######## block 1 ########
`src/rtl/pwm_capture.sv`:
```
// PWM capture: synchronises an external PWM input and measures the period
// and high time of each complete cycle, in system clocks.
//
// state     | meaning
// ----------+-----------------------------------------------------------
// S_IDLE    | stopped, RDY high, waiting for START
// S_ARM     | waiting for the first synchronised rising edge
// S_MEAS_HI | input high: counting period and high time
// S_MEAS_LO | input low: counting period; the next rise completes a cycle
module pwm_capture #(
    parameter int WIDTH = 16
) (
    input  logic             i_clk,
    input  logic             i_rst,
    input  logic             i_pwm_in,
    input  logic             i_start,
    input  logic             i_stop,
    output logic [WIDTH-1:0] o_period,
    output logic [WIDTH-1:0] o_duty,
    output logic             o_valid,
    output logic             o_busy,
    output logic             o_rdy,
    output logic             o_ovf
);

    typedef enum logic [1:0] {
        S_IDLE,
        S_ARM,
        S_MEAS_HI,
        S_MEAS_LO
    } state_t;

    localparam logic [WIDTH-1:0] C_MAX = '1;
    localparam logic [WIDTH-1:0] C_ONE = WIDTH'(1);

    state_t           r_state;
    logic             r_sync1;
    logic             r_sync2;
    logic             r_s_d;
    logic [WIDTH-1:0] r_cnt_p;
    logic [WIDTH-1:0] r_cnt_d;
    logic [WIDTH-1:0] r_period;
    logic [WIDTH-1:0] r_duty;
    logic             r_valid;
    logic             r_ovf;

    state_t           w_state_nxt;
    logic [WIDTH-1:0] w_cnt_p_nxt;
    logic [WIDTH-1:0] w_cnt_d_nxt;
    logic [WIDTH-1:0] w_period_nxt;
    logic [WIDTH-1:0] w_duty_nxt;
    logic             w_valid_nxt;
    logic             w_ovf_nxt;
    logic             w_rise;
    logic             w_fall;
    logic             w_cnt_max;

    assign w_rise    = r_sync2 & ~r_s_d;
    assign w_fall    = ~r_sync2 & r_s_d;
    assign w_cnt_max = (r_cnt_p == C_MAX);

    // Two-flop synchroniser plus delayed copy for edge detection; free-running.
    always_ff @(posedge i_clk) begin
        if (i_rst) begin
            r_sync1 <= 1'b0;
            r_sync2 <= 1'b0;
            r_s_d   <= 1'b0;
        end else begin
            r_sync1 <= i_pwm_in;
            r_sync2 <= r_sync1;
            r_s_d   <= r_sync2;
        end
    end

    // State, counters and result registers.
    always_ff @(posedge i_clk) begin
        if (i_rst) begin
            r_state  <= S_IDLE;
            r_cnt_p  <= '0;
            r_cnt_d  <= '0;
            r_period <= '0;
            r_duty   <= '0;
            r_valid  <= 1'b0;
            r_ovf    <= 1'b0;
        end else begin
            r_state  <= w_state_nxt;
            r_cnt_p  <= w_cnt_p_nxt;
            r_cnt_d  <= w_cnt_d_nxt;
            r_period <= w_period_nxt;
            r_duty   <= w_duty_nxt;
            r_valid  <= w_valid_nxt;
            r_ovf    <= w_ovf_nxt;
        end
    end

    // Next-state and measurement update; STOP beats everything, then the
    // completing rise, then counter saturation.
    always_comb begin
        w_state_nxt  = r_state;
        w_cnt_p_nxt  = r_cnt_p;
        w_cnt_d_nxt  = r_cnt_d;
        w_period_nxt = r_period;
        w_duty_nxt   = r_duty;
        w_valid_nxt  = 1'b0;
        w_ovf_nxt    = r_ovf;
        if (i_stop) begin
            w_state_nxt = S_IDLE;
            w_cnt_p_nxt = '0;
            w_cnt_d_nxt = '0;
        end else begin
            unique case (r_state)
                S_IDLE: begin
                    if (i_start) begin
                        w_state_nxt = S_ARM;
                        w_ovf_nxt   = 1'b0;
                    end
                end
                S_ARM: begin
                    if (w_rise) begin
                        w_state_nxt = S_MEAS_HI;
                        w_cnt_p_nxt = C_ONE;
                        w_cnt_d_nxt = C_ONE;
                    end
                end
                S_MEAS_HI: begin
                    if (w_cnt_max) begin
                        w_state_nxt = S_ARM;
                        w_ovf_nxt   = 1'b1;
                        w_cnt_p_nxt = '0;
                        w_cnt_d_nxt = '0;
                    end else if (w_fall) begin
                        w_state_nxt = S_MEAS_LO;
                        w_cnt_p_nxt = r_cnt_p + C_ONE;
                    end else begin
                        w_cnt_p_nxt = r_cnt_p + C_ONE;
                        w_cnt_d_nxt = r_cnt_d + C_ONE;
                    end
                end
                S_MEAS_LO: begin
                    if (w_rise) begin
                        w_state_nxt  = S_MEAS_HI;
                        w_period_nxt = r_cnt_p;
                        w_duty_nxt   = r_cnt_d;
                        w_valid_nxt  = 1'b1;
                        w_cnt_p_nxt  = C_ONE;
                        w_cnt_d_nxt  = C_ONE;
                    end else if (w_cnt_max) begin
                        w_state_nxt = S_ARM;
                        w_ovf_nxt   = 1'b1;
                        w_cnt_p_nxt = '0;
                        w_cnt_d_nxt = '0;
                    end else begin
                        w_cnt_p_nxt = r_cnt_p + C_ONE;
                    end
                end
                default: begin
                    w_state_nxt = S_IDLE;
                end
            endcase
        end
    end

    assign o_period = r_period;
    assign o_duty   = r_duty;
    assign o_valid  = r_valid;
    assign o_ovf    = r_ovf;
    assign o_busy   = (r_state != S_IDLE);
    assign o_rdy    = (r_state == S_IDLE);

endmodule

```
`config.mk`:
```
export PLATFORM = sky130hd
export DESIGN_NAME = pwm_capture
export DESIGN_NICKNAME = d
export VERILOG_FILES = /design/src/rtl/pwm_capture.sv
export SDC_FILE = /design/constraint.sdc
export NUM_CORES = 1
export LEC_CHECK = 0
export ABC_CLOCK_PERIOD_IN_PS = 1800
export CAP_MARGIN = 20
export CORE_UTILIZATION = 49
export CTS_CLUSTER_SIZE = 16
export DETAILED_ROUTE_END_ITERATION = 8
export PLACE_DENSITY = 0.75
export SYNTH_ARGS = -nofsm -noshare
export SYNTH_HDL_FRONTEND = slang
export SYNTH_SLANG_ARGS = --single-unit
```
`constraint.sdc`:
```
create_clock -name i_clk -period 1.8 [get_ports i_clk]
set_clock_uncertainty 0.1 [all_clocks]
set_input_delay 0.18 -clock i_clk [delete_from_list [all_inputs] [get_ports i_clk]]
set_output_delay 0.18 -clock i_clk [all_outputs]
set_load 0.02 [all_outputs]
```
Fig. 1: block 1, clock wires, drivers and flops
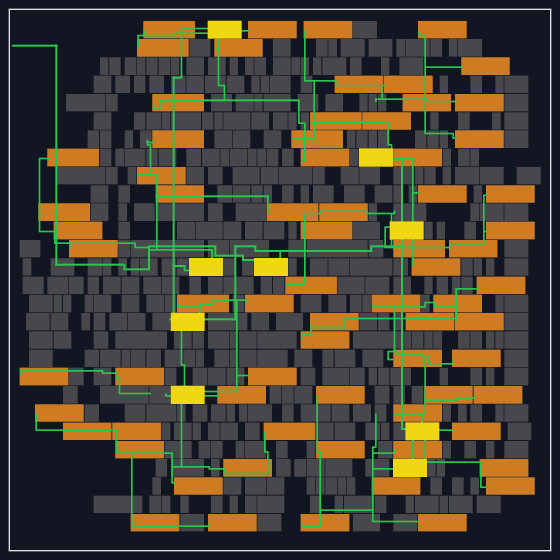
[yellow] clock drivers | count: 9
[orange] flip-flops | count: 71
[green] clock wires | length: 912 um
routed clock nets	10

==> reports/metrics.cfg <==
[status]
result_of_the_run = finished with violations
failed_checks = negative setup slack

[final_layout]
clockBufferCount = 12
area_taken_by_flip_flops_and_latches_mm2 = 0.00144
areaGrowthSynthToFinish_pct = 43.4
comb-cell-share = 0.385
most_frequently_placed_logic_cell_in_the_final_layout = sky130_fd_sc_hd__nand2_1
sequential_cell_total = 71
post-route-cell-area_mm2 = 0.00433
bufAreaShareNonClock = 0.204
multiInputCombCellCount = 277
finish.utilization = 0.731
layout_top_cells = 86 x sky130_fd_sc_hd__nand2_1, 57 x sky130_fd_sc_hd__dfxtp_1, 52 x sky130_fd_sc_hd__buf_4
layout.cells.non_filler = 547
num-nonclk-buffers = 98

[setup_path]
worstSetupPathType = reg2reg
crit_end = r_cnt_d[11]$_SDFFE_PP0P_
critical_path.reg2reg.startpoint = r_cnt_p[8]$_SDFFE_PP0P_
timing.critical_path.cells = and4_1, and4_4, a21oi_4, or4_1, a21oi_2
critical_path_required_ps = 1990
reg2reg_to = r_cnt_d[11]$_SDFFE_PP0P_
critPathMaxStageDelay_ps = 550
critical_path_stages = 5
timing.reg2reg.worst_path_depth = 5

[yosys]
common_cells = 87 x sky130_fd_sc_hd__nand2_1, 71 x sky130_fd_sc_hd__dfxtp_1, 56 x sky130_fd_sc_hd__a21oi_1
ys.flop_type = sky130_fd_sc_hd__dfxtp_1
muxShareOfSynthArea = 0.00664
yosysCellCount = 374
ys.flops = 71
enable_flop_cells = 0
yosys.stat.chipArea_mm2 = 0.00302
netlist.top_cell.by_area = sky130_fd_sc_hd__dfxtp_1
synth.logic.top_family = simple AND/OR/NAND/NOR gates
syn-instance-count = 374
syn-mean-instance-area_um2 = 8.06
ys_seq_share = 0.471
synth-adder-area-share = 0.00830

[clock_network]
h-tree-depth = 3
cts_buffer_depth = 2
cts_tree = built
postCtsSetupBuffers = 3

[worst_hold_path]
hp-start = i_pwm_in
worst_hold_path.endpoint = r_sync1$_SDFF_PP0_

[placement]
hpwl_um = 5700
count_of_port_buffers_added_during_placement = 40
dpl_cell_area_mm2 = 0.00390

[die]
floorplan_stage_core_utilization = 0.509
fp-row-count = 28
coreArea_mm2 = 0.00592

[final_timing]
count_of_final_setup_violators = 8
holdWs_ps = 293
setup_slack_ps = -63.1
max-slew-margin-rel = 0.750
rsz0062_at_grt = yes

[power]
power_frac_seq = 0.522
largestPowerGroup = registers
sequentialPower_uw = 1580
power.ir.vdd_worst_uv = 605
sw_ratio = 0.227
cellInternalPower_uw = 2330
switching_power_uw = 686

[global_route]
grtUsageMet2 = 0.397
gr-usage-met1 = 0.363
antenna_found_initial = 0
aggregate_global_route_resource_usage = 0.261


######## block 2 ########
Fig. 2: block 2, placed cells, one color a class
Bar = 50 um. Fill, decap, tap and diode cells in gray.
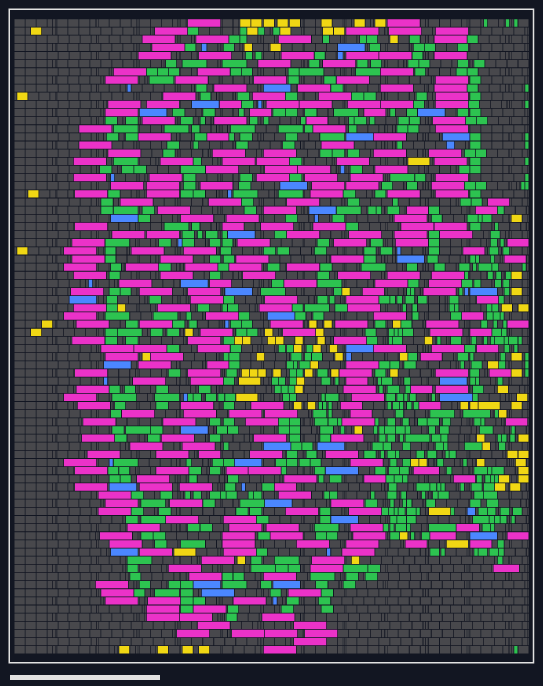
Fig. 3: block 2, clock wires, drivers and flops
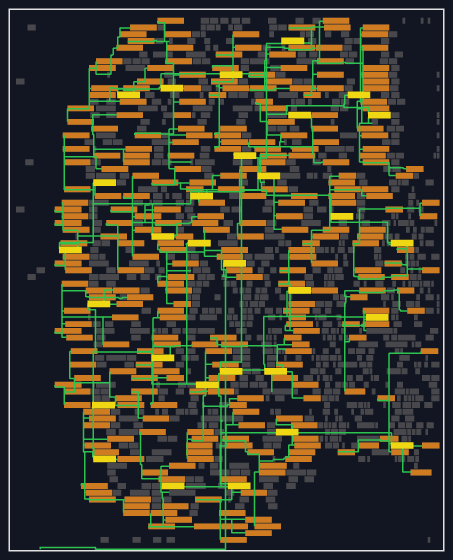
Fig. 4: block 2, placed standard cells
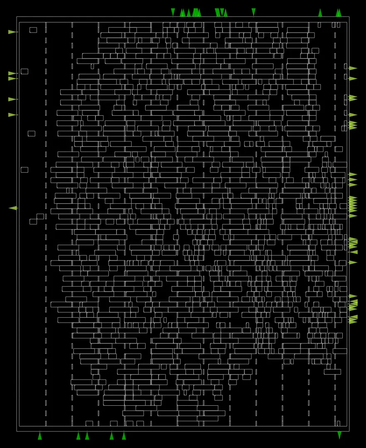
## config.mk

```make
export PLATFORM = sky130hd
export DESIGN_NAME = fft_data_input_handler
export DESIGN_NICKNAME = d
export VERILOG_FILES = /design/src/rtl/fft_data_input_handler.sv
export SDC_FILE = /design/constraint.sdc
export NUM_CORES = 1
export LEC_CHECK = 0
export CAP_MARGIN = 20
export CORE_ASPECT_RATIO = 1.25
export CORE_UTILIZATION = 40
export CTS_CLUSTER_DIAMETER = 100
export DETAILED_ROUTE_END_ITERATION = 7
export SETUP_SLACK_MARGIN = 0.02
export SYNTH_ARGS = -nofsm -noshare
export SYNTH_HDL_FRONTEND = slang
export SYNTH_SLANG_ARGS = --single-unit
```

## constraint.sdc

```tcl
create_clock -name CLK -period 3.41 [get_ports CLK]
set_clock_uncertainty 0.1 [all_clocks]
set_input_delay 0.341 -clock CLK [delete_from_list [all_inputs] [get_ports CLK]]
set_output_delay 0.341 -clock CLK [all_outputs]
set_load 0.03 [all_outputs]
```

## src/rtl/fft_data_input_handler.sv

```systemverilog
// Buffers ADC samples in a first-word-fall-through FIFO and presents them as
// complex FFT input transfers, marking the last point of each frame with tLast.
module fft_data_input_handler #(
  parameter int FRAME_LEN  = 1024,
  parameter int FIFO_DEPTH = 16
) (
  input  logic                        CLK,
  input  logic                        RST,
  input  logic [15:0]                 sample,
  input  logic                        sampleValid,
  output logic [31:0]                 tData,
  output logic                        tValid,
  output logic                        tLast,
  input  logic                        tReady,
  output logic [$clog2(FIFO_DEPTH):0] level,
  output logic                        overflow
);

  localparam int AW = $clog2(FIFO_DEPTH);
  localparam int LW = AW + 1;
  localparam int IW = $clog2(FRAME_LEN);
  localparam logic [LW-1:0] DEPTH_L  = LW'(FIFO_DEPTH);
  localparam logic [IW-1:0] LAST_IDX = IW'(FRAME_LEN - 1);

  logic [15:0]   mem [FIFO_DEPTH];
  logic [AW-1:0] wrPtrReg, wrPtrNext;
  logic [AW-1:0] rdPtrReg, rdPtrNext;
  logic [LW-1:0] levelReg, levelNext;
  logic [IW-1:0] idxReg, idxNext;
  logic          overflowReg, overflowNext;
  logic [15:0]   headReg;
  logic          full, push, pop, wrEn;

  always_comb begin
    full         = (levelReg == DEPTH_L);
    pop          = (levelReg != '0) && tReady;
    push         = sampleValid;
    // A full FIFO still accepts a sample when the head leaves on the same edge
    wrEn         = push && (!full || pop) && !RST;
    wrPtrNext    = wrPtrReg;
    rdPtrNext    = rdPtrReg;
    levelNext    = levelReg;
    idxNext      = idxReg;
    overflowNext = overflowReg;
    if (wrEn) begin
      wrPtrNext = wrPtrReg + AW'(1);
    end
    if (pop) begin
      rdPtrNext = rdPtrReg + AW'(1);
      idxNext   = (idxReg == LAST_IDX) ? '0 : idxReg + IW'(1);
    end
    case ({wrEn, pop})
      2'b10:   levelNext = levelReg + LW'(1);
      2'b01:   levelNext = levelReg - LW'(1);
      default: levelNext = levelReg;
    endcase
    if (push && full && !pop) begin
      overflowNext = 1'b1;
    end
  end

  always_ff @(posedge CLK) begin
    if (wrEn) begin
      mem[wrPtrReg] <= sample;
    end
  end

  // Head register reads the entry that will be at the head after this edge,
  // bypassing the write port when that entry is being written right now.
  always_ff @(posedge CLK) begin
    if (RST) begin
      wrPtrReg    <= '0;
      rdPtrReg    <= '0;
      levelReg    <= '0;
      idxReg      <= '0;
      overflowReg <= 1'b0;
      headReg     <= '0;
    end else begin
      wrPtrReg    <= wrPtrNext;
      rdPtrReg    <= rdPtrNext;
      levelReg    <= levelNext;
      idxReg      <= idxNext;
      overflowReg <= overflowNext;
      headReg     <= (wrEn && (wrPtrReg == rdPtrNext)) ? sample : mem[rdPtrNext];
    end
  end

  always_comb begin
    tValid   = (levelReg != '0);
    tData    = tValid ? {16'h0000, headReg} : 32'h0;
    tLast    = tValid && (idxReg == LAST_IDX);
    level    = levelReg;
    overflow = overflowReg;
  end

endmodule

```

==> reports/metrics.cfg <==
[placement]
placed_cells = 1533
count_of_port_buffers_added_during_placement = 43

[yosys]
ys_seq_share = 0.569
ys.flop_type = sky130_fd_sc_hd__edfxtp_1
syn-mean-instance-area_um2 = 14.6
muxShareOfSynthArea = 0.275
synth.logic.top_family = multiplexers
yosysTopAreaCellShare = 0.516

[setup_path]
critical_path_stages = 5
start_kind = flop
worst-path-buf-inv = 3
critical_path_required_ps = 2970
reg2reg_to = level[4]$_SDFFE_PP0P_

[final_layout]
layout.clock.cell_area_share = 0.0559
top_area_cell_class = sequential cells
bufAreaShareNonClock = 0.0542
most_frequently_placed_logic_cell_in_the_final_layout = sky130_fd_sc_hd__edfxtp_1
number_of_flip_flops_under_the_largest_register_name = 256

[global_route]
overall_overflow_remaining_after_global_route = 0
aggregate_global_route_resource_usage = 0.188
grt_start_max_net_pins = 84
grtUsageMet2 = 0.331
antenna_found_initial = 1
busiest_layer = met2

[detailed_routing]
post-route-drc-count = 0
topRoutingLayerUsed = met4

[final_timing]
hold_viol_final = 0
count_of_final_setup_violators = 0
max-slew-margin-rel = 0.347

[worst_hold_path]
hp-start = sampleValid
hp_class = in2reg

[clock_network]
number_of_hold_repair_buffers_added_at_the_cts_stage = 0
clk_pin_slew_worst_paths_ps = 60
cts_buffer_depth = 3

[power]
largestPowerGroup = combinational cells
power.share.combinational = 0.430
sequentialPower_uw = 4260
power_dens_cells_mw_per_mm2 = 766
comb_cell_power_uw = 5650

[status]
result_of_the_run = complete, no violations

Notes on Fig. 2 above:
color	class	cells	share of their area
blue	clock drivers and dummy loads	56	5.8%
yellow	other buffers and delay cells	98	5.6%
green	combinational and other logic	659	37%
magenta	flops	296	51%

Notes on Fig. 3 above:
[green] clock wires | length: 3,710 um
[orange] flip-flops | count: 296
[yellow] clock drivers | count: 30
flops lie	spread over the die
P_clk: 3240 uW
Worst-Skew Late Latency: 560 ps
clock power share: 0.246

Notes on Fig. 4 above:
final standard cell utilization of the core: 0.470
registers: 296
placeable core area: 0.0365 mm2
# Taps: 480
total of fill cells in the finished design: 3,200


######## block 3 ########
<file path="src/rtl/sqrt_share_pkg.sv">
// Shared types and helpers for the square-root engine scheduler.
package sqrt_share_pkg;

  localparam int TIMEOUT_CYC_DEF = 256;

  typedef enum logic [2:0] {
    ST_IDLE  = 3'd0,
    ST_GRANT = 3'd1,
    ST_ISSUE = 3'd2,
    ST_WAIT  = 3'd3,
    ST_RESP  = 3'd4
  } state_e;

  // Operand width of a mean-square value: squared sample plus averaging headroom.
  function automatic int in_width(input int data_w, input int buf_bit_w);
    return 2 * data_w + buf_bit_w;
  endfunction

endpackage

</file>
<file path="src/rtl/sqrt_share_ctrl_if.sv">
// Requester-side and engine-side signal bundle of the square-root scheduler.
interface sqrt_share_ctrl_if
  import sqrt_share_pkg::*;
#(
  parameter int NUM_REQ   = 2,
  parameter int DATA_W    = 16,
  parameter int BUF_BIT_W = 8
) ();

  localparam int IN_W = in_width(DATA_W, BUF_BIT_W);

  logic [NUM_REQ-1:0]           req_valid_i;
  logic [NUM_REQ-1:0][IN_W-1:0] req_data_i;
  logic [NUM_REQ-1:0]           req_ready_o;
  logic [DATA_W-1:0]            res_data_o;
  logic [NUM_REQ-1:0]           res_valid_o;
  logic                         res_err_o;
  logic [IN_W-1:0]              sqrt_din_o;
  logic                         sqrt_start_o;
  logic                         sqrt_clr_o;
  logic [DATA_W-1:0]            sqrt_dout_i;
  logic                         sqrt_done_i;

  modport slave (
    input  req_valid_i, req_data_i, sqrt_dout_i, sqrt_done_i,
    output req_ready_o, res_data_o, res_valid_o, res_err_o,
           sqrt_din_o, sqrt_start_o, sqrt_clr_o
  );

  modport master (
    output req_valid_i, req_data_i, sqrt_dout_i, sqrt_done_i,
    input  req_ready_o, res_data_o, res_valid_o, res_err_o,
           sqrt_din_o, sqrt_start_o, sqrt_clr_o
  );

endinterface

</file>
<file path="src/rtl/rr_arbiter.sv">
// Combinational round-robin picker: first active request at or after the pointer.
module rr_arbiter #(
  parameter  int NUM_REQ = 2,
  localparam int IDX_W   = $clog2(NUM_REQ)
) (
  input  logic [NUM_REQ-1:0] req_i,
  input  logic [IDX_W-1:0]   ptr_i,
  output logic [NUM_REQ-1:0] grant_o,
  output logic [IDX_W-1:0]   idx_o
);

  logic [IDX_W-1:0] cand_s;
  logic [IDX_W-1:0] idx_s;
  logic             found_s;

  // Scan requesters in pointer order; the first hit wins.
  always_comb begin
    cand_s  = '0;
    idx_s   = '0;
    found_s = 1'b0;
    for (int i = 0; i < NUM_REQ; i++) begin
      cand_s  = IDX_W'((int'(ptr_i) + i) % NUM_REQ);
      idx_s   = (!found_s && req_i[cand_s]) ? cand_s : idx_s;
      found_s = found_s | req_i[cand_s];
    end
    idx_o   = idx_s;
    grant_o = found_s ? (NUM_REQ'(1'b1) << idx_s) : '0;
  end

endmodule

</file>
<file path="src/rtl/sqrt_share_ctrl.sv">
// Shares one iterative square-root engine among NUM_REQ producers with
// round-robin arbitration, result routing and a done-timeout supervisor.
module sqrt_share_ctrl
  import sqrt_share_pkg::*;
#(
  parameter int NUM_REQ     = 2,
  parameter int DATA_W      = 16,
  parameter int BUF_BIT_W   = 8,
  parameter int TIMEOUT_CYC = TIMEOUT_CYC_DEF
) (
  input  logic               clk,
  input  logic               rst_n,
  input  logic               clr_i,
  sqrt_share_ctrl_if.slave   bus,
  output logic               busy_o
);

  localparam int IN_W  = in_width(DATA_W, BUF_BIT_W);
  localparam int IDX_W = $clog2(NUM_REQ);
  localparam int CNT_W = $clog2(TIMEOUT_CYC);

  state_e             state_q;
  logic [IDX_W-1:0]   ptr_q;
  logic [IDX_W-1:0]   idx_q;
  logic [NUM_REQ-1:0] ready_q;
  logic [NUM_REQ-1:0] res_valid_q;
  logic [DATA_W-1:0]  res_data_q;
  logic               err_q;
  logic [IN_W-1:0]    din_q;
  logic               start_q;
  logic               clr_q;
  logic [CNT_W-1:0]   cnt_q;

  logic [NUM_REQ-1:0] arb_grant_d;
  logic [IDX_W-1:0]   arb_idx_d;
  logic [IDX_W-1:0]   ptr_d;
  logic [NUM_REQ-1:0] idx_onehot_d;

  rr_arbiter #(.NUM_REQ(NUM_REQ)) u_arb (
    .req_i   (bus.req_valid_i),
    .ptr_i   (ptr_q),
    .grant_o (arb_grant_d),
    .idx_o   (arb_idx_d)
  );

  assign ptr_d        = (idx_q == IDX_W'(NUM_REQ - 1)) ? '0 : idx_q + IDX_W'(1'b1);
  assign idx_onehot_d = NUM_REQ'(1'b1) << idx_q;

  // Scheduler FSM; every output is registered on the transition into its state.
  always_ff @(posedge clk or negedge rst_n) begin
    if (!rst_n) begin
      state_q     <= ST_IDLE;
      ptr_q       <= '0;
      idx_q       <= '0;
      ready_q     <= '0;
      res_valid_q <= '0;
      res_data_q  <= '0;
      err_q       <= 1'b0;
      din_q       <= '0;
      start_q     <= 1'b0;
      clr_q       <= 1'b0;
      cnt_q       <= '0;
    end else if (clr_i) begin
      state_q     <= ST_IDLE;
      ptr_q       <= '0;
      idx_q       <= '0;
      ready_q     <= '0;
      res_valid_q <= '0;
      res_data_q  <= '0;
      err_q       <= 1'b0;
      din_q       <= '0;
      start_q     <= 1'b0;
      clr_q       <= 1'b1;
      cnt_q       <= '0;
    end else begin
      ready_q     <= '0;
      res_valid_q <= '0;
      err_q       <= 1'b0;
      start_q     <= 1'b0;
      clr_q       <= 1'b0;
      case (state_q)
        ST_IDLE: begin
          if (|bus.req_valid_i) begin
            idx_q   <= arb_idx_d;
            ready_q <= arb_grant_d;
            state_q <= ST_GRANT;
          end
        end
        ST_GRANT: begin
          // A producer that withdrew keeps its turn: no pointer update here.
          if (bus.req_valid_i[idx_q]) begin
            din_q   <= bus.req_data_i[idx_q];
            start_q <= 1'b1;
            state_q <= ST_ISSUE;
          end else begin
            state_q <= ST_IDLE;
          end
        end
        ST_ISSUE: begin
          cnt_q   <= '0;
          state_q <= ST_WAIT;
        end
        ST_WAIT: begin
          if (bus.sqrt_done_i) begin
            res_data_q  <= bus.sqrt_dout_i;
            res_valid_q <= idx_onehot_d;
            din_q       <= '0;
            state_q     <= ST_RESP;
          end else if (cnt_q == CNT_W'(TIMEOUT_CYC - 2)) begin
            res_data_q  <= '0;
            err_q       <= 1'b1;
            clr_q       <= 1'b1;
            res_valid_q <= idx_onehot_d;
            din_q       <= '0;
            state_q     <= ST_RESP;
          end else begin
            cnt_q <= cnt_q + CNT_W'(1'b1);
          end
        end
        ST_RESP: begin
          ptr_q   <= ptr_d;
          state_q <= ST_IDLE;
        end
        default: begin
          state_q <= ST_IDLE;
        end
      endcase
    end
  end

  assign bus.req_ready_o  = ready_q;
  assign bus.res_valid_o  = res_valid_q;
  assign bus.res_data_o   = res_data_q;
  assign bus.res_err_o    = err_q;
  assign bus.sqrt_din_o   = din_q;
  assign bus.sqrt_start_o = start_q;
  assign bus.sqrt_clr_o   = clr_q;
  assign busy_o           = (state_q != ST_IDLE);

endmodule

</file>
<file path="src/flat_wrapper.sv">
// flat-port wrapper written by rule: the top's interface ports become plain ports
module sqrt_share_ctrl_flat import sqrt_share_pkg::*;
#(
  parameter int NUM_REQ     = 2,
  parameter int DATA_W      = 16,
  parameter int BUF_BIT_W   = 8,
  parameter int TIMEOUT_CYC = TIMEOUT_CYC_DEF
)
  (clk, rst_n, clr_i, busy_o, bus_req_valid_i, bus_req_data_i, bus_sqrt_dout_i, bus_sqrt_done_i, bus_req_ready_o, bus_res_data_o, bus_res_valid_o, bus_res_err_o, bus_sqrt_din_o, bus_sqrt_start_o, bus_sqrt_clr_o);
  sqrt_share_ctrl_if #(.NUM_REQ(NUM_REQ), .DATA_W(DATA_W), .BUF_BIT_W(BUF_BIT_W)) bus_i ();
  input  logic clk;
  input  logic rst_n;
  input  logic clr_i;
  output logic busy_o;
  input wire logic [$bits(bus_i.req_valid_i)-1:0] bus_req_valid_i;
  input wire logic [$bits(bus_i.req_data_i)-1:0] bus_req_data_i;
  input wire logic [$bits(bus_i.sqrt_dout_i)-1:0] bus_sqrt_dout_i;
  input wire logic [$bits(bus_i.sqrt_done_i)-1:0] bus_sqrt_done_i;
  output wire logic [$bits(bus_i.req_ready_o)-1:0] bus_req_ready_o;
  output wire logic [$bits(bus_i.res_data_o)-1:0] bus_res_data_o;
  output wire logic [$bits(bus_i.res_valid_o)-1:0] bus_res_valid_o;
  output wire logic [$bits(bus_i.res_err_o)-1:0] bus_res_err_o;
  output wire logic [$bits(bus_i.sqrt_din_o)-1:0] bus_sqrt_din_o;
  output wire logic [$bits(bus_i.sqrt_start_o)-1:0] bus_sqrt_start_o;
  output wire logic [$bits(bus_i.sqrt_clr_o)-1:0] bus_sqrt_clr_o;
  assign bus_i.req_valid_i = bus_req_valid_i;
  assign bus_i.req_data_i = bus_req_data_i;
  assign bus_i.sqrt_dout_i = bus_sqrt_dout_i;
  assign bus_i.sqrt_done_i = bus_sqrt_done_i;
  assign bus_req_ready_o = bus_i.req_ready_o;
  assign bus_res_data_o = bus_i.res_data_o;
  assign bus_res_valid_o = bus_i.res_valid_o;
  assign bus_res_err_o = bus_i.res_err_o;
  assign bus_sqrt_din_o = bus_i.sqrt_din_o;
  assign bus_sqrt_start_o = bus_i.sqrt_start_o;
  assign bus_sqrt_clr_o = bus_i.sqrt_clr_o;
  sqrt_share_ctrl #(.NUM_REQ(NUM_REQ), .DATA_W(DATA_W), .BUF_BIT_W(BUF_BIT_W), .TIMEOUT_CYC(TIMEOUT_CYC)) u_core (.clk(clk), .rst_n(rst_n), .clr_i(clr_i), .bus(bus_i), .busy_o(busy_o));
endmodule
</file>
<file path="config.mk">
export PLATFORM = sky130hd
export DESIGN_NAME = sqrt_share_ctrl_flat
export DESIGN_NICKNAME = d
export VERILOG_FILES = /design/src/rtl/sqrt_share_pkg.sv /design/src/rtl/sqrt_share_ctrl_if.sv /design/src/rtl/rr_arbiter.sv /design/src/rtl/sqrt_share_ctrl.sv /design/src/flat_wrapper.sv
export SDC_FILE = /design/constraint.sdc
export NUM_CORES = 1
export LEC_CHECK = 0
export CAP_MARGIN = 20
export CELL_PAD_IN_SITES_DETAIL_PLACEMENT = 0
export CELL_PAD_IN_SITES_GLOBAL_PLACEMENT = 2
export CORE_MARGIN = 2
export CORE_UTILIZATION = 23
export CTS_CLUSTER_SIZE = 28
export DETAILED_ROUTE_END_ITERATION = 16
export GPL_ROUTABILITY_DRIVEN = 0
export HOLD_SLACK_MARGIN = 0.12
export PLACE_DENSITY = 0.77
export SLEW_MARGIN = 10
export SYNTH_ARGS = -nofsm -noshare
export SYNTH_HDL_FRONTEND = slang
export SYNTH_SLANG_ARGS = --single-unit
</file>
<file path="constraint.sdc">
create_clock -name clk -period 1.9 [get_ports clk]
set_input_delay 0.38 -clock clk [delete_from_list [all_inputs] [get_ports clk]]
set_output_delay 0.38 -clock clk [all_outputs]
set_load 0.02 [all_outputs]
</file>
Fig. 5: block 3, placed cells, one color a class
Bar = 50 um. Fill, decap, tap and diode cells in gray.
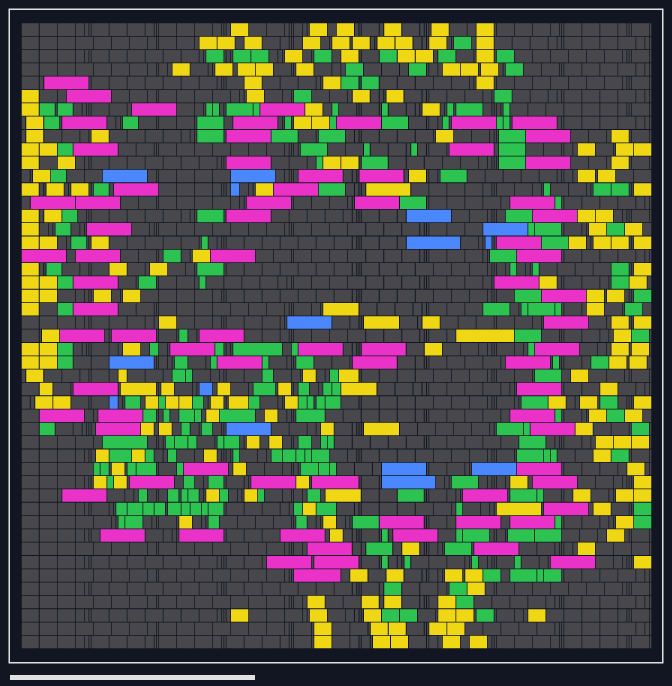
color	class	cells	share of their area
blue	clock drivers and dummy loads	15	5.0%
yellow	other buffers and delay cells	207	34%
magenta	flops	76	31%
green	combinational and other logic	220	30%
final standard cell utilization of the core: 0.392
share of the final layout cell area in sequential cells: 0.295
Cell Rows: 47
placeable core area: 0.0165 mm2

==> reports/metrics.cfg <==
[final_layout]
area.combinational_mm2 = 0.00184
area_taken_by_flip_flops_and_latches_mm2 = 0.00190
final.signal_inverter_count = 7
top_area_cell_class = buffers
antenna_cells = 0

[detailed_routing]
dr.pass1.iters = 6
route.detailed.wl_per_inst_um = 14.8
post-route-drc-count = 0
met2_wire_len_um = 5190
topRoutingLayerUsed = met4

[global_route]
gr-usage-met3 = 0.0544
grt_start_max_net_pins = 50
grtUsageMet2 = 0.211
gr-usage-met1 = 0.149
grt_first_pass_wirelength_um = 17500

[placement]
hpwl_um = 7950
placement.setup.worst_slack_ps = -302

[yosys]
muxShareOfSynthArea = 0.266
area_share_of_xor_xnor_cells_in_the_synthesized_design = 0
synthesis.yosys.warnings = 0
yosysCellCount = 315
synth_simple_gate_area_share = 0.112
synth.logic.top_family = multiplexers
common_cells = 76 x sky130_fd_sc_hd__dfrtp_1, 46 x sky130_fd_sc_hd__nor2_1, 41 x sky130_fd_sc_hd__mux2i_1
synth.distinct_cells = 43
synth-adder-area-share = 0.00652
floorplan.nets = 419

[power]
sequentialPower_uw = 1870
power_dens_cells_mw_per_mm2 = 786

[clock_network]
clock_buffers_created_by_tritoncts = 9
postCtsSetupBuffers = 1
cts_buffer_depth = 2
clk_pin_slew_worst_paths_ps = 60

[final_timing]
holdWs_ps = 498
worstMarginPinSlew_ps = 419
timing.fmax_mhz = 542

[setup_path]
timing.critical_path.cells = clkdlybuf4s50_1, buf_6, a21oi_1, nor3_4, buf_6, clkbuf_16, mux2_4
critical_path_required_ps = 2120
timing.reg2reg.worst_path_depth = 7
worst_path_max_delay_cell = sky130_fd_sc_hd__clkdlybuf4s50_1
critical_path_stages = 7
cp_max_fo = 11
start_kind = input port

[job]
max-cap-violations = 0
warning_count = 28

[worst_hold_path]
hp_class = in2async

[die]
chip_area_mm2 = 0.0177

[status]
result_of_the_run = complete, no violations

Fig. 6: block 3, placed standard cells
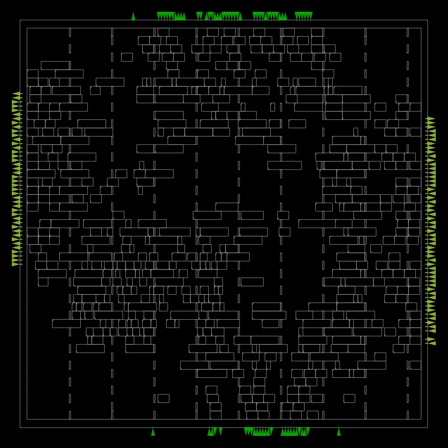
# Taps: 220
registers: 76


######## block 4 ########
Fig. 7: block 4, M2 wires
Bar = 20 um.
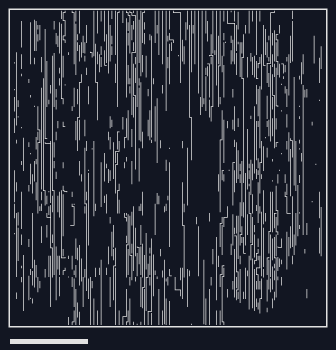
Fig. 8: block 4, placed standard cells
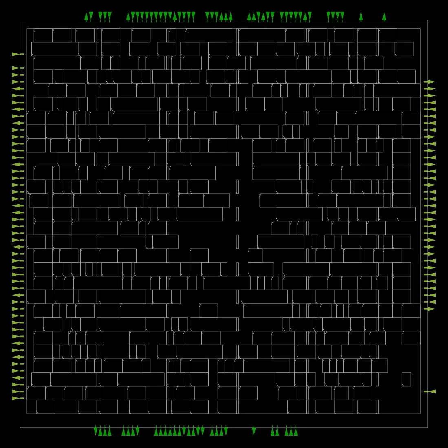
## src/rtl/regfile_pkg.sv

```systemverilog
// Shared register-file constants for the processing-element datapath.
// Items: RF_AW (address width), RF_DW (data width), RF_NUM_REGS, RF_ZERO_REG.
package regfile_pkg;
  localparam int unsigned RF_AW       = 5;
  localparam int unsigned RF_DW       = 32;
  localparam int unsigned RF_NUM_REGS = 32;
  localparam logic [RF_AW-1:0] RF_ZERO_REG = 5'd0;
endpackage

```

## src/rtl/regfile_wb_arbiter_if.sv

```systemverilog
// Writeback bus between the NREQ writeback sources and the arbiter.
// Signals: req_valid/req_ready/req_rd/req_wd (requester handshake),
//          rf_we/rf_rd/rf_wd (registered register-file write port),
//          grant_id (last accepted requester).
// Optional (WBARB_SCOREBOARD_EN): rsv_valid/rsv_rd (issue reservation),
//          busy (per-register pending-write bitmap).
// Modports: slave = arbiter side, master = sources / register-file side.
interface regfile_wb_arbiter_if
  import regfile_pkg::*;
#(
  parameter int unsigned NREQ = 3,
  parameter int unsigned AW   = RF_AW,
  parameter int unsigned DW   = RF_DW
);
  localparam int unsigned IW = $clog2(NREQ);
  localparam int unsigned NR = 2 ** AW;

  logic [NREQ-1:0]    req_valid;
  logic [NREQ-1:0]    req_ready;
  logic [NREQ*AW-1:0] req_rd;
  logic [NREQ*DW-1:0] req_wd;
  logic               rf_we;
  logic [AW-1:0]      rf_rd;
  logic [DW-1:0]      rf_wd;
  logic [IW-1:0]      grant_id;
`ifdef WBARB_SCOREBOARD_EN
  logic               rsv_valid;
  logic [AW-1:0]      rsv_rd;
  logic [NR-1:0]      busy;
`endif

  modport slave (
    input  req_valid, req_rd, req_wd,
    output req_ready, rf_we, rf_rd, rf_wd, grant_id
`ifdef WBARB_SCOREBOARD_EN
    , input rsv_valid, rsv_rd
    , output busy
`endif
  );

  modport master (
    output req_valid, req_rd, req_wd,
    input  req_ready, rf_we, rf_rd, rf_wd, grant_id
`ifdef WBARB_SCOREBOARD_EN
    , output rsv_valid, rsv_rd
    , input busy
`endif
  );
endinterface

```

## src/rtl/regfile_wb_arbiter_rr.sv

```systemverilog
// Combinational round-robin arbiter.
// Ports: req_i (requests), ptr_i (last winner; search starts at ptr_i+1 mod N),
//        gnt_o (one-hot grant), idx_o (winner index), any_o (some request granted).
module rr_arbiter #(
  parameter int unsigned N  = 3,
  parameter int unsigned IW = $clog2(N)
) (
  input  logic [N-1:0]  req_i,
  input  logic [IW-1:0] ptr_i,
  output logic [N-1:0]  gnt_o,
  output logic [IW-1:0] idx_o,
  output logic          any_o
);
  // First requester found scanning upward from ptr_i+1 with wrap wins.
  always_comb begin
    int unsigned j;
    logic        found;
    gnt_o = '0;
    idx_o = '0;
    found = 1'b0;
    j     = 0;
    for (int unsigned k = 1; k <= N; k++) begin
      j = (32'(ptr_i) + k) % N;
      if (!found && req_i[j]) begin
        found    = 1'b1;
        gnt_o[j] = 1'b1;
        idx_o    = IW'(j);
      end
    end
    any_o = found;
  end
endmodule

```

## src/rtl/regfile_wb_arbiter.sv

```systemverilog
// Round-robin arbiter sharing the single register-file write port among
// NREQ writeback sources, with a registered write stage.
// Ports: clk, rst_n (async active-low), bus (regfile_wb_arbiter_if.slave).
// Build option: WBARB_SCOREBOARD_EN adds the reservation scoreboard
// (rsv_valid/rsv_rd in, busy bitmap out).
module regfile_wb_arbiter
  import regfile_pkg::*;
#(
  parameter int unsigned NREQ = 3,
  parameter int unsigned AW   = RF_AW,
  parameter int unsigned DW   = RF_DW
) (
  input  logic                 clk,
  input  logic                 rst_n,
  regfile_wb_arbiter_if.slave  bus
);
  localparam int unsigned IW = $clog2(NREQ);
  localparam int unsigned NR = 2 ** AW;

  logic [NREQ-1:0] gnt;
  logic [IW-1:0]   win_idx;
  logic            xfer;
  logic [AW-1:0]   win_rd;
  logic [DW-1:0]   win_wd;

  logic            rf_we_q, rf_we_d;
  logic [AW-1:0]   rf_rd_q, rf_rd_d;
  logic [DW-1:0]   rf_wd_q, rf_wd_d;
  logic [IW-1:0]   gid_q, gid_d;
  logic [IW-1:0]   ptr_q, ptr_d;

  rr_arbiter #(.N(NREQ), .IW(IW)) u_rr (
    .req_i (bus.req_valid),
    .ptr_i (ptr_q),
    .gnt_o (gnt),
    .idx_o (win_idx),
    .any_o (xfer)
  );

  // Grant only ever follows a valid, so any grant is a transfer.
  assign bus.req_ready = gnt;

  // One-hot mux of the winner's payload.
  always_comb begin
    win_rd = '0;
    win_wd = '0;
    for (int unsigned i = 0; i < NREQ; i++) begin
      if (gnt[i]) begin
        win_rd = bus.req_rd[i*AW +: AW];
        win_wd = bus.req_wd[i*DW +: DW];
      end
    end
  end

  // Write stage next state; writes to the zero register are swallowed.
  always_comb begin
    rf_we_d = 1'b0;
    rf_rd_d = rf_rd_q;
    rf_wd_d = rf_wd_q;
    gid_d   = gid_q;
    ptr_d   = ptr_q;
    if (xfer) begin
      rf_we_d = (win_rd != AW'(RF_ZERO_REG));
      rf_rd_d = win_rd;
      rf_wd_d = win_wd;
      gid_d   = win_idx;
      ptr_d   = win_idx;
    end
  end

  always_ff @(posedge clk or negedge rst_n) begin
    if (!rst_n) begin
      rf_we_q <= 1'b0;
      rf_rd_q <= '0;
      rf_wd_q <= '0;
      gid_q   <= '0;
      ptr_q   <= IW'(NREQ - 1);
    end else begin
      rf_we_q <= rf_we_d;
      rf_rd_q <= rf_rd_d;
      rf_wd_q <= rf_wd_d;
      gid_q   <= gid_d;
      ptr_q   <= ptr_d;
    end
  end

  assign bus.rf_we    = rf_we_q;
  assign bus.rf_rd    = rf_rd_q;
  assign bus.rf_wd    = rf_wd_q;
  assign bus.grant_id = gid_q;

`ifdef WBARB_SCOREBOARD_EN
  logic [NR-1:0] busy_q, busy_d;

  // Clear on accepted write, then set on reservation so set wins.
  always_comb begin
    busy_d = busy_q;
    if (xfer && (win_rd != AW'(RF_ZERO_REG))) busy_d[win_rd] = 1'b0;
    if (bus.rsv_valid && (bus.rsv_rd != AW'(RF_ZERO_REG))) busy_d[bus.rsv_rd] = 1'b1;
    busy_d[0] = 1'b0;
  end

  always_ff @(posedge clk or negedge rst_n) begin
    if (!rst_n) busy_q <= '0;
    else        busy_q <= busy_d;
  end

  assign bus.busy = busy_q;
`endif
endmodule

```

## src/flat_wrapper.sv

```systemverilog
// flat-port wrapper written by rule: the top's interface ports become plain ports
module regfile_wb_arbiter_flat import regfile_pkg::*;
#(
  parameter int unsigned NREQ = 3,
  parameter int unsigned AW   = RF_AW,
  parameter int unsigned DW   = RF_DW
)
  (clk, rst_n, bus_req_valid, bus_req_rd, bus_req_wd, bus_req_ready, bus_rf_we, bus_rf_rd, bus_rf_wd, bus_grant_id);
  regfile_wb_arbiter_if #(.NREQ(NREQ), .AW(AW), .DW(DW)) bus_i ();
  input  logic clk;
  input  logic rst_n;
  input wire logic [$bits(bus_i.req_valid)-1:0] bus_req_valid;
  input wire logic [$bits(bus_i.req_rd)-1:0] bus_req_rd;
  input wire logic [$bits(bus_i.req_wd)-1:0] bus_req_wd;
  output wire logic [$bits(bus_i.req_ready)-1:0] bus_req_ready;
  output wire logic [$bits(bus_i.rf_we)-1:0] bus_rf_we;
  output wire logic [$bits(bus_i.rf_rd)-1:0] bus_rf_rd;
  output wire logic [$bits(bus_i.rf_wd)-1:0] bus_rf_wd;
  output wire logic [$bits(bus_i.grant_id)-1:0] bus_grant_id;
  assign bus_i.req_valid = bus_req_valid;
  assign bus_i.req_rd = bus_req_rd;
  assign bus_i.req_wd = bus_req_wd;
  assign bus_req_ready = bus_i.req_ready;
  assign bus_rf_we = bus_i.rf_we;
  assign bus_rf_rd = bus_i.rf_rd;
  assign bus_rf_wd = bus_i.rf_wd;
  assign bus_grant_id = bus_i.grant_id;
  regfile_wb_arbiter #(.NREQ(NREQ), .AW(AW), .DW(DW)) u_core (.clk(clk), .rst_n(rst_n), .bus(bus_i));
endmodule
```

## config.mk

```make
export PLATFORM = sky130hd
export DESIGN_NAME = regfile_wb_arbiter_flat
export DESIGN_NICKNAME = d
export VERILOG_FILES = /design/src/rtl/regfile_pkg.sv /design/src/rtl/regfile_wb_arbiter_if.sv /design/src/rtl/regfile_wb_arbiter_rr.sv /design/src/rtl/regfile_wb_arbiter.sv /design/src/flat_wrapper.sv
export SDC_FILE = /design/constraint.sdc
export NUM_CORES = 1
export LEC_CHECK = 0
export CAP_MARGIN = 20
export CORE_UTILIZATION = 39
export CTS_CLUSTER_DIAMETER = 80
export CTS_CLUSTER_SIZE = 20
export DETAILED_ROUTE_END_ITERATION = 8
export PLACE_DENSITY_LB_ADDON = 0.1
export SLEW_MARGIN = 20
export SYNTH_ARGS = -nofsm -noshare
export SYNTH_HDL_FRONTEND = slang
export SYNTH_SLANG_ARGS = --single-unit
```

## constraint.sdc

```tcl
create_clock -name clk -period 6.5 [get_ports clk]
set_clock_uncertainty 0.15 [all_clocks]
set_input_delay 1.3 -clock clk [delete_from_list [all_inputs] [get_ports clk]]
set_output_delay 1.3 -clock clk [all_outputs]
set_load 0.01 [all_outputs]
```

==> reports/metrics.cfg <==
[yosys]
ys.flops = 41
yosysTopAreaCellShare = 0.416
synth.distinct_cells = 38
common_cells = 45 x sky130_fd_sc_hd__nand2_1, 40 x sky130_fd_sc_hd__dfrtp_1, 36 x sky130_fd_sc_hd__a21oi_1, 36 x sky130_fd_sc_hd__nand3_1, 32 x sky130_fd_sc_hd__a221o_1
synth_top_cell_by_count = sky130_fd_sc_hd__nand2_1
async_reset_ff_frac = 1.00
synth.logic.top_family = AND-OR/OR-AND gates

[final_timing]
finalCriticalPeriod_ps = 5360
rsz0062_at_grt = no
maxSlewViolCount = 0

[power]
power_frac_seq = 0.234
cellInternalPower_uw = 1100
power.share.combinational = 0.683
power_dens_cells_mw_per_mm2 = 480
sw_ratio = 0.438

[placement]
dpl_cell_area_mm2 = 0.00397
placement.setup.worst_slack_ps = 1170

[final_layout]
antenna_cells = 0
drive_above_1_share = 0.0588

[setup_path]
timing.reg2reg.worst_path_depth = 10
critical_path_stages = 7
critical_path_required_ps = 5050
timing.critical_path.arrival_ps = 3910
path_delay_family = buffers and inverters
worstSetupPathType = in2out

[global_route]
busiest_layer = met2
gr-usage-met3 = 0.0761
overall_overflow_remaining_after_global_route = 0

[clock_network]
postCtsSetupBuffers = 0
cts_buffer_depth = 2
clkSinkCount = 41

[detailed_routing]
drt-met1-wl_um = 3300

[worst_hold_path]
timing.hold.worst_path_depth = 2
worst_hold_path.endpoint = u_core.bus.rf_rd[2]$_DFFE_PN0P_

[status]
result_of_the_run = complete, no violations

## Picture notes: Fig. 7
wire length on this layer	3,790 um
main direction	vertical
share of all routed wire	48%

## Picture notes: Fig. 8
Cell Rows: 28
final std cells w/o fill: 483
total of fill cells in the finished design: 471


######## block 5 ########
--- src/rtl/riscv_pkg.sv ---
`default_nettype none
// ============================================================================
// Module      : riscv_pkg
// Description : Shared RV32 front-end definitions: data width, the canonical
//               NOP encoding (addi x0,x0,0) and the fetch FSM state type.
// Ports       : none (package)
// Revision    : 1.0 - initial release
// ============================================================================
package riscv_pkg;

  localparam int XLEN = 32;

  localparam logic [XLEN-1:0] NOP_INSTR = 32'h0000_0013;

  typedef enum logic [1:0] {
    BOOT   = 2'd0,
    RUN    = 2'd1,
    STALL  = 2'd2,
    SQUASH = 2'd3
  } fetch_state_t;

endpackage
`default_nettype wire

--- src/rtl/if_id_register.sv ---
`default_nettype none
// ============================================================================
// Module      : if_id_register
// Description : IF/ID pipeline register with bubble / load / hold control.
//               bubble has priority over load; with neither, contents hold.
// Ports       : clk, rst_n       - clock, async active-low reset
//               load, bubble     - capture fetch data / insert NOP bubble
//               instr_in, pc_in, pc_plus4_in - fetch-side data
//               instr_id, pc_id, pc_plus4_id, valid_id - registered outputs
// Revision    : 1.0 - initial release
// ============================================================================
module if_id_register
  import riscv_pkg::*;
(
  input  logic            clk,
  input  logic            rst_n,
  input  logic            load,
  input  logic            bubble,
  input  logic [XLEN-1:0] instr_in,
  input  logic [XLEN-1:0] pc_in,
  input  logic [XLEN-1:0] pc_plus4_in,
  output logic [XLEN-1:0] instr_id,
  output logic [XLEN-1:0] pc_id,
  output logic [XLEN-1:0] pc_plus4_id,
  output logic            valid_id
);

  logic [XLEN-1:0] r_instr;
  logic [XLEN-1:0] r_pc;
  logic [XLEN-1:0] r_pc_plus4;
  logic            r_valid;

  always_ff @(posedge clk or negedge rst_n) begin
    if (!rst_n) begin
      r_instr    <= NOP_INSTR;
      r_pc       <= '0;
      r_pc_plus4 <= '0;
      r_valid    <= 1'b0;
    end else if (bubble) begin
      r_instr    <= NOP_INSTR;
      r_pc       <= '0;
      r_pc_plus4 <= '0;
      r_valid    <= 1'b0;
    end else if (load) begin
      r_instr    <= instr_in;
      r_pc       <= pc_in;
      r_pc_plus4 <= pc_plus4_in;
      r_valid    <= 1'b1;
    end
  end

  assign instr_id    = r_instr;
  assign pc_id       = r_pc;
  assign pc_plus4_id = r_pc_plus4;
  assign valid_id    = r_valid;

endmodule
`default_nettype wire

--- src/rtl/fetch_stage.sv ---
`default_nettype none
// ============================================================================
// Module      : fetch_stage
// Description : Instruction fetch stage: PC register, next-PC selection,
//               IF/ID register, fetch FSM and stall/squash perf counters.
// Ports       : clk, rst_n                 - clock, async active-low reset
//               pc_write_id                - 0 = load-use stall
//               flush, flush_pc            - squash IF/ID
//               flush_adder                - freeze PC increment
//               branch_taken_mem, branch_target_mem - MEM-stage redirect
//               imem_rdata / imem_addr     - combinational instruction memory
//               instr_id, pc_id, pc_plus4_id, valid_id - IF/ID contents
//               fetch_state                - FSM state (debug)
//               stall_count, squash_count  - saturating perf counters
// Revision    : 1.0 - initial release
// ============================================================================
module fetch_stage
  import riscv_pkg::*;
#(
  parameter logic [31:0] RESET_PC = 32'h0000_0000
) (
  input  logic        clk,
  input  logic        rst_n,
  input  logic        pc_write_id,
  input  logic        flush,
  input  logic        flush_pc,
  input  logic        flush_adder,
  input  logic        branch_taken_mem,
  input  logic [31:0] branch_target_mem,
  input  logic [31:0] imem_rdata,
  output logic [31:0] imem_addr,
  output logic [31:0] instr_id,
  output logic [31:0] pc_id,
  output logic [31:0] pc_plus4_id,
  output logic        valid_id,
  output logic [1:0]  fetch_state,
  output logic [15:0] stall_count,
  output logic [15:0] squash_count
);

  localparam logic [15:0] C_CNT_MAX = 16'hFFFF;

  fetch_state_t    r_state;
  fetch_state_t    w_next_state;
  logic [XLEN-1:0] r_pc;
  logic [XLEN-1:0] w_pc_next;
  logic [XLEN-1:0] w_pc_plus4;
  logic            w_boot;
  logic            w_squash;
  logic            w_stall;
  logic            w_ifid_load;
  logic            w_ifid_bubble;
  logic [15:0]     r_stall_count;
  logic [15:0]     r_squash_count;

  assign w_boot     = (r_state == BOOT);
  assign w_squash   = branch_taken_mem | flush | flush_pc;
  assign w_stall    = ~pc_write_id;
  assign w_pc_plus4 = r_pc + 32'd4;   // wraps naturally at 2^32

  // ---------------- FSM ----------------
  always_ff @(posedge clk or negedge rst_n) begin
    if (!rst_n) r_state <= BOOT;
    else        r_state <= w_next_state;
  end

  always_comb begin
    w_next_state = RUN;
    case (r_state)
      BOOT:    w_next_state = RUN;
      default: begin
        if (w_squash)     w_next_state = SQUASH;
        else if (w_stall) w_next_state = STALL;
        else              w_next_state = RUN;
      end
    endcase
  end

  // ---------------- PC ----------------
  // Redirect beats stall; flush_adder only freezes the increment.
  always_comb begin
    w_pc_next = w_pc_plus4;
    if (w_boot)                         w_pc_next = RESET_PC;
    else if (branch_taken_mem)          w_pc_next = branch_target_mem;
    else if (w_stall || flush_adder)    w_pc_next = r_pc;
  end

  always_ff @(posedge clk or negedge rst_n) begin
    if (!rst_n) r_pc <= RESET_PC;
    else        r_pc <= w_pc_next;
  end

  assign imem_addr = r_pc;

  // ---------------- IF/ID ----------------
  assign w_ifid_bubble = w_boot | w_squash;
  assign w_ifid_load   = ~w_boot & ~w_squash & ~w_stall;

  if_id_register u_if_id (
    .clk         (clk),
    .rst_n       (rst_n),
    .load        (w_ifid_load),
    .bubble      (w_ifid_bubble),
    .instr_in    (imem_rdata),
    .pc_in       (r_pc),
    .pc_plus4_in (w_pc_plus4),
    .instr_id    (instr_id),
    .pc_id       (pc_id),
    .pc_plus4_id (pc_plus4_id),
    .valid_id    (valid_id)
  );

  // ---------------- counters ----------------
  // stall_count ticks on every edge that places the FSM in STALL, so after
  // N stalled cycles the counter reads N while fetch_state shows STALL.
  always_ff @(posedge clk or negedge rst_n) begin
    if (!rst_n) begin
      r_stall_count  <= '0;
      r_squash_count <= '0;
    end else if (!w_boot) begin
      if ((w_next_state == STALL) && (r_stall_count != C_CNT_MAX))
        r_stall_count <= r_stall_count + 16'd1;
      if (w_squash && (r_squash_count != C_CNT_MAX))
        r_squash_count <= r_squash_count + 16'd1;
    end
  end

  assign fetch_state  = r_state;
  assign stall_count  = r_stall_count;
  assign squash_count = r_squash_count;

endmodule
`default_nettype wire
--- config.mk ---
export PLATFORM = sky130hd
export DESIGN_NAME = fetch_stage
export DESIGN_NICKNAME = d
export VERILOG_FILES = /design/src/rtl/riscv_pkg.sv /design/src/rtl/if_id_register.sv /design/src/rtl/fetch_stage.sv
export SDC_FILE = /design/constraint.sdc
export NUM_CORES = 1
export LEC_CHECK = 0
export ABC_AREA = 1
export CAP_MARGIN = 10
export CORE_ASPECT_RATIO = 0.6
export CORE_UTILIZATION = 25
export CTS_BUF_LIST = sky130_fd_sc_hd__clkbuf_16
export CTS_CLUSTER_DIAMETER = 150
export DETAILED_ROUTE_END_ITERATION = 8
export PLACE_DENSITY = 0.51
export SYNTH_ARGS = -nofsm -noshare
export SYNTH_HDL_FRONTEND = slang
export SYNTH_HIERARCHICAL = 1
export SYNTH_SLANG_ARGS = --single-unit
export TNS_END_PERCENT = 50
--- constraint.sdc ---
create_clock -name clk -period 3.6 [get_ports clk]
set_clock_uncertainty 0.2 [all_clocks]
set_input_delay 1.08 -clock clk [delete_from_list [all_inputs] [get_ports clk]]
set_output_delay 1.08 -clock clk [all_outputs]
set_load 0.01 [all_outputs]
==> reports/metrics.cfg <==
[yosys]
syn-instance-count = 1107
aoi_share = 0.0323
synth.top_cells.by_area = sky130_fd_sc_hd__dfrtp_1 48%, sky130_fd_sc_hd__nand2_1 21%, sky130_fd_sc_hd__nand3_1 8.0%, sky130_fd_sc_hd__nor2_1 5.0%, sky130_fd_sc_hd__inv_1 2.6%
ys.flop_type = sky130_fd_sc_hd__dfrtp_1
enable_flop_cells = 0
ys.flops = 163
synth-adder-area-share = 0.00451

[status]
result_of_the_run = complete, no violations

[final_layout]
finish.utilization = 0.360
nFillCells = 3475
layout_top_cells = 467 x sky130_fd_sc_hd__nand2_1, 232 x sky130_fd_sc_hd__clkdlybuf4s50_1, 160 x sky130_fd_sc_hd__dfrtp_1
top_area_cell_class = sequential cells
num-nonclk-buffers = 255
most_frequently_placed_logic_cell_in_the_final_layout = sky130_fd_sc_hd__nand2_1
multiInputCombCellCount = 835
final.signal_inverter_count = 61
area.combinational_mm2 = 0.00372
layout.nets = 1407
layout.cells.non_filler = 1797
drive_above_1_share = 0.0624

[global_route]
busiest_layer = met1
overall_overflow_remaining_after_global_route = 0
number_of_global_route_vias_before_repair = 7665
gr-usage-met1 = 0.270
gr-usage-met3 = 0.0473
antenna_found_initial = 1

[setup_path]
crit_end = imem_addr[29]
timing.critical_path.cells = clkdlybuf4s50_1
start_kind = flop
sort_of_element_at_the_end_of_the_critical_path = output pin
critPathMaxStageDelay_ps = 610

[placement]
hpwl_um = 21700

[final_timing]
max-slew-margin-rel = 0.583
sum_of_negative_setup_slack_ps = 0
hold_viol_final = 0
maxSlewViolCount = 0
min_period_over_period = 0.803

[worst_hold_path]
worst_hold_path.endpoint = u_if_id/pc_plus4_id[20]$_DFFE_PN0P_

[die]
floorplan_stage_core_utilization = 0.256
floorplan_die_height_um = 143
chip_area_mm2 = 0.0341

[power]
total_power_uw = 4910
sequentialPower_uw = 2160
cellInternalPower_uw = 3400
switching_power_uw = 1510

[detailed_routing]
post-route-drc-count = 0
dr.pass1.iters = 5
via_per_inst = 4.45
routed_wirelength_um = 29500
drt-met1-wl_um = 15400
drt_first_iter_violations = 609

[job]
max-cap-violations = 0

[clock_network]
h-tree-depth = 4
clk_pin_slew_worst_paths_ps = 70

Fig. 9: block 5, power grid
Pins as bars on the die edge. Tap cells in gray.
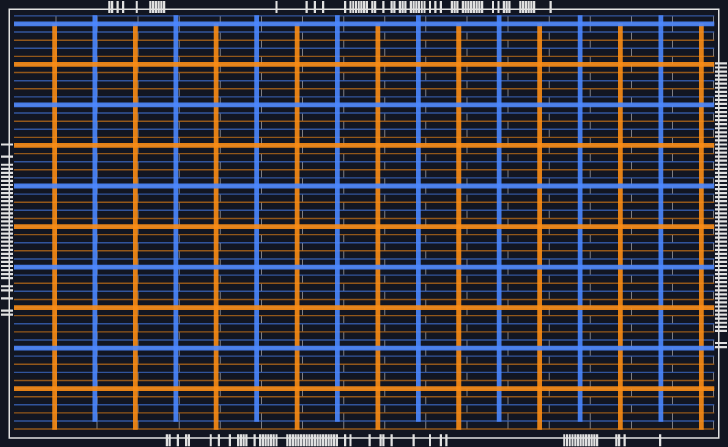
color	net
orange	VSS
blue	VDD
tap cells	450
rows	51
met5 straps	10

Fig. 10: block 5, clock wires, drivers and flops
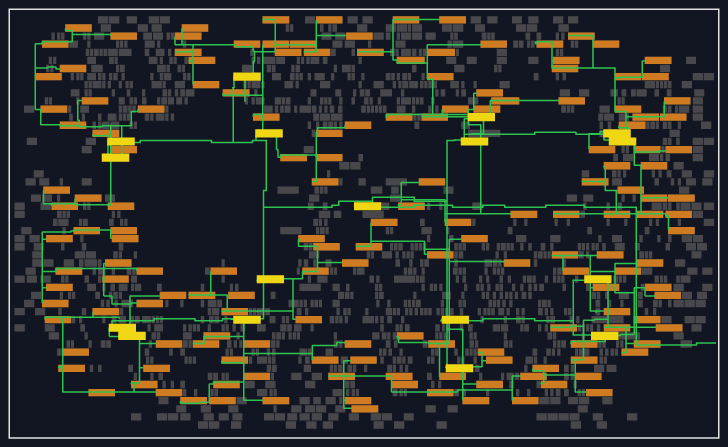
[yellow] clock drivers | count: 17
[green] clock wires | length: 2,680 um
[orange] flip-flops | count: 163
routed clock nets	18
flops lie	spread over the die


######## block 6 ########
Fig. 11: block 6, placed cells, one color a class
Bar = 20 um. Fill, decap, tap and diode cells in gray.
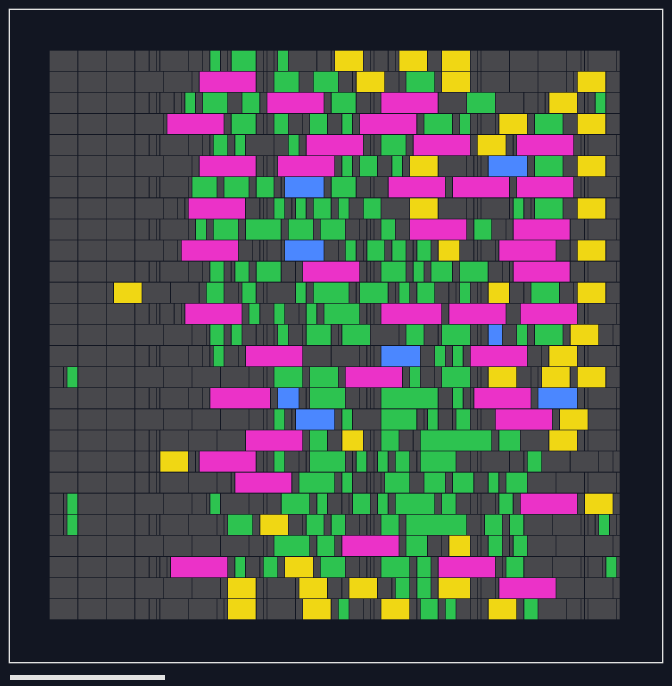
Fig. 12: block 6, clock wires, drivers and flops
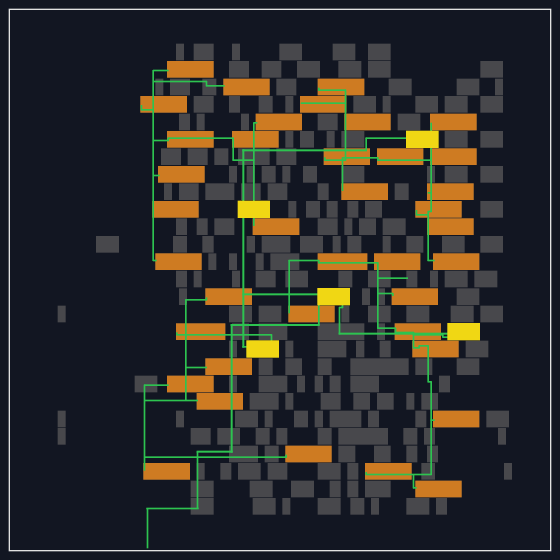
--- src/rtl/pitch_frame_scheduler.sv ---
// rtl/pitch_frame_scheduler.sv - circular-buffer frame sequencer in front of the min-tau pitch analyzer
module pitch_frame_scheduler #(
   parameter int DATA_WIDTH       = 8,
   parameter int WINDOW_SIZE_BITS = 8,
   parameter int MAX_TAU          = 40,
   parameter int HOP              = 128,
   parameter int TIMEOUT_CYCLES   = 4096
) (
   input  logic                        clk,
   input  logic                        reset,
   input  logic                        enable,
   input  logic [DATA_WIDTH-1:0]       sample_in,
   input  logic                        sample_valid,
   output logic                        mem_wr_en,
   output logic [WINDOW_SIZE_BITS:0]   mem_wr_addr,
   output logic [DATA_WIDTH-1:0]       mem_wr_data,
   output logic [WINDOW_SIZE_BITS:0]   frame_base,
   output logic                        an_reset,
   input  logic                        an_ready,
   input  logic [7:0]                  an_min_tau,
   output logic [7:0]                  pitch_tau,
   output logic                        pitch_valid,
   output logic                        timeout,
   output logic                        overrun
);

   // Buffer holds two windows; pointers carry one extra bit so that
   // "completely full" and "empty" are distinguishable.
   localparam int AW          = WINDOW_SIZE_BITS + 1;
   localparam int PW          = AW + 1;
   localparam int BUFFER_SIZE = 1 << AW;
   localparam int FRAME_LEN   = (1 << WINDOW_SIZE_BITS) + MAX_TAU;
   localparam int CW          = (TIMEOUT_CYCLES > 2) ? $clog2(TIMEOUT_CYCLES) : 1;

   localparam logic [PW-1:0] BUF_FULL  = PW'(BUFFER_SIZE);
   localparam logic [PW-1:0] FRAME_MIN = PW'(FRAME_LEN);
   localparam logic [PW-1:0] HOP_STEP  = PW'(HOP);
   localparam logic [PW-1:0] PTR_ONE   = PW'(1);
   localparam logic [CW-1:0] CNT_LAST  = CW'(TIMEOUT_CYCLES - 1);
   localparam logic [CW-1:0] CNT_ONE   = CW'(1);

   // Sequencer states
   localparam logic [1:0] ST_IDLE = 2'd0;
   localparam logic [1:0] ST_ARM  = 2'd1;
   localparam logic [1:0] ST_RUN  = 2'd2;
   localparam logic [1:0] ST_DONE = 2'd3;

   logic [1:0]      state_q,       state_d;
   logic [PW-1:0]   wr_ptr_q,      wr_ptr_d;
   logic [PW-1:0]   rd_base_q,     rd_base_d;
   logic [CW-1:0]   cnt_q,         cnt_d;
   logic [7:0]      pitch_tau_q,   pitch_tau_d;
   logic            pitch_valid_q, pitch_valid_d;
   logic            timeout_q,     timeout_d;
   logic            overrun_q,     overrun_d;

   logic [PW-1:0]   avail;
   logic            full;
   logic            wr_fire;
   logic            frame_ready;
   logic            run_abort;

   // Occupancy: wraps naturally, range 0..BUFFER_SIZE.
   assign avail       = wr_ptr_q - rd_base_q;
   assign full        = (avail == BUF_FULL);
   assign wr_fire     = sample_valid & ~full;
   assign frame_ready = (avail >= FRAME_MIN);
   assign run_abort   = (cnt_q == CNT_LAST);

   assign mem_wr_en   = wr_fire;
   assign mem_wr_addr = wr_ptr_q[AW-1:0];
   assign mem_wr_data = sample_in;
   assign frame_base  = rd_base_q[AW-1:0];

   // The analyzer is only released while the frame is actually running.
   assign an_reset    = (state_q != ST_RUN);

   assign pitch_tau   = pitch_tau_q;
   assign pitch_valid = pitch_valid_q;
   assign timeout     = timeout_q;
   assign overrun     = overrun_q;

   // Next-state: sample writer runs independently of the frame sequencer.
   always_comb begin
      state_d       = state_q;
      wr_ptr_d      = wr_ptr_q;
      rd_base_d     = rd_base_q;
      cnt_d         = cnt_q;
      pitch_tau_d   = pitch_tau_q;
      pitch_valid_d = 1'b0;
      timeout_d     = timeout_q;
      overrun_d     = overrun_q;

      // A full buffer drops the sample rather than clobbering a frame in flight.
      if (wr_fire) begin
         wr_ptr_d = wr_ptr_q + PTR_ONE;
      end
      if (sample_valid && full) begin
         overrun_d = 1'b1;
      end

      case (state_q)
         ST_IDLE: begin
            if (enable && frame_ready) begin
               state_d = ST_ARM;
            end
         end
         ST_ARM: begin
            cnt_d   = '0;
            state_d = ST_RUN;
         end
         ST_RUN: begin
            cnt_d = cnt_q + CNT_ONE;
            // an_ready takes precedence over the watchdog on the same cycle.
            // Result and frame advance are registered so they appear together
            // with pitch_valid in DONE.
            if (an_ready) begin
               state_d       = ST_DONE;
               pitch_tau_d   = an_min_tau;
               pitch_valid_d = 1'b1;
               rd_base_d     = rd_base_q + HOP_STEP;
            end else if (run_abort) begin
               state_d       = ST_DONE;
               pitch_tau_d   = 8'd0;
               pitch_valid_d = 1'b1;
               timeout_d     = 1'b1;
               rd_base_d     = rd_base_q + HOP_STEP;
            end
         end
         ST_DONE: begin
            state_d = ST_IDLE;
         end
         default: begin
            state_d = ST_IDLE;
         end
      endcase
   end

   // State registers with synchronous active-low reset.
   always_ff @(posedge clk) begin
      if (!reset) begin
         state_q       <= ST_IDLE;
         wr_ptr_q      <= '0;
         rd_base_q     <= '0;
         cnt_q         <= '0;
         pitch_tau_q   <= 8'd0;
         pitch_valid_q <= 1'b0;
         timeout_q     <= 1'b0;
         overrun_q     <= 1'b0;
      end else begin
         state_q       <= state_d;
         wr_ptr_q      <= wr_ptr_d;
         rd_base_q     <= rd_base_d;
         cnt_q         <= cnt_d;
         pitch_tau_q   <= pitch_tau_d;
         pitch_valid_q <= pitch_valid_d;
         timeout_q     <= timeout_d;
         overrun_q     <= overrun_d;
      end
   end

endmodule
--- config.mk ---
export PLATFORM = sky130hd
export DESIGN_NAME = pitch_frame_scheduler
export DESIGN_NICKNAME = d
export VERILOG_FILES = /design/src/rtl/pitch_frame_scheduler.sv
export SDC_FILE = /design/constraint.sdc
export NUM_CORES = 1
export LEC_CHECK = 0
export CAP_MARGIN = 10
export CELL_PAD_IN_SITES_DETAIL_PLACEMENT = 1
export CELL_PAD_IN_SITES_GLOBAL_PLACEMENT = 1
export CORE_MARGIN = 5
export CORE_UTILIZATION = 36
export CTS_BUF_LIST = sky130_fd_sc_hd__clkbuf_8
export CTS_CLUSTER_SIZE = 30
export DETAILED_ROUTE_END_ITERATION = 10
export GPL_ROUTABILITY_DRIVEN = 0
export PLACE_DENSITY = 0.89
export SYNTH_ARGS = -nofsm -noshare
export SYNTH_HDL_FRONTEND = slang
export SYNTH_SLANG_ARGS = --single-unit
--- constraint.sdc ---
create_clock -name clk -period 3.1 [get_ports clk]
set_clock_uncertainty 0.2 [all_clocks]
set_input_delay 0.62 -clock clk [delete_from_list [all_inputs] [get_ports clk]]
set_output_delay 0.62 -clock clk [all_outputs]
set_load 0.05 [all_outputs]
==> reports/metrics.cfg <==
[setup_path]
reg2reg_setup_slack_ps = 490
cp_max_fo = 2
crit_end = mem_wr_en
timing.critical_path.arrival_ps = 2300
critical_path_stages = 8
worst_setup_path_start = wr_ptr_q[7]$_SDFFE_PN0P_
critical_path_required_ps = 2280
worst_path_most_repeated_cell = sky130_fd_sc_hd__inv_1
path_delay_family = adder cells
reg2reg_to = wr_ptr_q[1]$_SDFFE_PN0P_
sort_of_element_at_the_end_of_the_critical_path = output pin
critical_path.reg2reg.startpoint = wr_ptr_q[7]$_SDFFE_PN0P_

[die]
num_io_pins = 60
fp-row-count = 27
chip_area_mm2 = 0.00707

[final_layout]
multiInputCombCellCount = 134
drive_above_1_share = 0.107
top_area_cell_class = combinational gates
number_of_flip_flops_under_the_largest_register_name = 12
post-route-cell-area_mm2 = 0.00234
sequential_cell_total = 38
area.combinational_um2 = 947
most_frequently_placed_logic_cell_in_the_final_layout = sky130_fd_sc_hd__dfxtp_1
layout.cells.non_filler = 306
area_taken_by_flip_flops_and_latches_um2 = 763
finish.utilization = 0.433
comb-cell-share = 0.404
clockBufferCount = 6

[detailed_routing]
via_count = 1523
antenna_left = 0
via_per_inst = 4.98
route.detailed.wl_per_inst_um = 14.8
met2_wire_len_um = 2260

[status]
result_of_the_run = finished with violations
failed_checks = negative setup slack

[final_timing]
min_period_over_period = 1.01
sum_of_negative_setup_slack_ps = -18.1
max-slew-margin-rel = 0.520
rsz0062_at_grt = yes
count_of_final_setup_violators = 1
setup_slack_ps = -18.1
timing.fmax_mhz = 321
finalCriticalPeriod_ps = 3120

[clock_network]
clk_pin_slew_worst_paths_ps = 70
post_cts_resize_count = 3
clkSinkCount = 38
cts_root_buffer = sky130_fd_sc_hd__clkbuf_8
h-tree-depth = 2

[global_route]
antenna_found_initial = 0
grt_start_max_net_pins = 17
number_of_global_route_vias_before_repair = 1594
gr-usage-met3 = 0.0444

[power]
power.ir.vdd_worst_uv = 215
power.share.combinational = 0.095
power_frac_seq = 0.527
largestPowerGroup = registers

[placement]
hpwl_um = 3410
dpl_cell_area_mm2 = 0.00224
count_of_port_buffers_added_during_placement = 36
placement.setup.worst_slack_ps = 199

[job]
max-cap-violations = 0

[worst_hold_path]
worst_hold_path.endpoint = overrun$_SDFFE_PN0P_
hp-start = overrun$_SDFFE_PN0P_
timing.hold.worst_path_depth = 2

[yosys]
muxShareOfSynthArea = 0.0304
synth.logic.top_family = simple AND/OR/NAND/NOR gates
async_reset_ff_frac = 0
ys.flop_type = sky130_fd_sc_hd__dfxtp_1
synth_area_mm2 = 0.00197
yosysTopAreaCellShare = 0.385

Notes on Fig. 11 above:
color	class	cells	share of their area
green	combinational and other logic	148	44%
yellow	other buffers and delay cells	40	17%
magenta	flops	38	34%
blue	clock drivers and dummy loads	8	4.2%

Notes on Fig. 12 above:
[orange] flip-flops | count: 38
[green] clock wires | length: 503 um
[yellow] clock drivers | count: 5
routed clock nets	6
Worst-Skew Late Latency: 290 ps
clock power share: 0.378
P_clk: 356 uW


######## block 7 ########
Fig. 13: block 7, power grid
Pins as bars on the die edge. Tap cells in gray.
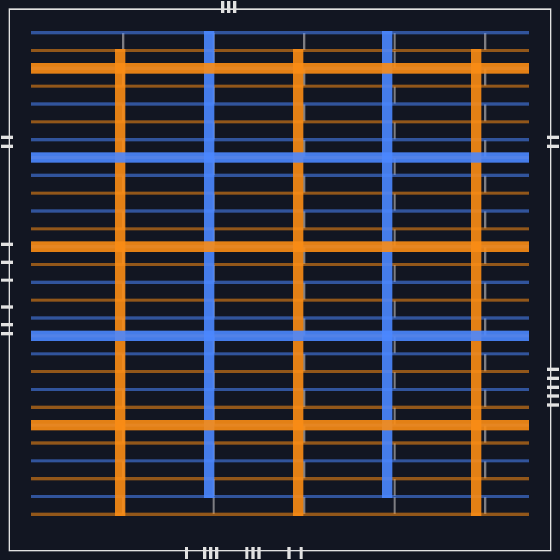
Fig. 14: block 7, placed cells, one color a class
Bar = 20 um. Fill, decap, tap and diode cells in gray.
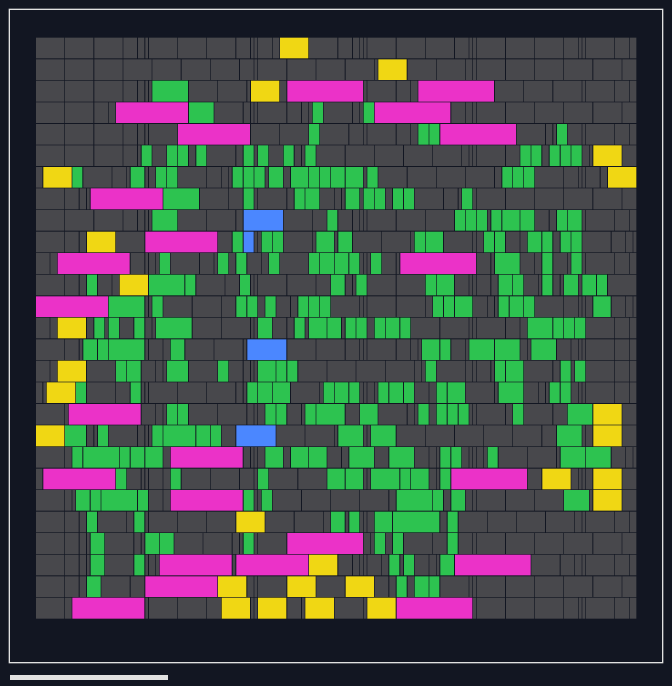
<file path="config.mk">
export PLATFORM = sky130hd
export DESIGN_NAME = tap_tms_driver
export DESIGN_NICKNAME = d
export VERILOG_FILES = /design/src/rtl/tap_pkg.sv /design/src/rtl/tap_route_rom.sv /design/src/rtl/tap_tms_driver.sv
export SDC_FILE = /design/constraint.sdc
export NUM_CORES = 1
export LEC_CHECK = 0
export ABC_AREA = 1
export CELL_PAD_IN_SITES_DETAIL_PLACEMENT = 0
export CELL_PAD_IN_SITES_GLOBAL_PLACEMENT = 2
export CORE_MARGIN = 3
export CORE_UTILIZATION = 32
export CTS_CLUSTER_DIAMETER = 80
export CTS_CLUSTER_SIZE = 40
export DETAILED_ROUTE_END_ITERATION = 8
export HOLD_SLACK_MARGIN = 0.12
export PLACE_DENSITY = 0.88
export SETUP_SLACK_MARGIN = 0.4
export SLEW_MARGIN = 20
export SYNTH_ARGS = -nofsm -noshare
export SYNTH_HDL_FRONTEND = slang
export SYNTH_SLANG_ARGS = --single-unit
</file>
<file path="constraint.sdc">
create_clock -name GCLK -period 3.9 [get_ports GCLK]
set_input_delay 0.39 -clock GCLK [delete_from_list [all_inputs] [get_ports GCLK]]
set_output_delay 0.39 -clock GCLK [all_outputs]
set_load 0.1 [all_outputs]
</file>
<file path="src/rtl/tap_pkg.sv">
// Shared JTAG TAP definitions: IEEE 1149.1 state encoding, the TAP transition
// function and the driver FSM states.
package tap_pkg;

  localparam int TAP_W = 4;

  typedef enum logic [TAP_W-1:0] {
    TAP_EX2DR   = 4'h0,
    TAP_EX1DR   = 4'h1,
    TAP_SHDR    = 4'h2,
    TAP_PAUSEDR = 4'h3,
    TAP_SELIR   = 4'h4,
    TAP_UPDDR   = 4'h5,
    TAP_CAPDR   = 4'h6,
    TAP_SELDR   = 4'h7,
    TAP_EX2IR   = 4'h8,
    TAP_EX1IR   = 4'h9,
    TAP_SHIR    = 4'hA,
    TAP_PAUSEIR = 4'hB,
    TAP_RTI     = 4'hC,
    TAP_UPDIR   = 4'hD,
    TAP_CAPIR   = 4'hE,
    TAP_TLR     = 4'hF
  } tap_state_t;

  typedef enum logic [1:0] {
    DRV_SYNC,
    DRV_IDLE,
    DRV_WALK,
    DRV_RESET
  } drv_state_t;

  function automatic tap_state_t tap_next_state(input tap_state_t s, input logic tms);
    tap_state_t n;
    n = TAP_TLR;
    case (s)
      TAP_TLR:     n = tms ? TAP_TLR   : TAP_RTI;
      TAP_RTI:     n = tms ? TAP_SELDR : TAP_RTI;
      TAP_SELDR:   n = tms ? TAP_SELIR : TAP_CAPDR;
      TAP_CAPDR:   n = tms ? TAP_EX1DR : TAP_SHDR;
      TAP_SHDR:    n = tms ? TAP_EX1DR : TAP_SHDR;
      TAP_EX1DR:   n = tms ? TAP_UPDDR : TAP_PAUSEDR;
      TAP_PAUSEDR: n = tms ? TAP_EX2DR : TAP_PAUSEDR;
      TAP_EX2DR:   n = tms ? TAP_UPDDR : TAP_SHDR;
      TAP_UPDDR:   n = tms ? TAP_SELDR : TAP_RTI;
      TAP_SELIR:   n = tms ? TAP_TLR   : TAP_CAPIR;
      TAP_CAPIR:   n = tms ? TAP_EX1IR : TAP_SHIR;
      TAP_SHIR:    n = tms ? TAP_EX1IR : TAP_SHIR;
      TAP_EX1IR:   n = tms ? TAP_UPDIR : TAP_PAUSEIR;
      TAP_PAUSEIR: n = tms ? TAP_EX2IR : TAP_PAUSEIR;
      TAP_EX2IR:   n = tms ? TAP_UPDIR : TAP_SHIR;
      TAP_UPDIR:   n = tms ? TAP_SELDR : TAP_RTI;
      default:     n = TAP_TLR;
    endcase
    return n;
  endfunction

  function automatic logic tap_is_stable(input tap_state_t s);
    return s inside {TAP_TLR, TAP_RTI, TAP_SHDR, TAP_PAUSEDR, TAP_SHIR, TAP_PAUSEIR};
  endfunction

endpackage

</file>
<file path="src/rtl/tap_route_rom.sv">
// First-hop TMS of the shortest TAP path from any state to a stable target.
// Each target lists the states whose shortest path starts with TMS=0.
module tap_route_rom
  import tap_pkg::*;
(
  input  logic [TAP_W-1:0] cur_i,
  input  logic [TAP_W-1:0] target_i,
  output logic             tms_o
);

  tap_state_t cur;
  tap_state_t tgt;

  assign cur = tap_state_t'(cur_i);
  assign tgt = tap_state_t'(target_i);

  // Non-stable targets are never walked to; TMS=1 is the safe value there.
  always_comb begin
    tms_o = 1'b1;
    case (tgt)
      TAP_TLR:     tms_o = 1'b1;
      TAP_RTI:     tms_o = !(cur inside {TAP_TLR, TAP_RTI, TAP_UPDDR, TAP_UPDIR});
      TAP_SHDR:    tms_o = !(cur inside {TAP_TLR, TAP_SELDR, TAP_CAPDR, TAP_SHDR,
                                         TAP_EX1DR, TAP_EX2DR});
      TAP_PAUSEDR: tms_o = !(cur inside {TAP_TLR, TAP_SELDR, TAP_EX1DR, TAP_PAUSEDR,
                                         TAP_EX2DR});
      TAP_SHIR:    tms_o = !(cur inside {TAP_TLR, TAP_SELIR, TAP_CAPIR, TAP_SHIR,
                                         TAP_EX1IR, TAP_EX2IR});
      TAP_PAUSEIR: tms_o = !(cur inside {TAP_TLR, TAP_SELIR, TAP_EX1IR, TAP_PAUSEIR,
                                         TAP_EX2IR});
      default:     tms_o = 1'b1;
    endcase
  end

endmodule

</file>
<file path="src/rtl/tap_tms_driver.sv">
// JTAG TAP initiator: walks the TAP to a requested stable state, keeps a shadow
// of the TAP state, pulses TRST on command and checks the TAP's observed state.
module tap_tms_driver
  import tap_pkg::*;
#(
  parameter int SYNC_LEN    = 5,
  parameter int TRST_CYCLES = 1
) (
  input  logic             GCLK,
  input  logic             RST,
  // req_valid/req_ready: a request transfers on any GCLK edge where both are 1.
  input  logic             req_valid,
  input  logic [TAP_W-1:0] req_state,
  output logic             req_ready,
  input  logic             trst_req,
  input  logic             obs_valid,
  input  logic [TAP_W-1:0] obs_state,
  output logic             TMS,
  output logic             TRST,
  output logic [TAP_W-1:0] cur_state,
  output logic             busy,
  output logic             done,
  output logic             err,
  output logic             abort,
  output logic             mismatch,
  output logic [1:0]       dbg_state
);

  localparam logic [2:0] SYNC_LAST = 3'(SYNC_LEN - 1);
  localparam logic [3:0] TRST_LAST = 4'(TRST_CYCLES - 1);

  drv_state_t state_q, state_d;
  tap_state_t cur_q, cur_d;
  tap_state_t target_q, target_d;
  logic       tms_q, tms_d;
  logic       trst_q, trst_d;
  logic [2:0] sync_cnt_q, sync_cnt_d;
  logic [3:0] trst_cnt_q, trst_cnt_d;
  logic       done_q, done_d;
  logic       err_q, err_d;
  logic       abort_q, abort_d;
  logic       mismatch_q, mismatch_d;

  tap_state_t req_tap;
  tap_state_t walk_next;
  tap_state_t rom_cur;
  tap_state_t rom_tgt;
  logic       accept;
  logic       req_stable;
  logic       rom_tms;

  assign req_tap    = tap_state_t'(req_state);
  assign walk_next  = tap_next_state(cur_q, tms_q);
  assign accept     = (state_q == DRV_IDLE) && req_valid && !trst_req;
  assign req_stable = tap_is_stable(req_tap);

  // In WALK the ROM looks one hop ahead, since TMS is registered alongside the shadow.
  assign rom_cur = (state_q == DRV_WALK) ? walk_next : cur_q;
  assign rom_tgt = (state_q == DRV_WALK) ? target_q :
                   ((accept && req_stable) ? req_tap : cur_q);

  tap_route_rom u_rom (
    .cur_i   (rom_cur),
    .target_i(rom_tgt),
    .tms_o   (rom_tms)
  );

  always_ff @(posedge GCLK or posedge RST) begin
    if (RST) begin
      state_q    <= DRV_SYNC;
      cur_q      <= TAP_TLR;
      target_q   <= TAP_TLR;
      tms_q      <= 1'b1;
      trst_q     <= 1'b0;
      sync_cnt_q <= '0;
      trst_cnt_q <= '0;
      done_q     <= 1'b0;
      err_q      <= 1'b0;
      abort_q    <= 1'b0;
      mismatch_q <= 1'b0;
    end else begin
      state_q    <= state_d;
      cur_q      <= cur_d;
      target_q   <= target_d;
      tms_q      <= tms_d;
      trst_q     <= trst_d;
      sync_cnt_q <= sync_cnt_d;
      trst_cnt_q <= trst_cnt_d;
      done_q     <= done_d;
      err_q      <= err_d;
      abort_q    <= abort_d;
      mismatch_q <= mismatch_d;
    end
  end

  always_comb begin
    state_d    = state_q;
    cur_d      = cur_q;
    target_d   = target_q;
    tms_d      = tms_q;
    trst_d     = 1'b0;
    sync_cnt_d = sync_cnt_q;
    trst_cnt_d = trst_cnt_q;
    done_d     = 1'b0;
    err_d      = 1'b0;
    abort_d    = 1'b0;
    mismatch_d = mismatch_q | (obs_valid && (obs_state != cur_q));

    if (trst_req) begin
      state_d    = DRV_RESET;
      cur_d      = TAP_TLR;
      tms_d      = 1'b1;
      trst_d     = 1'b1;
      trst_cnt_d = '0;
      mismatch_d = 1'b0;
      abort_d    = (state_q == DRV_WALK);
    end else begin
      case (state_q)
        DRV_SYNC: begin
          tms_d      = 1'b1;
          cur_d      = TAP_TLR;
          sync_cnt_d = sync_cnt_q + 3'd1;
          if (sync_cnt_q == SYNC_LAST) state_d = DRV_IDLE;
        end
        DRV_IDLE: begin
          tms_d = rom_tms;
          if (accept) begin
            if (!req_stable) begin
              err_d = 1'b1;
            end else if (req_tap == cur_q) begin
              done_d = 1'b1;
            end else begin
              target_d = req_tap;
              state_d  = DRV_WALK;
            end
          end
        end
        DRV_WALK: begin
          cur_d = walk_next;
          tms_d = rom_tms;
          if (walk_next == target_q) begin
            done_d  = 1'b1;
            state_d = DRV_IDLE;
          end
        end
        DRV_RESET: begin
          tms_d      = 1'b1;
          cur_d      = TAP_TLR;
          trst_cnt_d = trst_cnt_q + 4'd1;
          if (trst_cnt_q == TRST_LAST) state_d = DRV_IDLE;
          else trst_d = 1'b1;
        end
        default: state_d = DRV_SYNC;
      endcase
    end
  end

  assign req_ready = (state_q == DRV_IDLE) && !trst_req;
  assign TMS       = tms_q;
  assign TRST      = trst_q;
  assign cur_state = cur_q;
  assign busy      = (state_q != DRV_IDLE);
  assign done      = done_q;
  assign err       = err_q;
  assign abort     = abort_q;
  assign mismatch  = mismatch_q;
  assign dbg_state = state_q;

endmodule

</file>
==> reports/metrics.cfg <==
[status]
result_of_the_run = complete, no violations

[final_layout]
layout.cells.non_filler = 370
layout.nets = 320
top_area_cell_class = combinational gates
finish.utilization = 0.396
layout_top_cells = 96 x sky130_fd_sc_hd__nand2_1, 33 x sky130_fd_sc_hd__inv_1, 26 x sky130_fd_sc_hd__clkdlybuf4s50_1
bufAreaShareNonClock = 0.118
sequential_cell_total = 23
nFillCells = 605
comb-cell-share = 0.493

[yosys]
synth_simple_gate_area_share = 0.385
synth.distinct_cells = 31
synth.logic.top_family = simple AND/OR/NAND/NOR gates
synth.top_cells.by_area = sky130_fd_sc_hd__nand2_1 19%, sky130_fd_sc_hd__dfrtp_1 19%, sky130_fd_sc_hd__dfstp_2 13%, sky130_fd_sc_hd__inv_1 6.6%, sky130_fd_sc_hd__ha_1 5.4%
netlist.top_cell.by_area = sky130_fd_sc_hd__nand2_1

[die]
floorplan.tapcells = 72

[clock_network]
postCtsSetupBuffers = 0
cts_root_buffer = sky130_fd_sc_hd__clkbuf_8
clkSinkCount = 23
number_of_hold_repair_buffers_added_at_the_cts_stage = 0

[setup_path]
crit_end = req_ready
cp_max_fo = 4
critical_path.reg2reg.startpoint = dbg_state[0]$_DFFE_PP0P_
worst-path-buf-inv = 3
timing.critical_path.arrival_ps = 2300
worst_path_max_delay_cell = sky130_fd_sc_hd__clkdlybuf4s50_1
sort_of_element_at_the_end_of_the_critical_path = output pin

[power]
comb_cell_power_uw = 726
switching_power_uw = 645
sequentialPower_uw = 381
cellInternalPower_uw = 615

[global_route]
gr-usage-met1 = 0.212
grt_first_pass_wirelength_um = 8580

[detailed_routing]
post-route-drc-count = 0

[placement]
dpl_cell_area_mm2 = 0.00216
count_of_port_buffers_added_during_placement = 26

[final_timing]
worstMarginPinSlew_ps = 982

About Fig. 13:
color	net
blue	VDD
orange	VSS
met5 straps	5
met4 straps	5
rows	27
signal pins	27
tap cells	72

About Fig. 14:
color	class	cells	share of their area
magenta	flops	23	28%
green	combinational and other logic	245	58%
yellow	other buffers and delay cells	26	12%
blue	clock drivers and dummy loads	4	2.1%
post-route cell area: 0.00221 mm2
share of the final layout cell area in sequential cells: 0.266


######## block 8 ########
Fig. 15: block 8, placed cells, one color a class
Bar = 50 um. Fill, decap, tap and diode cells in gray.
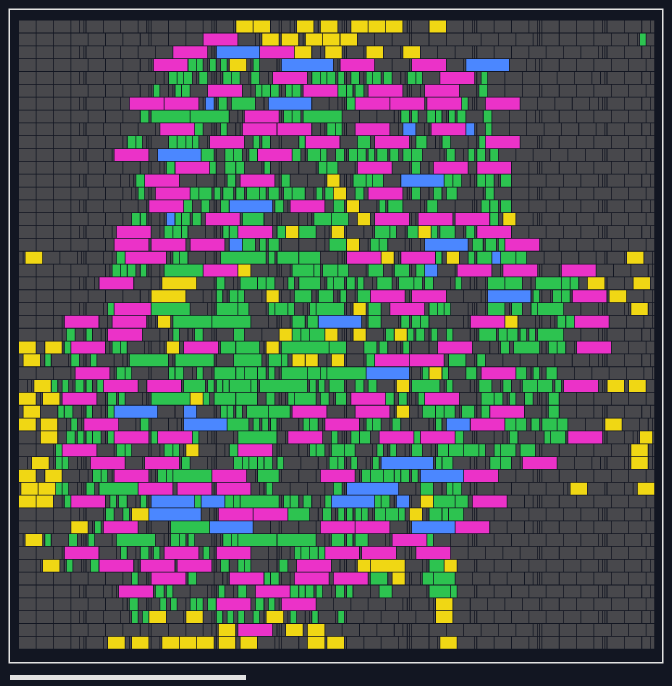
Fig. 16: block 8, placed standard cells
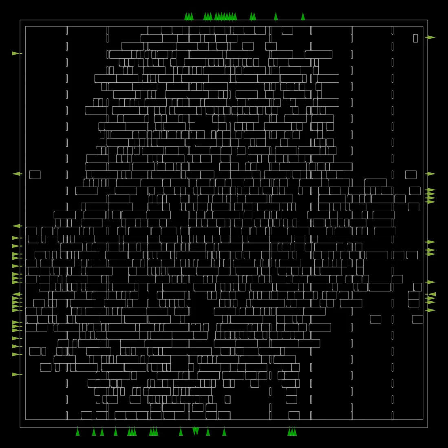
==> src/rtl/accumulator_serial_if.sv <==
// Request/status bundle for accumulator_serial: the master issues operations, the slave
// reports progress and the accumulator contents.
interface accumulator_serial_if #(
  parameter int unsigned WORD_BITS = 32
);
  logic                 start;
  logic [1:0]           op;
  logic [WORD_BITS-1:0] operand;
  logic                 busy;
  logic                 done;
  logic [WORD_BITS-1:0] acc;
  logic                 negative;
  logic                 overflow;

  modport master (
    output start, op, operand,
    input  busy, done, acc, negative, overflow
  );

  modport slave (
    input  start, op, operand,
    output busy, done, acc, negative, overflow
  );
endinterface

==> src/rtl/accumulator_serial.sv <==
// Serial accumulator: computes A = 0 - S or A = A - S one SLICE_BITS slice per cycle and
// commits the whole result in one step. Define ACC_OVERFLOW_EN to enable the overflow flag.
module accumulator_serial #(
  parameter int unsigned WORD_BITS  = 32,
  parameter int unsigned SLICE_BITS = 8
) (
  input logic                clock,
  input logic                reset,
  accumulator_serial_if.slave bus
);
  localparam int unsigned N        = WORD_BITS / SLICE_BITS;
  localparam int unsigned IDX_BITS = (N > 1) ? $clog2(N) : 1;
  localparam int unsigned LSB_BITS = (WORD_BITS > 1) ? $clog2(WORD_BITS) : 1;
  localparam logic [1:0]  OP_LDN   = 2'b01;
  localparam logic [1:0]  OP_SUB   = 2'b10;
  localparam logic [1:0]  OP_CLR   = 2'b11;

  typedef enum logic [1:0] {IDLE, RUN, DONE} state_t;

  state_t                 state;
  logic [WORD_BITS-1:0]   acc_q;
  logic [WORD_BITS-1:0]   minuend;
  logic [WORD_BITS-1:0]   subtrahend;
  logic [WORD_BITS-1:0]   result;
  logic [WORD_BITS-1:0]   result_next;
  logic                   borrow;
  logic [IDX_BITS-1:0]    idx;
  logic                   busy_q;
  logic                   done_q;
  logic [LSB_BITS-1:0]    lsb;
  logic [SLICE_BITS-1:0]  m_slice;
  logic [SLICE_BITS-1:0]  s_slice;
  logic [SLICE_BITS:0]    diff;

  // Current slice difference, with the borrow-out landing in the extra top bit.
  always_comb begin
    lsb         = LSB_BITS'(32'(idx) * SLICE_BITS);
    m_slice     = minuend[lsb +: SLICE_BITS];
    s_slice     = subtrahend[lsb +: SLICE_BITS];
    diff        = {1'b0, m_slice} - {1'b0, s_slice} - {{SLICE_BITS{1'b0}}, borrow};
    result_next = result;
    result_next[lsb +: SLICE_BITS] = diff[SLICE_BITS-1:0];
  end

`ifdef ACC_OVERFLOW_EN
  logic overflow_q;
`endif

  always_ff @(posedge clock) begin
    if (reset) begin
      state      <= IDLE;
      acc_q      <= '0;
      minuend    <= '0;
      subtrahend <= '0;
      result     <= '0;
      borrow     <= 1'b0;
      idx        <= '0;
      busy_q     <= 1'b0;
      done_q     <= 1'b0;
`ifdef ACC_OVERFLOW_EN
      overflow_q <= 1'b0;
`endif
    end else begin
      case (state)
        IDLE: begin
          if (bus.start && (bus.op == OP_LDN || bus.op == OP_SUB)) begin
            minuend    <= (bus.op == OP_SUB) ? acc_q : '0;
            subtrahend <= bus.operand;
            borrow     <= 1'b0;
            idx        <= '0;
            busy_q     <= 1'b1;
            state      <= RUN;
          end else if (bus.start && bus.op == OP_CLR) begin
            acc_q      <= '0;
`ifdef ACC_OVERFLOW_EN
            overflow_q <= 1'b0;
`endif
            done_q     <= 1'b1;
            state      <= DONE;
          end
        end
        RUN: begin
          result <= result_next;
          borrow <= diff[SLICE_BITS];
          idx    <= idx + IDX_BITS'(1);
          // acc only moves on the final slice so observers never see a partial result.
          if (idx == IDX_BITS'(N - 1)) begin
            acc_q      <= result_next;
`ifdef ACC_OVERFLOW_EN
            overflow_q <= (minuend[WORD_BITS-1] != subtrahend[WORD_BITS-1]) &&
                          (result_next[WORD_BITS-1] != minuend[WORD_BITS-1]);
`endif
            busy_q     <= 1'b0;
            done_q     <= 1'b1;
            state      <= DONE;
          end
        end
        DONE: begin
          done_q <= 1'b0;
          state  <= IDLE;
        end
        default: begin
          busy_q <= 1'b0;
          done_q <= 1'b0;
          state  <= IDLE;
        end
      endcase
    end
  end

  assign bus.busy     = busy_q;
  assign bus.done     = done_q;
  assign bus.acc      = acc_q;
  assign bus.negative = acc_q[WORD_BITS-1];
`ifdef ACC_OVERFLOW_EN
  assign bus.overflow = overflow_q;
`else
  assign bus.overflow = 1'b0;
`endif
endmodule

==> src/flat_wrapper.sv <==
// flat-port wrapper written by rule: the top's interface ports become plain ports
module accumulator_serial_flat 
#(
  parameter int unsigned WORD_BITS  = 32,
  parameter int unsigned SLICE_BITS = 8
)
  (clock, reset, bus_start, bus_op, bus_operand, bus_busy, bus_done, bus_acc, bus_negative, bus_overflow);
  accumulator_serial_if #(.WORD_BITS(WORD_BITS)) bus_i ();
  input logic clock;
  input logic reset;
  input wire logic [$bits(bus_i.start)-1:0] bus_start;
  input wire logic [$bits(bus_i.op)-1:0] bus_op;
  input wire logic [$bits(bus_i.operand)-1:0] bus_operand;
  output wire logic [$bits(bus_i.busy)-1:0] bus_busy;
  output wire logic [$bits(bus_i.done)-1:0] bus_done;
  output wire logic [$bits(bus_i.acc)-1:0] bus_acc;
  output wire logic [$bits(bus_i.negative)-1:0] bus_negative;
  output wire logic [$bits(bus_i.overflow)-1:0] bus_overflow;
  assign bus_i.start = bus_start;
  assign bus_i.op = bus_op;
  assign bus_i.operand = bus_operand;
  assign bus_busy = bus_i.busy;
  assign bus_done = bus_i.done;
  assign bus_acc = bus_i.acc;
  assign bus_negative = bus_i.negative;
  assign bus_overflow = bus_i.overflow;
  accumulator_serial #(.WORD_BITS(WORD_BITS), .SLICE_BITS(SLICE_BITS)) u_core (.clock(clock), .reset(reset), .bus(bus_i));
endmodule
==> config.mk <==
export PLATFORM = sky130hd
export DESIGN_NAME = accumulator_serial_flat
export DESIGN_NICKNAME = d
export VERILOG_FILES = /design/src/rtl/accumulator_serial_if.sv /design/src/rtl/accumulator_serial.sv /design/src/flat_wrapper.sv
export SDC_FILE = /design/constraint.sdc
export NUM_CORES = 1
export LEC_CHECK = 0
export CAP_MARGIN = 20
export CORE_MARGIN = 1.5
export CORE_UTILIZATION = 35
export DETAILED_ROUTE_END_ITERATION = 6
export MAX_ROUTING_LAYER = met4
export PLACE_DENSITY = 0.64
export SYNTH_ARGS = -nofsm -noshare
export SYNTH_HDL_FRONTEND = slang
export SYNTH_SLANG_ARGS = --single-unit
==> constraint.sdc <==
create_clock -name clock -period 3.05 [get_ports clock]
set_input_delay 0.305 -clock clock [delete_from_list [all_inputs] [get_ports clock]]
set_output_delay 0.305 -clock clock [all_outputs]
set_load 0.05 [all_outputs]
==> reports/metrics.cfg <==
[yosys]
synth.logic.top_family = simple AND/OR/NAND/NOR gates
synth.distinct_cells = 55
syn-mean-instance-area_um2 = 8.43
synth_area_mm2 = 0.00639
netlist.top_cell.by_area = sky130_fd_sc_hd__dfxtp_1
floorplan.nets = 817
syn-instance-count = 758

[worst_hold_path]
hp-start = reset

[setup_path]
timing.critical_path.arrival_ps = 3330
cp_max_fo = 13

[global_route]
aggregate_global_route_resource_usage = 0.200
overall_overflow_remaining_after_global_route = 0
gr-usage-met3 = 0.0398

[power]
total_power_uw = 4850
largestPowerGroup = clock
power_frac_seq = 0.381

[clock_network]
clock_latency_ps = 430
number_of_hold_repair_buffers_added_at_the_cts_stage = 0

[final_timing]
setup_slack_ps = 97.0
count_of_final_setup_violators = 0
holdWs_ps = 339
worstMarginPinSlew_ps = 991

[placement]
count_of_port_buffers_added_during_placement = 71
placement.setup.worst_slack_ps = 62.9

[final_layout]
layout.nets = 884
areaGrowthSynthToFinish_pct = 27.4
finish.utilization = 0.454
multiInputCombCellCount = 532

[status]
result_of_the_run = complete, no violations

[die]
fp.dieW_um = 138
floorplan_die_height_um = 138

[detailed_routing]
route.detailed.wl_per_inst_um = 17.1
drt-met1-wl_um = 8530

About Fig. 15:
color	class	cells	share of their area
blue	clock drivers and dummy loads	32	8.0%
magenta	flops	135	34%
green	combinational and other logic	562	44%
yellow	other buffers and delay cells	109	13%

About Fig. 16:
total of fill cells in the finished design: 1,778
registers: 135
share of the final layout cell area in sequential cells: 0.332
placeable core area: 0.0180 mm2


######## block 9 ########
Fig. 17: block 9, clock wires, drivers and flops
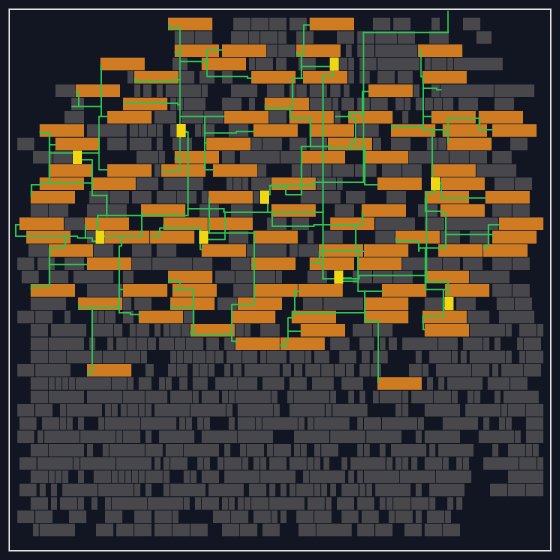
Fig. 18: block 9, placed cells, one color a class
Bar = 20 um. Fill, decap, tap and diode cells in gray.
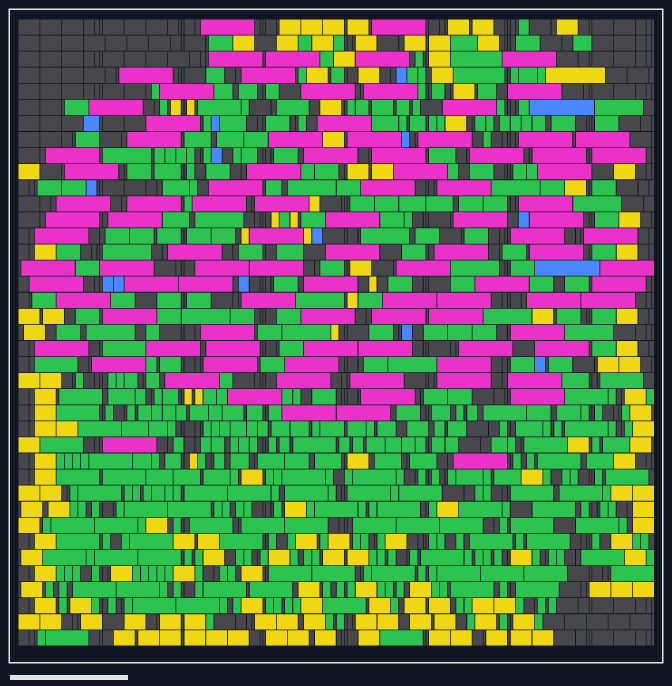
### src/rtl/binning_pkg.sv
// Shared constants, state encoding and width helper for the binning buffer drain.
package binning_pkg;

    localparam int N_LANES   = 8;
    localparam int LANE_W    = 12;
    localparam int BIN_BURST = 61;

    typedef enum logic [1:0] {
        IDLE  = 2'd0,
        BURST = 2'd1,
        WAIT  = 2'd2
    } drain_state_t;

    function automatic int sum_w(input int n, input int w);
        return w + $clog2(n);
    endfunction

endpackage

### src/rtl/binning_skid_fifo.sv
// Small synchronous FIFO with occupancy count; the drain uses it as its output buffer.
// Writers must never push into a full buffer; the drain's credit scheme guarantees that.
module binning_skid_fifo #(
    parameter int DEPTH = 4,
    parameter int WIDTH = 16,
    localparam int CNT_W = $clog2(DEPTH + 1)
) (
    input  logic             clk,
    input  logic             rst,
    input  logic             wr_en_i,
    input  logic [WIDTH-1:0] wr_data_i,
    input  logic             rd_en_i,
    output logic [WIDTH-1:0] rd_data_o,
    output logic [CNT_W-1:0] count_o
);

    localparam int PW = (DEPTH > 1) ? $clog2(DEPTH) : 1;

    logic [WIDTH-1:0] mem_q [DEPTH];
    logic [PW-1:0]    wr_ptr_q;
    logic [PW-1:0]    rd_ptr_q;
    logic [CNT_W-1:0] count_q;
    logic             do_rd_s;

    function automatic logic [PW-1:0] ptr_inc(input logic [PW-1:0] p);
        if (p == PW'(DEPTH - 1)) begin
            return '0;
        end else begin
            return p + PW'(1);
        end
    endfunction

    assign do_rd_s = rd_en_i && (count_q != '0);

    // Storage, pointers and occupancy; memory is cleared so the head reads zero after reset.
    always_ff @(posedge clk or posedge rst) begin
        if (rst) begin
            for (int i = 0; i < DEPTH; i++) begin
                mem_q[i] <= '0;
            end
            wr_ptr_q <= '0;
            rd_ptr_q <= '0;
            count_q  <= '0;
        end else begin
            if (wr_en_i) begin
                mem_q[wr_ptr_q] <= wr_data_i;
                wr_ptr_q        <= ptr_inc(wr_ptr_q);
            end
            if (do_rd_s) begin
                rd_ptr_q <= ptr_inc(rd_ptr_q);
            end
            if (wr_en_i && !do_rd_s) begin
                count_q <= count_q + CNT_W'(1);
            end else if (!wr_en_i && do_rd_s) begin
                count_q <= count_q - CNT_W'(1);
            end else begin
                count_q <= count_q;
            end
        end
    end

    assign rd_data_o = mem_q[rd_ptr_q];
    assign count_o   = count_q;

endmodule

### src/rtl/binning_drain.sv
// Read side of the lane binning buffer: pops all lanes in lockstep, sums co-indexed samples,
// and streams binned pixels out. Define BINNING_AVG_EN to emit the rounded mean instead of the sum.
module binning_drain import binning_pkg::*; #(
    parameter int N          = N_LANES,
    parameter int W          = LANE_W,
    parameter int BURST      = BIN_BURST,
    parameter int OBUF_DEPTH = 4
) (
    input  logic                     clk,
    input  logic                     rst,
    input  logic [N*W-1:0]           lane_dout,
    input  logic [N-1:0]             lane_empty,
    input  logic [N-1:0]             lane_prog_full,
    output logic                     lane_rd_en,
    output logic [sum_w(N, W)-1:0]   bin_data,
    output logic                     bin_valid,
    input  logic                     bin_ready,
    output logic                     bin_last,
    output logic                     underflow,
    output logic                     burst_done
);

    localparam int L   = $clog2(N);
    localparam int SW  = sum_w(N, W);
    localparam int RCW = $clog2(BURST + 1);
    localparam int CW  = $clog2(OBUF_DEPTH + 1);

    localparam logic [RCW-1:0] BURST_C    = RCW'(BURST);
    localparam logic [RCW-1:0] LAST_IDX_C = RCW'(BURST - 1);
    localparam logic [CW:0]    DEPTH_C    = (CW + 1)'(OBUF_DEPTH);

    drain_state_t   state_q, state_d;
    logic [RCW-1:0] rd_cnt_q, rd_cnt_d;
    logic           rd_issue_s;
    logic           s1_valid_q, s1_last_q;
    logic           s2_valid_q, s2_last_q;
    logic [SW-1:0]  s2_data_q, s2_data_d;
    logic [SW-1:0]  sum_s;
    logic [CW-1:0]  obuf_count_s;
    logic [CW:0]    in_use_s;
    logic [SW:0]    obuf_rd_s;
    logic           accept_s;
    logic           underflow_q, burst_done_q;

    // Every OBUF slot already filled or claimed by a word in s1/s2 is unavailable as a credit.
    assign in_use_s = (CW + 1)'(obuf_count_s) + (CW + 1)'(s1_valid_q) + (CW + 1)'(s2_valid_q);
    assign accept_s = bin_valid && bin_ready;

    // State register and per-burst read counter.
    always_ff @(posedge clk or posedge rst) begin
        if (rst) begin
            state_q  <= binning_pkg::IDLE;
            rd_cnt_q <= '0;
        end else begin
            state_q  <= state_d;
            rd_cnt_q <= rd_cnt_d;
        end
    end

    // Next-state: start on a full set of lanes, stop issuing at BURST, finish on the last acceptance.
    always_comb begin
        state_d  = state_q;
        rd_cnt_d = rd_cnt_q;
        case (state_q)
            binning_pkg::IDLE: begin
                if (&lane_prog_full) begin
                    state_d  = binning_pkg::BURST;
                    rd_cnt_d = '0;
                end else begin
                    state_d  = binning_pkg::IDLE;
                end
            end
            binning_pkg::BURST: begin
                if (rd_cnt_q == BURST_C) begin
                    state_d = binning_pkg::WAIT;
                end else if (rd_issue_s) begin
                    rd_cnt_d = rd_cnt_q + RCW'(1);
                end else begin
                    rd_cnt_d = rd_cnt_q;
                end
            end
            binning_pkg::WAIT: begin
                if (accept_s && bin_last) begin
                    state_d = binning_pkg::IDLE;
                end else begin
                    state_d = binning_pkg::WAIT;
                end
            end
            default: begin
                state_d = binning_pkg::IDLE;
            end
        endcase
    end

    // Read issue: only while bursting, with a free credit and words left in the burst.
    always_comb begin
        rd_issue_s = 1'b0;
        case (state_q)
            binning_pkg::BURST: rd_issue_s = (in_use_s < DEPTH_C) && (rd_cnt_q < BURST_C);
            default:            rd_issue_s = 1'b0;
        endcase
    end

    assign lane_rd_en = rd_issue_s;

    // Adder tree over the zero-extended lane samples presented by the lane FIFOs.
    always_comb begin
        sum_s = '0;
        for (int i = 0; i < N; i++) begin
            sum_s = sum_s + SW'(lane_dout[i*W +: W]);
        end
    end

`ifdef BINNING_AVG_EN
    localparam logic [SW-1:0] HALF_C = SW'(N / 2);
    assign s2_data_d = (sum_s + HALF_C) >> L;
`else
    assign s2_data_d = sum_s;
`endif

    // s1 marks the cycle the popped samples sit on lane_dout; s2 registers the reduced word.
    always_ff @(posedge clk or posedge rst) begin
        if (rst) begin
            s1_valid_q <= 1'b0;
            s1_last_q  <= 1'b0;
            s2_valid_q <= 1'b0;
            s2_last_q  <= 1'b0;
            s2_data_q  <= '0;
        end else begin
            s1_valid_q <= rd_issue_s;
            s1_last_q  <= rd_issue_s && (rd_cnt_q == LAST_IDX_C);
            s2_valid_q <= s1_valid_q;
            s2_last_q  <= s1_last_q;
            s2_data_q  <= s1_valid_q ? s2_data_d : s2_data_q;
        end
    end

    binning_skid_fifo #(
        .DEPTH (OBUF_DEPTH),
        .WIDTH (SW + 1)
    ) u_obuf (
        .clk       (clk),
        .rst       (rst),
        .wr_en_i   (s2_valid_q),
        .wr_data_i ({s2_last_q, s2_data_q}),
        .rd_en_i   (bin_ready),
        .rd_data_o (obuf_rd_s),
        .count_o   (obuf_count_s)
    );

    assign bin_valid = (obuf_count_s != '0);
    assign bin_data  = obuf_rd_s[SW-1:0];
    assign bin_last  = obuf_rd_s[SW];

    // Sticky underflow and end-of-burst pulse.
    always_ff @(posedge clk or posedge rst) begin
        if (rst) begin
            underflow_q  <= 1'b0;
            burst_done_q <= 1'b0;
        end else begin
            underflow_q  <= underflow_q | (rd_issue_s & (|lane_empty));
            burst_done_q <= accept_s & bin_last;
        end
    end

    assign underflow  = underflow_q;
    assign burst_done = burst_done_q;

endmodule

### config.mk
export PLATFORM = sky130hd
export DESIGN_NAME = binning_drain
export DESIGN_NICKNAME = d
export VERILOG_FILES = /design/src/rtl/binning_pkg.sv /design/src/rtl/binning_skid_fifo.sv /design/src/rtl/binning_drain.sv
export SDC_FILE = /design/constraint.sdc
export NUM_CORES = 1
export LEC_CHECK = 0
export CORE_UTILIZATION = 59
export CTS_BUF_LIST = sky130_fd_sc_hd__clkbuf_2
export CTS_CLUSTER_SIZE = 20
export DETAILED_ROUTE_END_ITERATION = 6
export GPL_TIMING_DRIVEN = 0
export PLACE_DENSITY = 0.85
export SLEW_MARGIN = 30
export SYNTH_ARGS = -nofsm -noshare
export SYNTH_HDL_FRONTEND = slang
export SYNTH_SLANG_ARGS = --single-unit
### constraint.sdc
create_clock -name clk -period 7.3 [get_ports clk]
set_input_delay 1.46 -clock clk [delete_from_list [all_inputs] [get_ports clk]]
set_output_delay 1.46 -clock clk [all_outputs]
set_load 0.03 [all_outputs]
==> reports/metrics.cfg <==
[yosys]
netlist.top_cell.by_area = sky130_fd_sc_hd__dfrtp_1
async_reset_ff_frac = 1.00
ys.flops = 100
synth_simple_gate_area_share = 0.0515
syn-mean-instance-area_um2 = 11.7

[clock_network]
cts_buffer_depth = 2
postCtsSetupBuffers = 0
clock_buffers_created_by_tritoncts = 9

[setup_path]
worstSetupPathType = in2reg
worst-path-buf-inv = 5
critPathMaxStageDelay_ps = 600
start_kind = input port
crit_end = s2_data_q[11]$_DFFE_PP0P_

[detailed_routing]
drt_first_iter_violations = 158
antenna_left = 0
dr_wl_met3_um = 523
drt-met1-wl_um = 5000

[worst_hold_path]
worst_hold_path.endpoint = s2_valid_q$_DFF_PP0_

[power]
total_power_uw = 2080
cellInternalPower_uw = 1230

[final_timing]
setup_slack_ps = 1800
hold_viol_final = 0
maxSlewViolCount = 0
sum_of_negative_setup_slack_ps = 0

[die]
fp.dieW_um = 110

[final_layout]
nFillCells = 749
bufAreaShareNonClock = 0.165
most_frequently_placed_logic_cell_in_the_final_layout = sky130_fd_sc_hd__inv_1
clockBufferCount = 9

[status]
result_of_the_run = complete, no violations

[global_route]
gr-usage-met1 = 0.280

About Fig. 17:
[yellow] clock drivers | count: 9
[orange] flip-flops | count: 100
[green] clock wires | length: 1,050 um
routed clock nets	10
Worst-Skew Late Latency: 570 ps
clock skew: 24.5 ps
clock power share: 0.136
P_clk: 282 uW

About Fig. 18:
color	class	cells	share of their area
blue	clock drivers and dummy loads	15	1.5%
green	combinational and other logic	479	52%
yellow	other buffers and delay cells	148	17%
magenta	flops	100	30%
post-route cell area: 0.00860 mm2
Cell Rows: 39


######## block 10 ########
$ cat src/rtl/mult_arb_pkg.sv
// Shared defaults, requester identity and in-flight tag types for the
// round-robin multiplier arbiter.
package mult_arb_pkg;

  localparam int DEF_WIDTH   = 8;
  localparam int DEF_LATENCY = 3;

  typedef logic req_id_t;

  localparam req_id_t REQ0 = 1'b0;
  localparam req_id_t REQ1 = 1'b1;

  // One in-flight operation: whether the slot is occupied and who issued it.
  typedef struct packed {
    logic    valid;
    req_id_t id;
  } tag_t;

  localparam tag_t TAG_NONE = '{valid: 1'b0, id: REQ0};

  function automatic tag_t issue_tag(input req_id_t id);
    return '{valid: 1'b1, id: id};
  endfunction

endpackage

$ cat src/rtl/mult_tag_pipe.sv
// Fixed-depth shift register of requester tags that travels alongside the
// external multiplier pipeline so each product can be routed back.
module mult_tag_pipe
  import mult_arb_pkg::*;
#(
  parameter int DEPTH = DEF_LATENCY
) (
  input  logic clk,
  input  logic rst,
  input  tag_t tag_i,
  output tag_t tail_o,
  output logic any_valid_o
);

  tag_t stage_q [DEPTH];

  // Shift one stage per cycle; there is no stall path.
  always_ff @(posedge clk or negedge rst) begin
    if (!rst) begin
      // NOTE: this is a shift register, not a RAM, so every stage is reset;
      // dropping in-flight tags is what cancels operations on reset.
      for (int i = 0; i < DEPTH; i++) begin
        stage_q[i] <= TAG_NONE;
      end
    end else begin
      // NOTE: non-blocking assignments make each stage read its neighbour's
      // pre-edge value, so the loop order does not matter.
      stage_q[0] <= tag_i;
      for (int i = 1; i < DEPTH; i++) begin
        stage_q[i] <= stage_q[i-1];
      end
    end
  end

  assign tail_o = stage_q[DEPTH-1];

  // Any occupied stage means a product is still on its way.
  always_comb begin
    any_valid_o = 1'b0;
    for (int i = 0; i < DEPTH; i++) begin
      any_valid_o = any_valid_o | stage_q[i].valid;
    end
  end

endmodule

$ cat src/rtl/mult_arbiter.sv
// Round-robin arbiter sharing one external pipelined multiplier between two
// requesters. The granted pair is registered onto the multiplier inputs and a
// tag follows it through the multiplier latency to steer the product back.
module mult_arbiter
  import mult_arb_pkg::*;
#(
  parameter int WIDTH   = DEF_WIDTH,
  parameter int LATENCY = DEF_LATENCY
) (
  input  logic               clk,
  input  logic               rst,
  input  logic               req0_valid,
  input  logic [WIDTH-1:0]   req0_a,
  input  logic [WIDTH-1:0]   req0_b,
  output logic               req0_ready,
  input  logic               req1_valid,
  input  logic [WIDTH-1:0]   req1_a,
  input  logic [WIDTH-1:0]   req1_b,
  output logic               req1_ready,
  output logic [WIDTH-1:0]   mul_a,
  output logic [WIDTH-1:0]   mul_b,
  input  logic [2*WIDTH-1:0] mul_prod,
  output logic               rsp0_valid,
  output logic [2*WIDTH-1:0] rsp0_data,
  output logic               rsp1_valid,
  output logic [2*WIDTH-1:0] rsp1_data,
  output logic               busy
);

  logic             grant0, grant1;
  req_id_t          last_q, last_d;
  logic [WIDTH-1:0] mul_a_q, mul_a_d;
  logic [WIDTH-1:0] mul_b_q, mul_b_d;
  tag_t             tag_q, tag_d;
  tag_t             tail;
  logic             pipe_busy;

  // Grant: a lone requester always wins; on a tie the one not served last wins.
  always_comb begin
    grant0 = req0_valid && (!req1_valid || (last_q == REQ1));
    grant1 = req1_valid && (!req0_valid || (last_q == REQ0));
  end

  assign req0_ready = grant0;
  assign req1_ready = grant1;

  // Next operands, stage-0 tag and priority pointer from this cycle's accept.
  always_comb begin
    // NOTE: every output gets a default first so no path leaves it unassigned
    // and no latch is inferred.
    mul_a_d = '0;
    mul_b_d = '0;
    tag_d   = TAG_NONE;
    last_d  = last_q;
    if (grant0) begin
      mul_a_d = req0_a;
      mul_b_d = req0_b;
      tag_d   = issue_tag(REQ0);
      last_d  = REQ0;
    end else if (grant1) begin
      mul_a_d = req1_a;
      mul_b_d = req1_b;
      tag_d   = issue_tag(REQ1);
      last_d  = REQ1;
    end
  end

  // Operand registers, stage-0 tag and pointer; reset makes req0 win the first tie.
  always_ff @(posedge clk or negedge rst) begin
    if (!rst) begin
      mul_a_q <= '0;
      mul_b_q <= '0;
      tag_q   <= TAG_NONE;
      last_q  <= REQ1;
    end else begin
      mul_a_q <= mul_a_d;
      mul_b_q <= mul_b_d;
      tag_q   <= tag_d;
      last_q  <= last_d;
    end
  end

  assign mul_a = mul_a_q;
  assign mul_b = mul_b_q;

  // The tag sits in tag_q while the operands sit on the multiplier inputs,
  // then rides LATENCY more stages so it retires with its product.
  mult_tag_pipe #(
    .DEPTH (LATENCY)
  ) u_tag_pipe (
    .clk         (clk),
    .rst         (rst),
    .tag_i       (tag_q),
    .tail_o      (tail),
    .any_valid_o (pipe_busy)
  );

  assign busy = tag_q.valid | pipe_busy;

  // Response demux: the retiring tag selects which requester sees the product.
  always_comb begin
    rsp0_valid = 1'b0;
    rsp0_data  = '0;
    rsp1_valid = 1'b0;
    rsp1_data  = '0;
    if (tail.valid) begin
      if (tail.id == REQ0) begin
        rsp0_valid = 1'b1;
        rsp0_data  = mul_prod;
      end else begin
        rsp1_valid = 1'b1;
        rsp1_data  = mul_prod;
      end
    end
  end

endmodule
$ cat config.mk
export PLATFORM = sky130hd
export DESIGN_NAME = mult_arbiter
export DESIGN_NICKNAME = d
export VERILOG_FILES = /design/src/rtl/mult_arb_pkg.sv /design/src/rtl/mult_tag_pipe.sv /design/src/rtl/mult_arbiter.sv
export SDC_FILE = /design/constraint.sdc
export NUM_CORES = 1
export LEC_CHECK = 0
export CAP_MARGIN = 15
export CORE_ASPECT_RATIO = 0.75
export CORE_MARGIN = 2
export CORE_UTILIZATION = 28
export CTS_BUF_LIST = sky130_fd_sc_hd__clkbuf_8
export DETAILED_ROUTE_END_ITERATION = 8
export PLACE_DENSITY = 0.78
export SYNTH_ARGS = -nofsm -noshare
export SYNTH_HDL_FRONTEND = slang
export SYNTH_SLANG_ARGS = --single-unit
$ cat constraint.sdc
create_clock -name clk -period 1.3 [get_ports clk]
set_input_delay 0.195 -clock clk [delete_from_list [all_inputs] [get_ports clk]]
set_output_delay 0.195 -clock clk [all_outputs]
set_load 0.01 [all_outputs]
Fig. 19: block 10, power grid
Pins as bars on the die edge. Tap cells in gray.
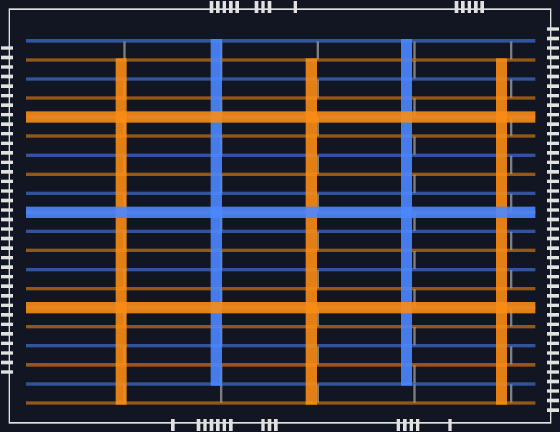
color	net
orange	VSS
blue	VDD
signal pins	105
rows	19
tap cells	52
met5 straps	3

Fig. 20: block 10, placed cells, one color a class
Bar = 20 um. Fill, decap, tap and diode cells in gray.
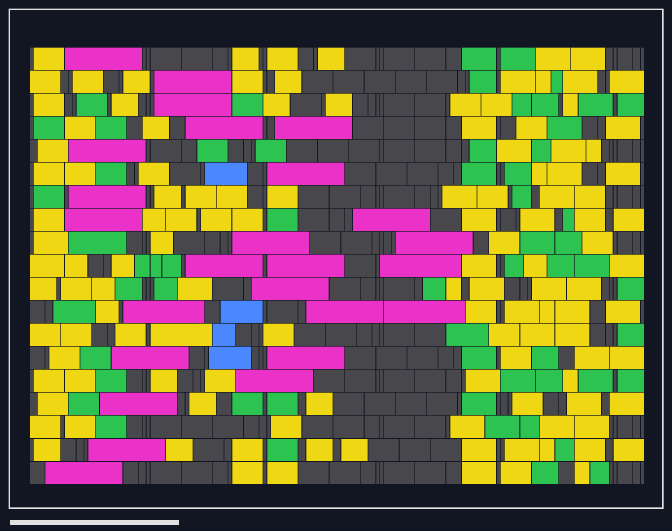
color	class	cells	share of their area
blue	clock drivers and dummy loads	4	2.0%
green	combinational and other logic	59	22%
yellow	other buffers and delay cells	123	50%
magenta	flops	25	26%

==> reports/metrics.cfg <==
[status]
result_of_the_run = finished with violations
failed_checks = negative setup slack

[setup_path]
worst-path-buf-inv = 1
crit_end = busy
critical_path.reg2reg.startpoint = last_q$_DFFE_PN1P_
timing.reg2reg.worst_path_depth = 4
worst_path_max_delay_cell = sky130_fd_sc_hd__or4_1
path_delay_family = simple AND/OR/NAND/NOR gates
timing.critical_path.arrival_ps = 1320
start_kind = flop
sort_of_element_at_the_end_of_the_critical_path = output pin

[final_layout]
num-nonclk-buffers = 123
top_area_cell_class = buffers
layout.cells.non_filler = 263
bufAreaShareNonClock = 0.483
final.signal_inverter_count = 0
layout.clock.cell_area_share = 0.0196
clockBufferCount = 3
layout.nets = 264
antenna_cells = 0

[yosys]
synth_simple_gate_area_share = 0.219
synth_top_cell_by_count = sky130_fd_sc_hd__dfrtp_1
common_cells = 24 x sky130_fd_sc_hd__dfrtp_1, 16 x sky130_fd_sc_hd__a32o_1, 16 x sky130_fd_sc_hd__and2_1, 16 x sky130_fd_sc_hd__and3_1, 5 x sky130_fd_sc_hd__clkbuf_1
muxShareOfSynthArea = 0
async_reset_ff_frac = 1.00
ys_seq_share = 0.559
enable_flop_cells = 0
synth_area_mm2 = 0.00112
floorplan.nets = 145
ys.flops = 25

[power]
comb_cell_power_uw = 810
sequentialPower_uw = 878
power_frac_seq = 0.407
power_clock_uw = 467
power.ir.vdd_worst_uv = 580
leakage_uw = 0.00116
largestPowerGroup = registers

[clock_network]
number_of_hold_repair_buffers_added_at_the_cts_stage = 0
postCtsSetupBuffers = 4
cts_root_buffer = sky130_fd_sc_hd__clkbuf_8
clkSinkCount = 25
cts_tree = built
h-tree-depth = 1

[final_timing]
setup_slack_ps = -212
count_of_final_setup_violators = 36
sum_of_negative_setup_slack_ps = -4180
skew_ps = 11.2
rsz0062_at_grt = yes
finalCriticalPeriod_ps = 1510

[die]
fp.dieW_um = 77.1
floorplan_stage_core_utilization = 0.298

[detailed_routing]
antenna_left = 0
via_count = 1258
via_per_inst = 4.78
dr.pass1.iters = 4
route.detailed.wl_per_inst_um = 15.8

[job]
max-cap-violations = 0

[global_route]
grt_start_max_net_pins = 26
overall_overflow_remaining_after_global_route = 0

[placement]
placement.setup.worst_slack_ps = -345

Fig. 21: block 10, placed standard cells
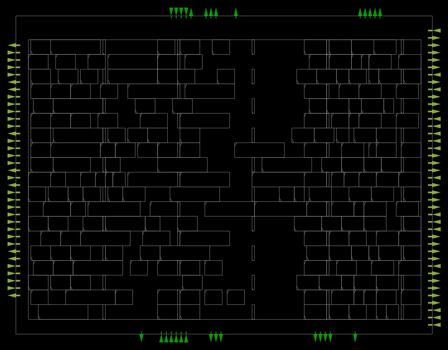
registers: 25
Cell Rows: 19
total of fill cells in the finished design: 274
placeable core area: 0.00376 mm2



==> screenshots <==
Power grid.
Pins as bars on the die edge. Tap cells in gray.
(a)
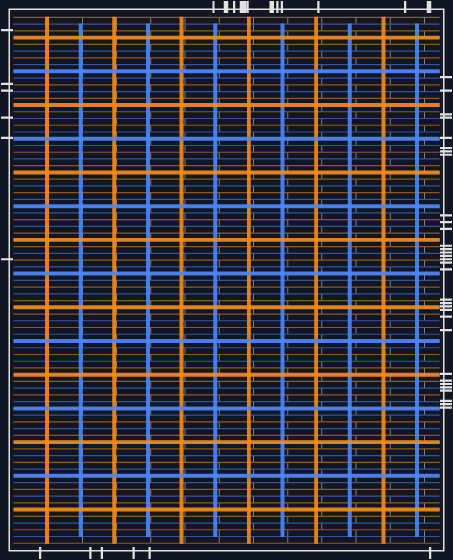
(b)
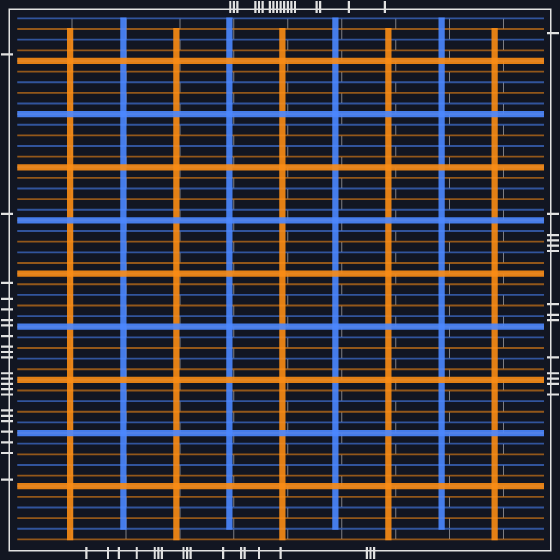
(c)
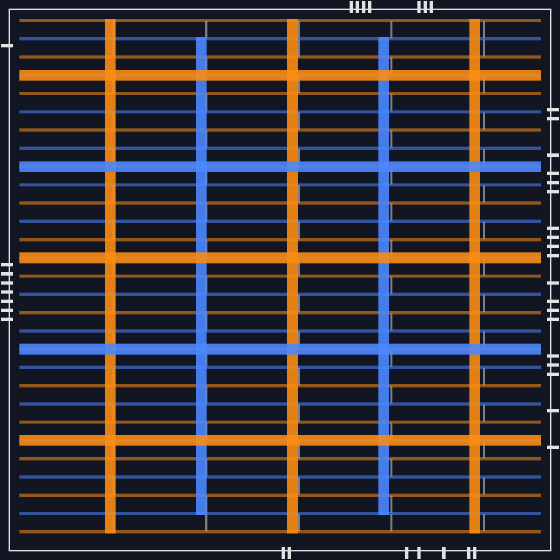
(d)
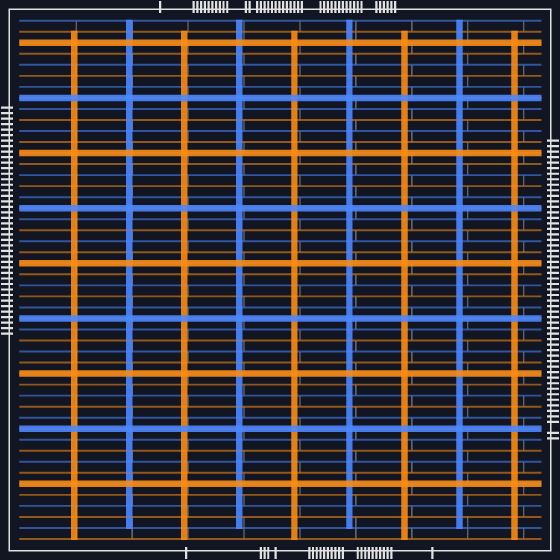
(e)
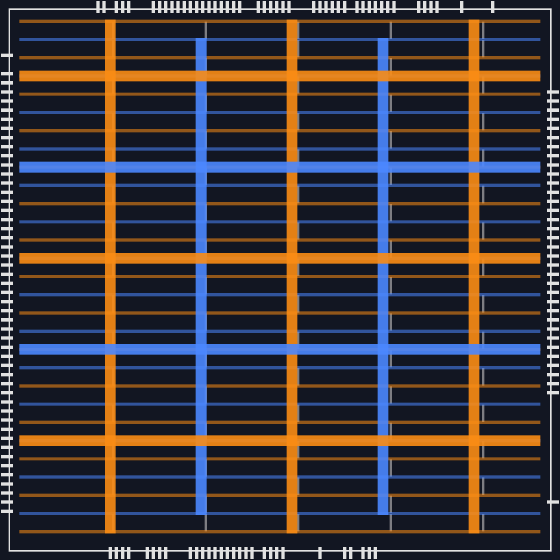
(f)
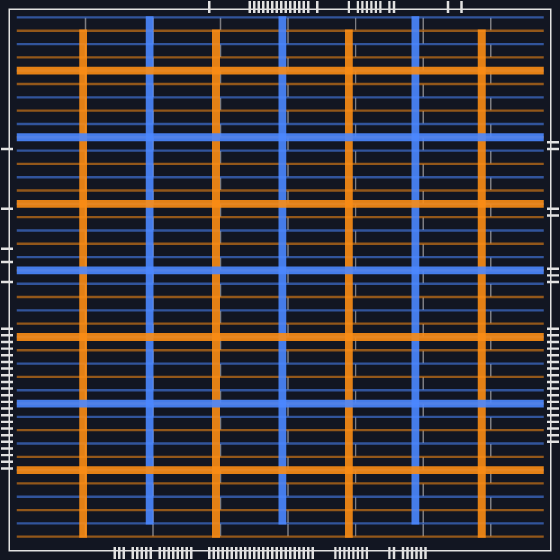
For block 9, see (f).
For block 8, see (b).
For block 1, see (c).
For block 4, see (e).
For block 3, see (d).
For block 2, see (a).

Key to (f):
color	net
orange	VSS
blue	VDD
signal pins	135
tap cells	143
met1 rails	40


==> layout pictures side by side <==
Clock wires, drivers and flops.
Plate I
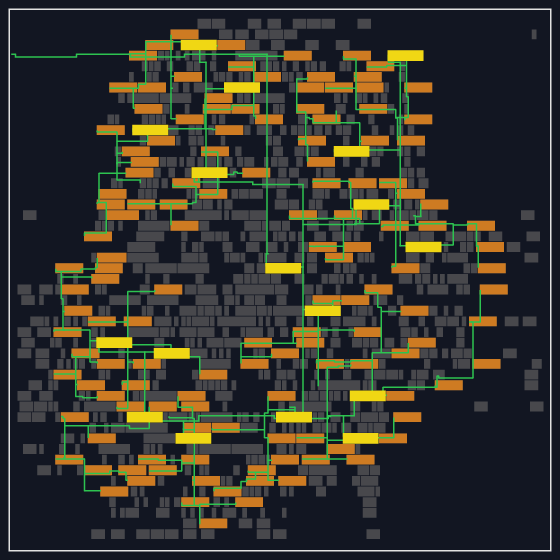
Plate II
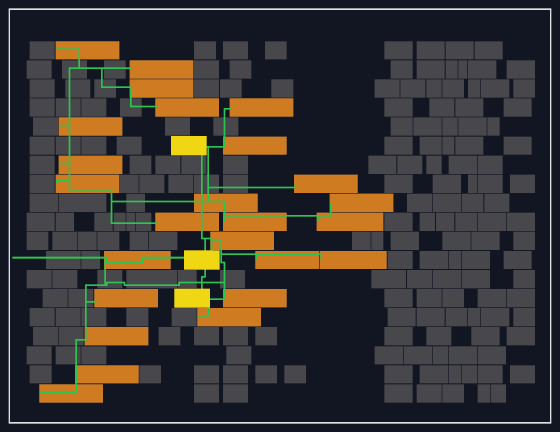
Plate III
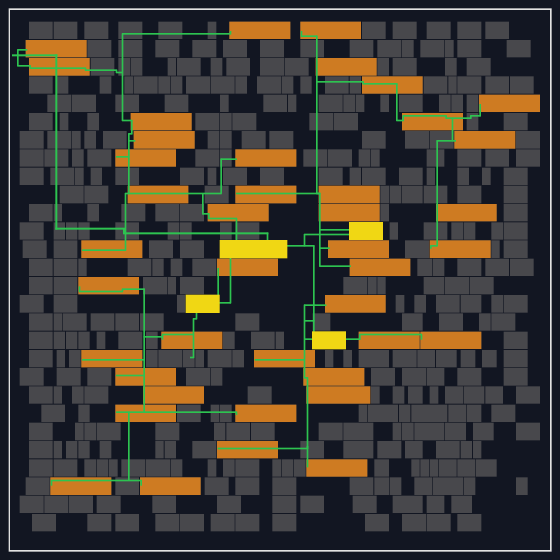
Plate IV
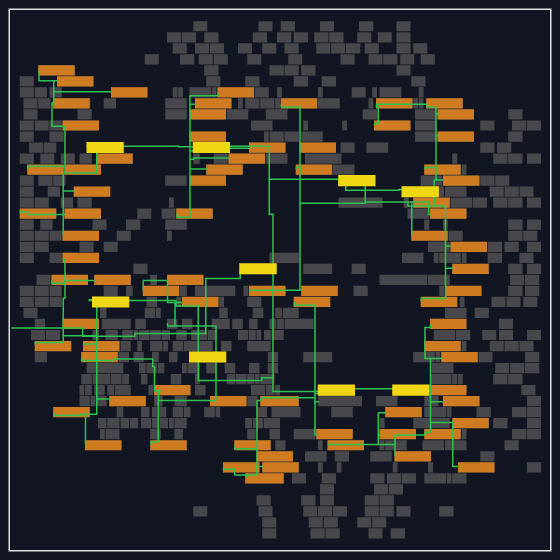
Plate V
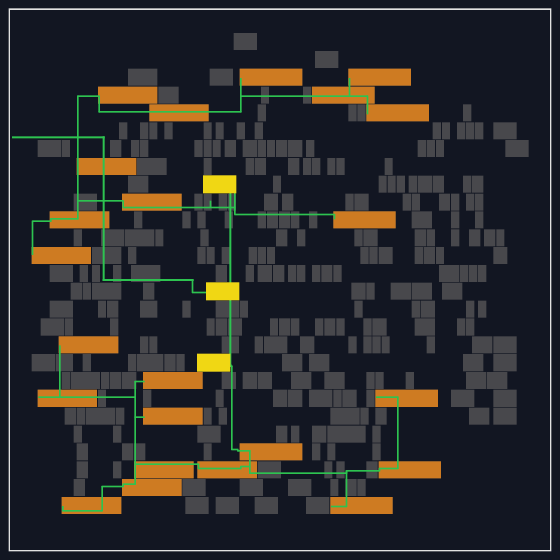
Block 8 is Plate I.
Block 7 is Plate V.
Block 3 is Plate IV.
Block 4 is Plate III.
Block 10 is Plate II.

Key to Plate V:
[green] clock wires | length: 365 um
[yellow] clock drivers | count: 3
[orange] flip-flops | count: 23
routed clock nets	4

No activity file was given, so power comes from the tool's default toggle rates.
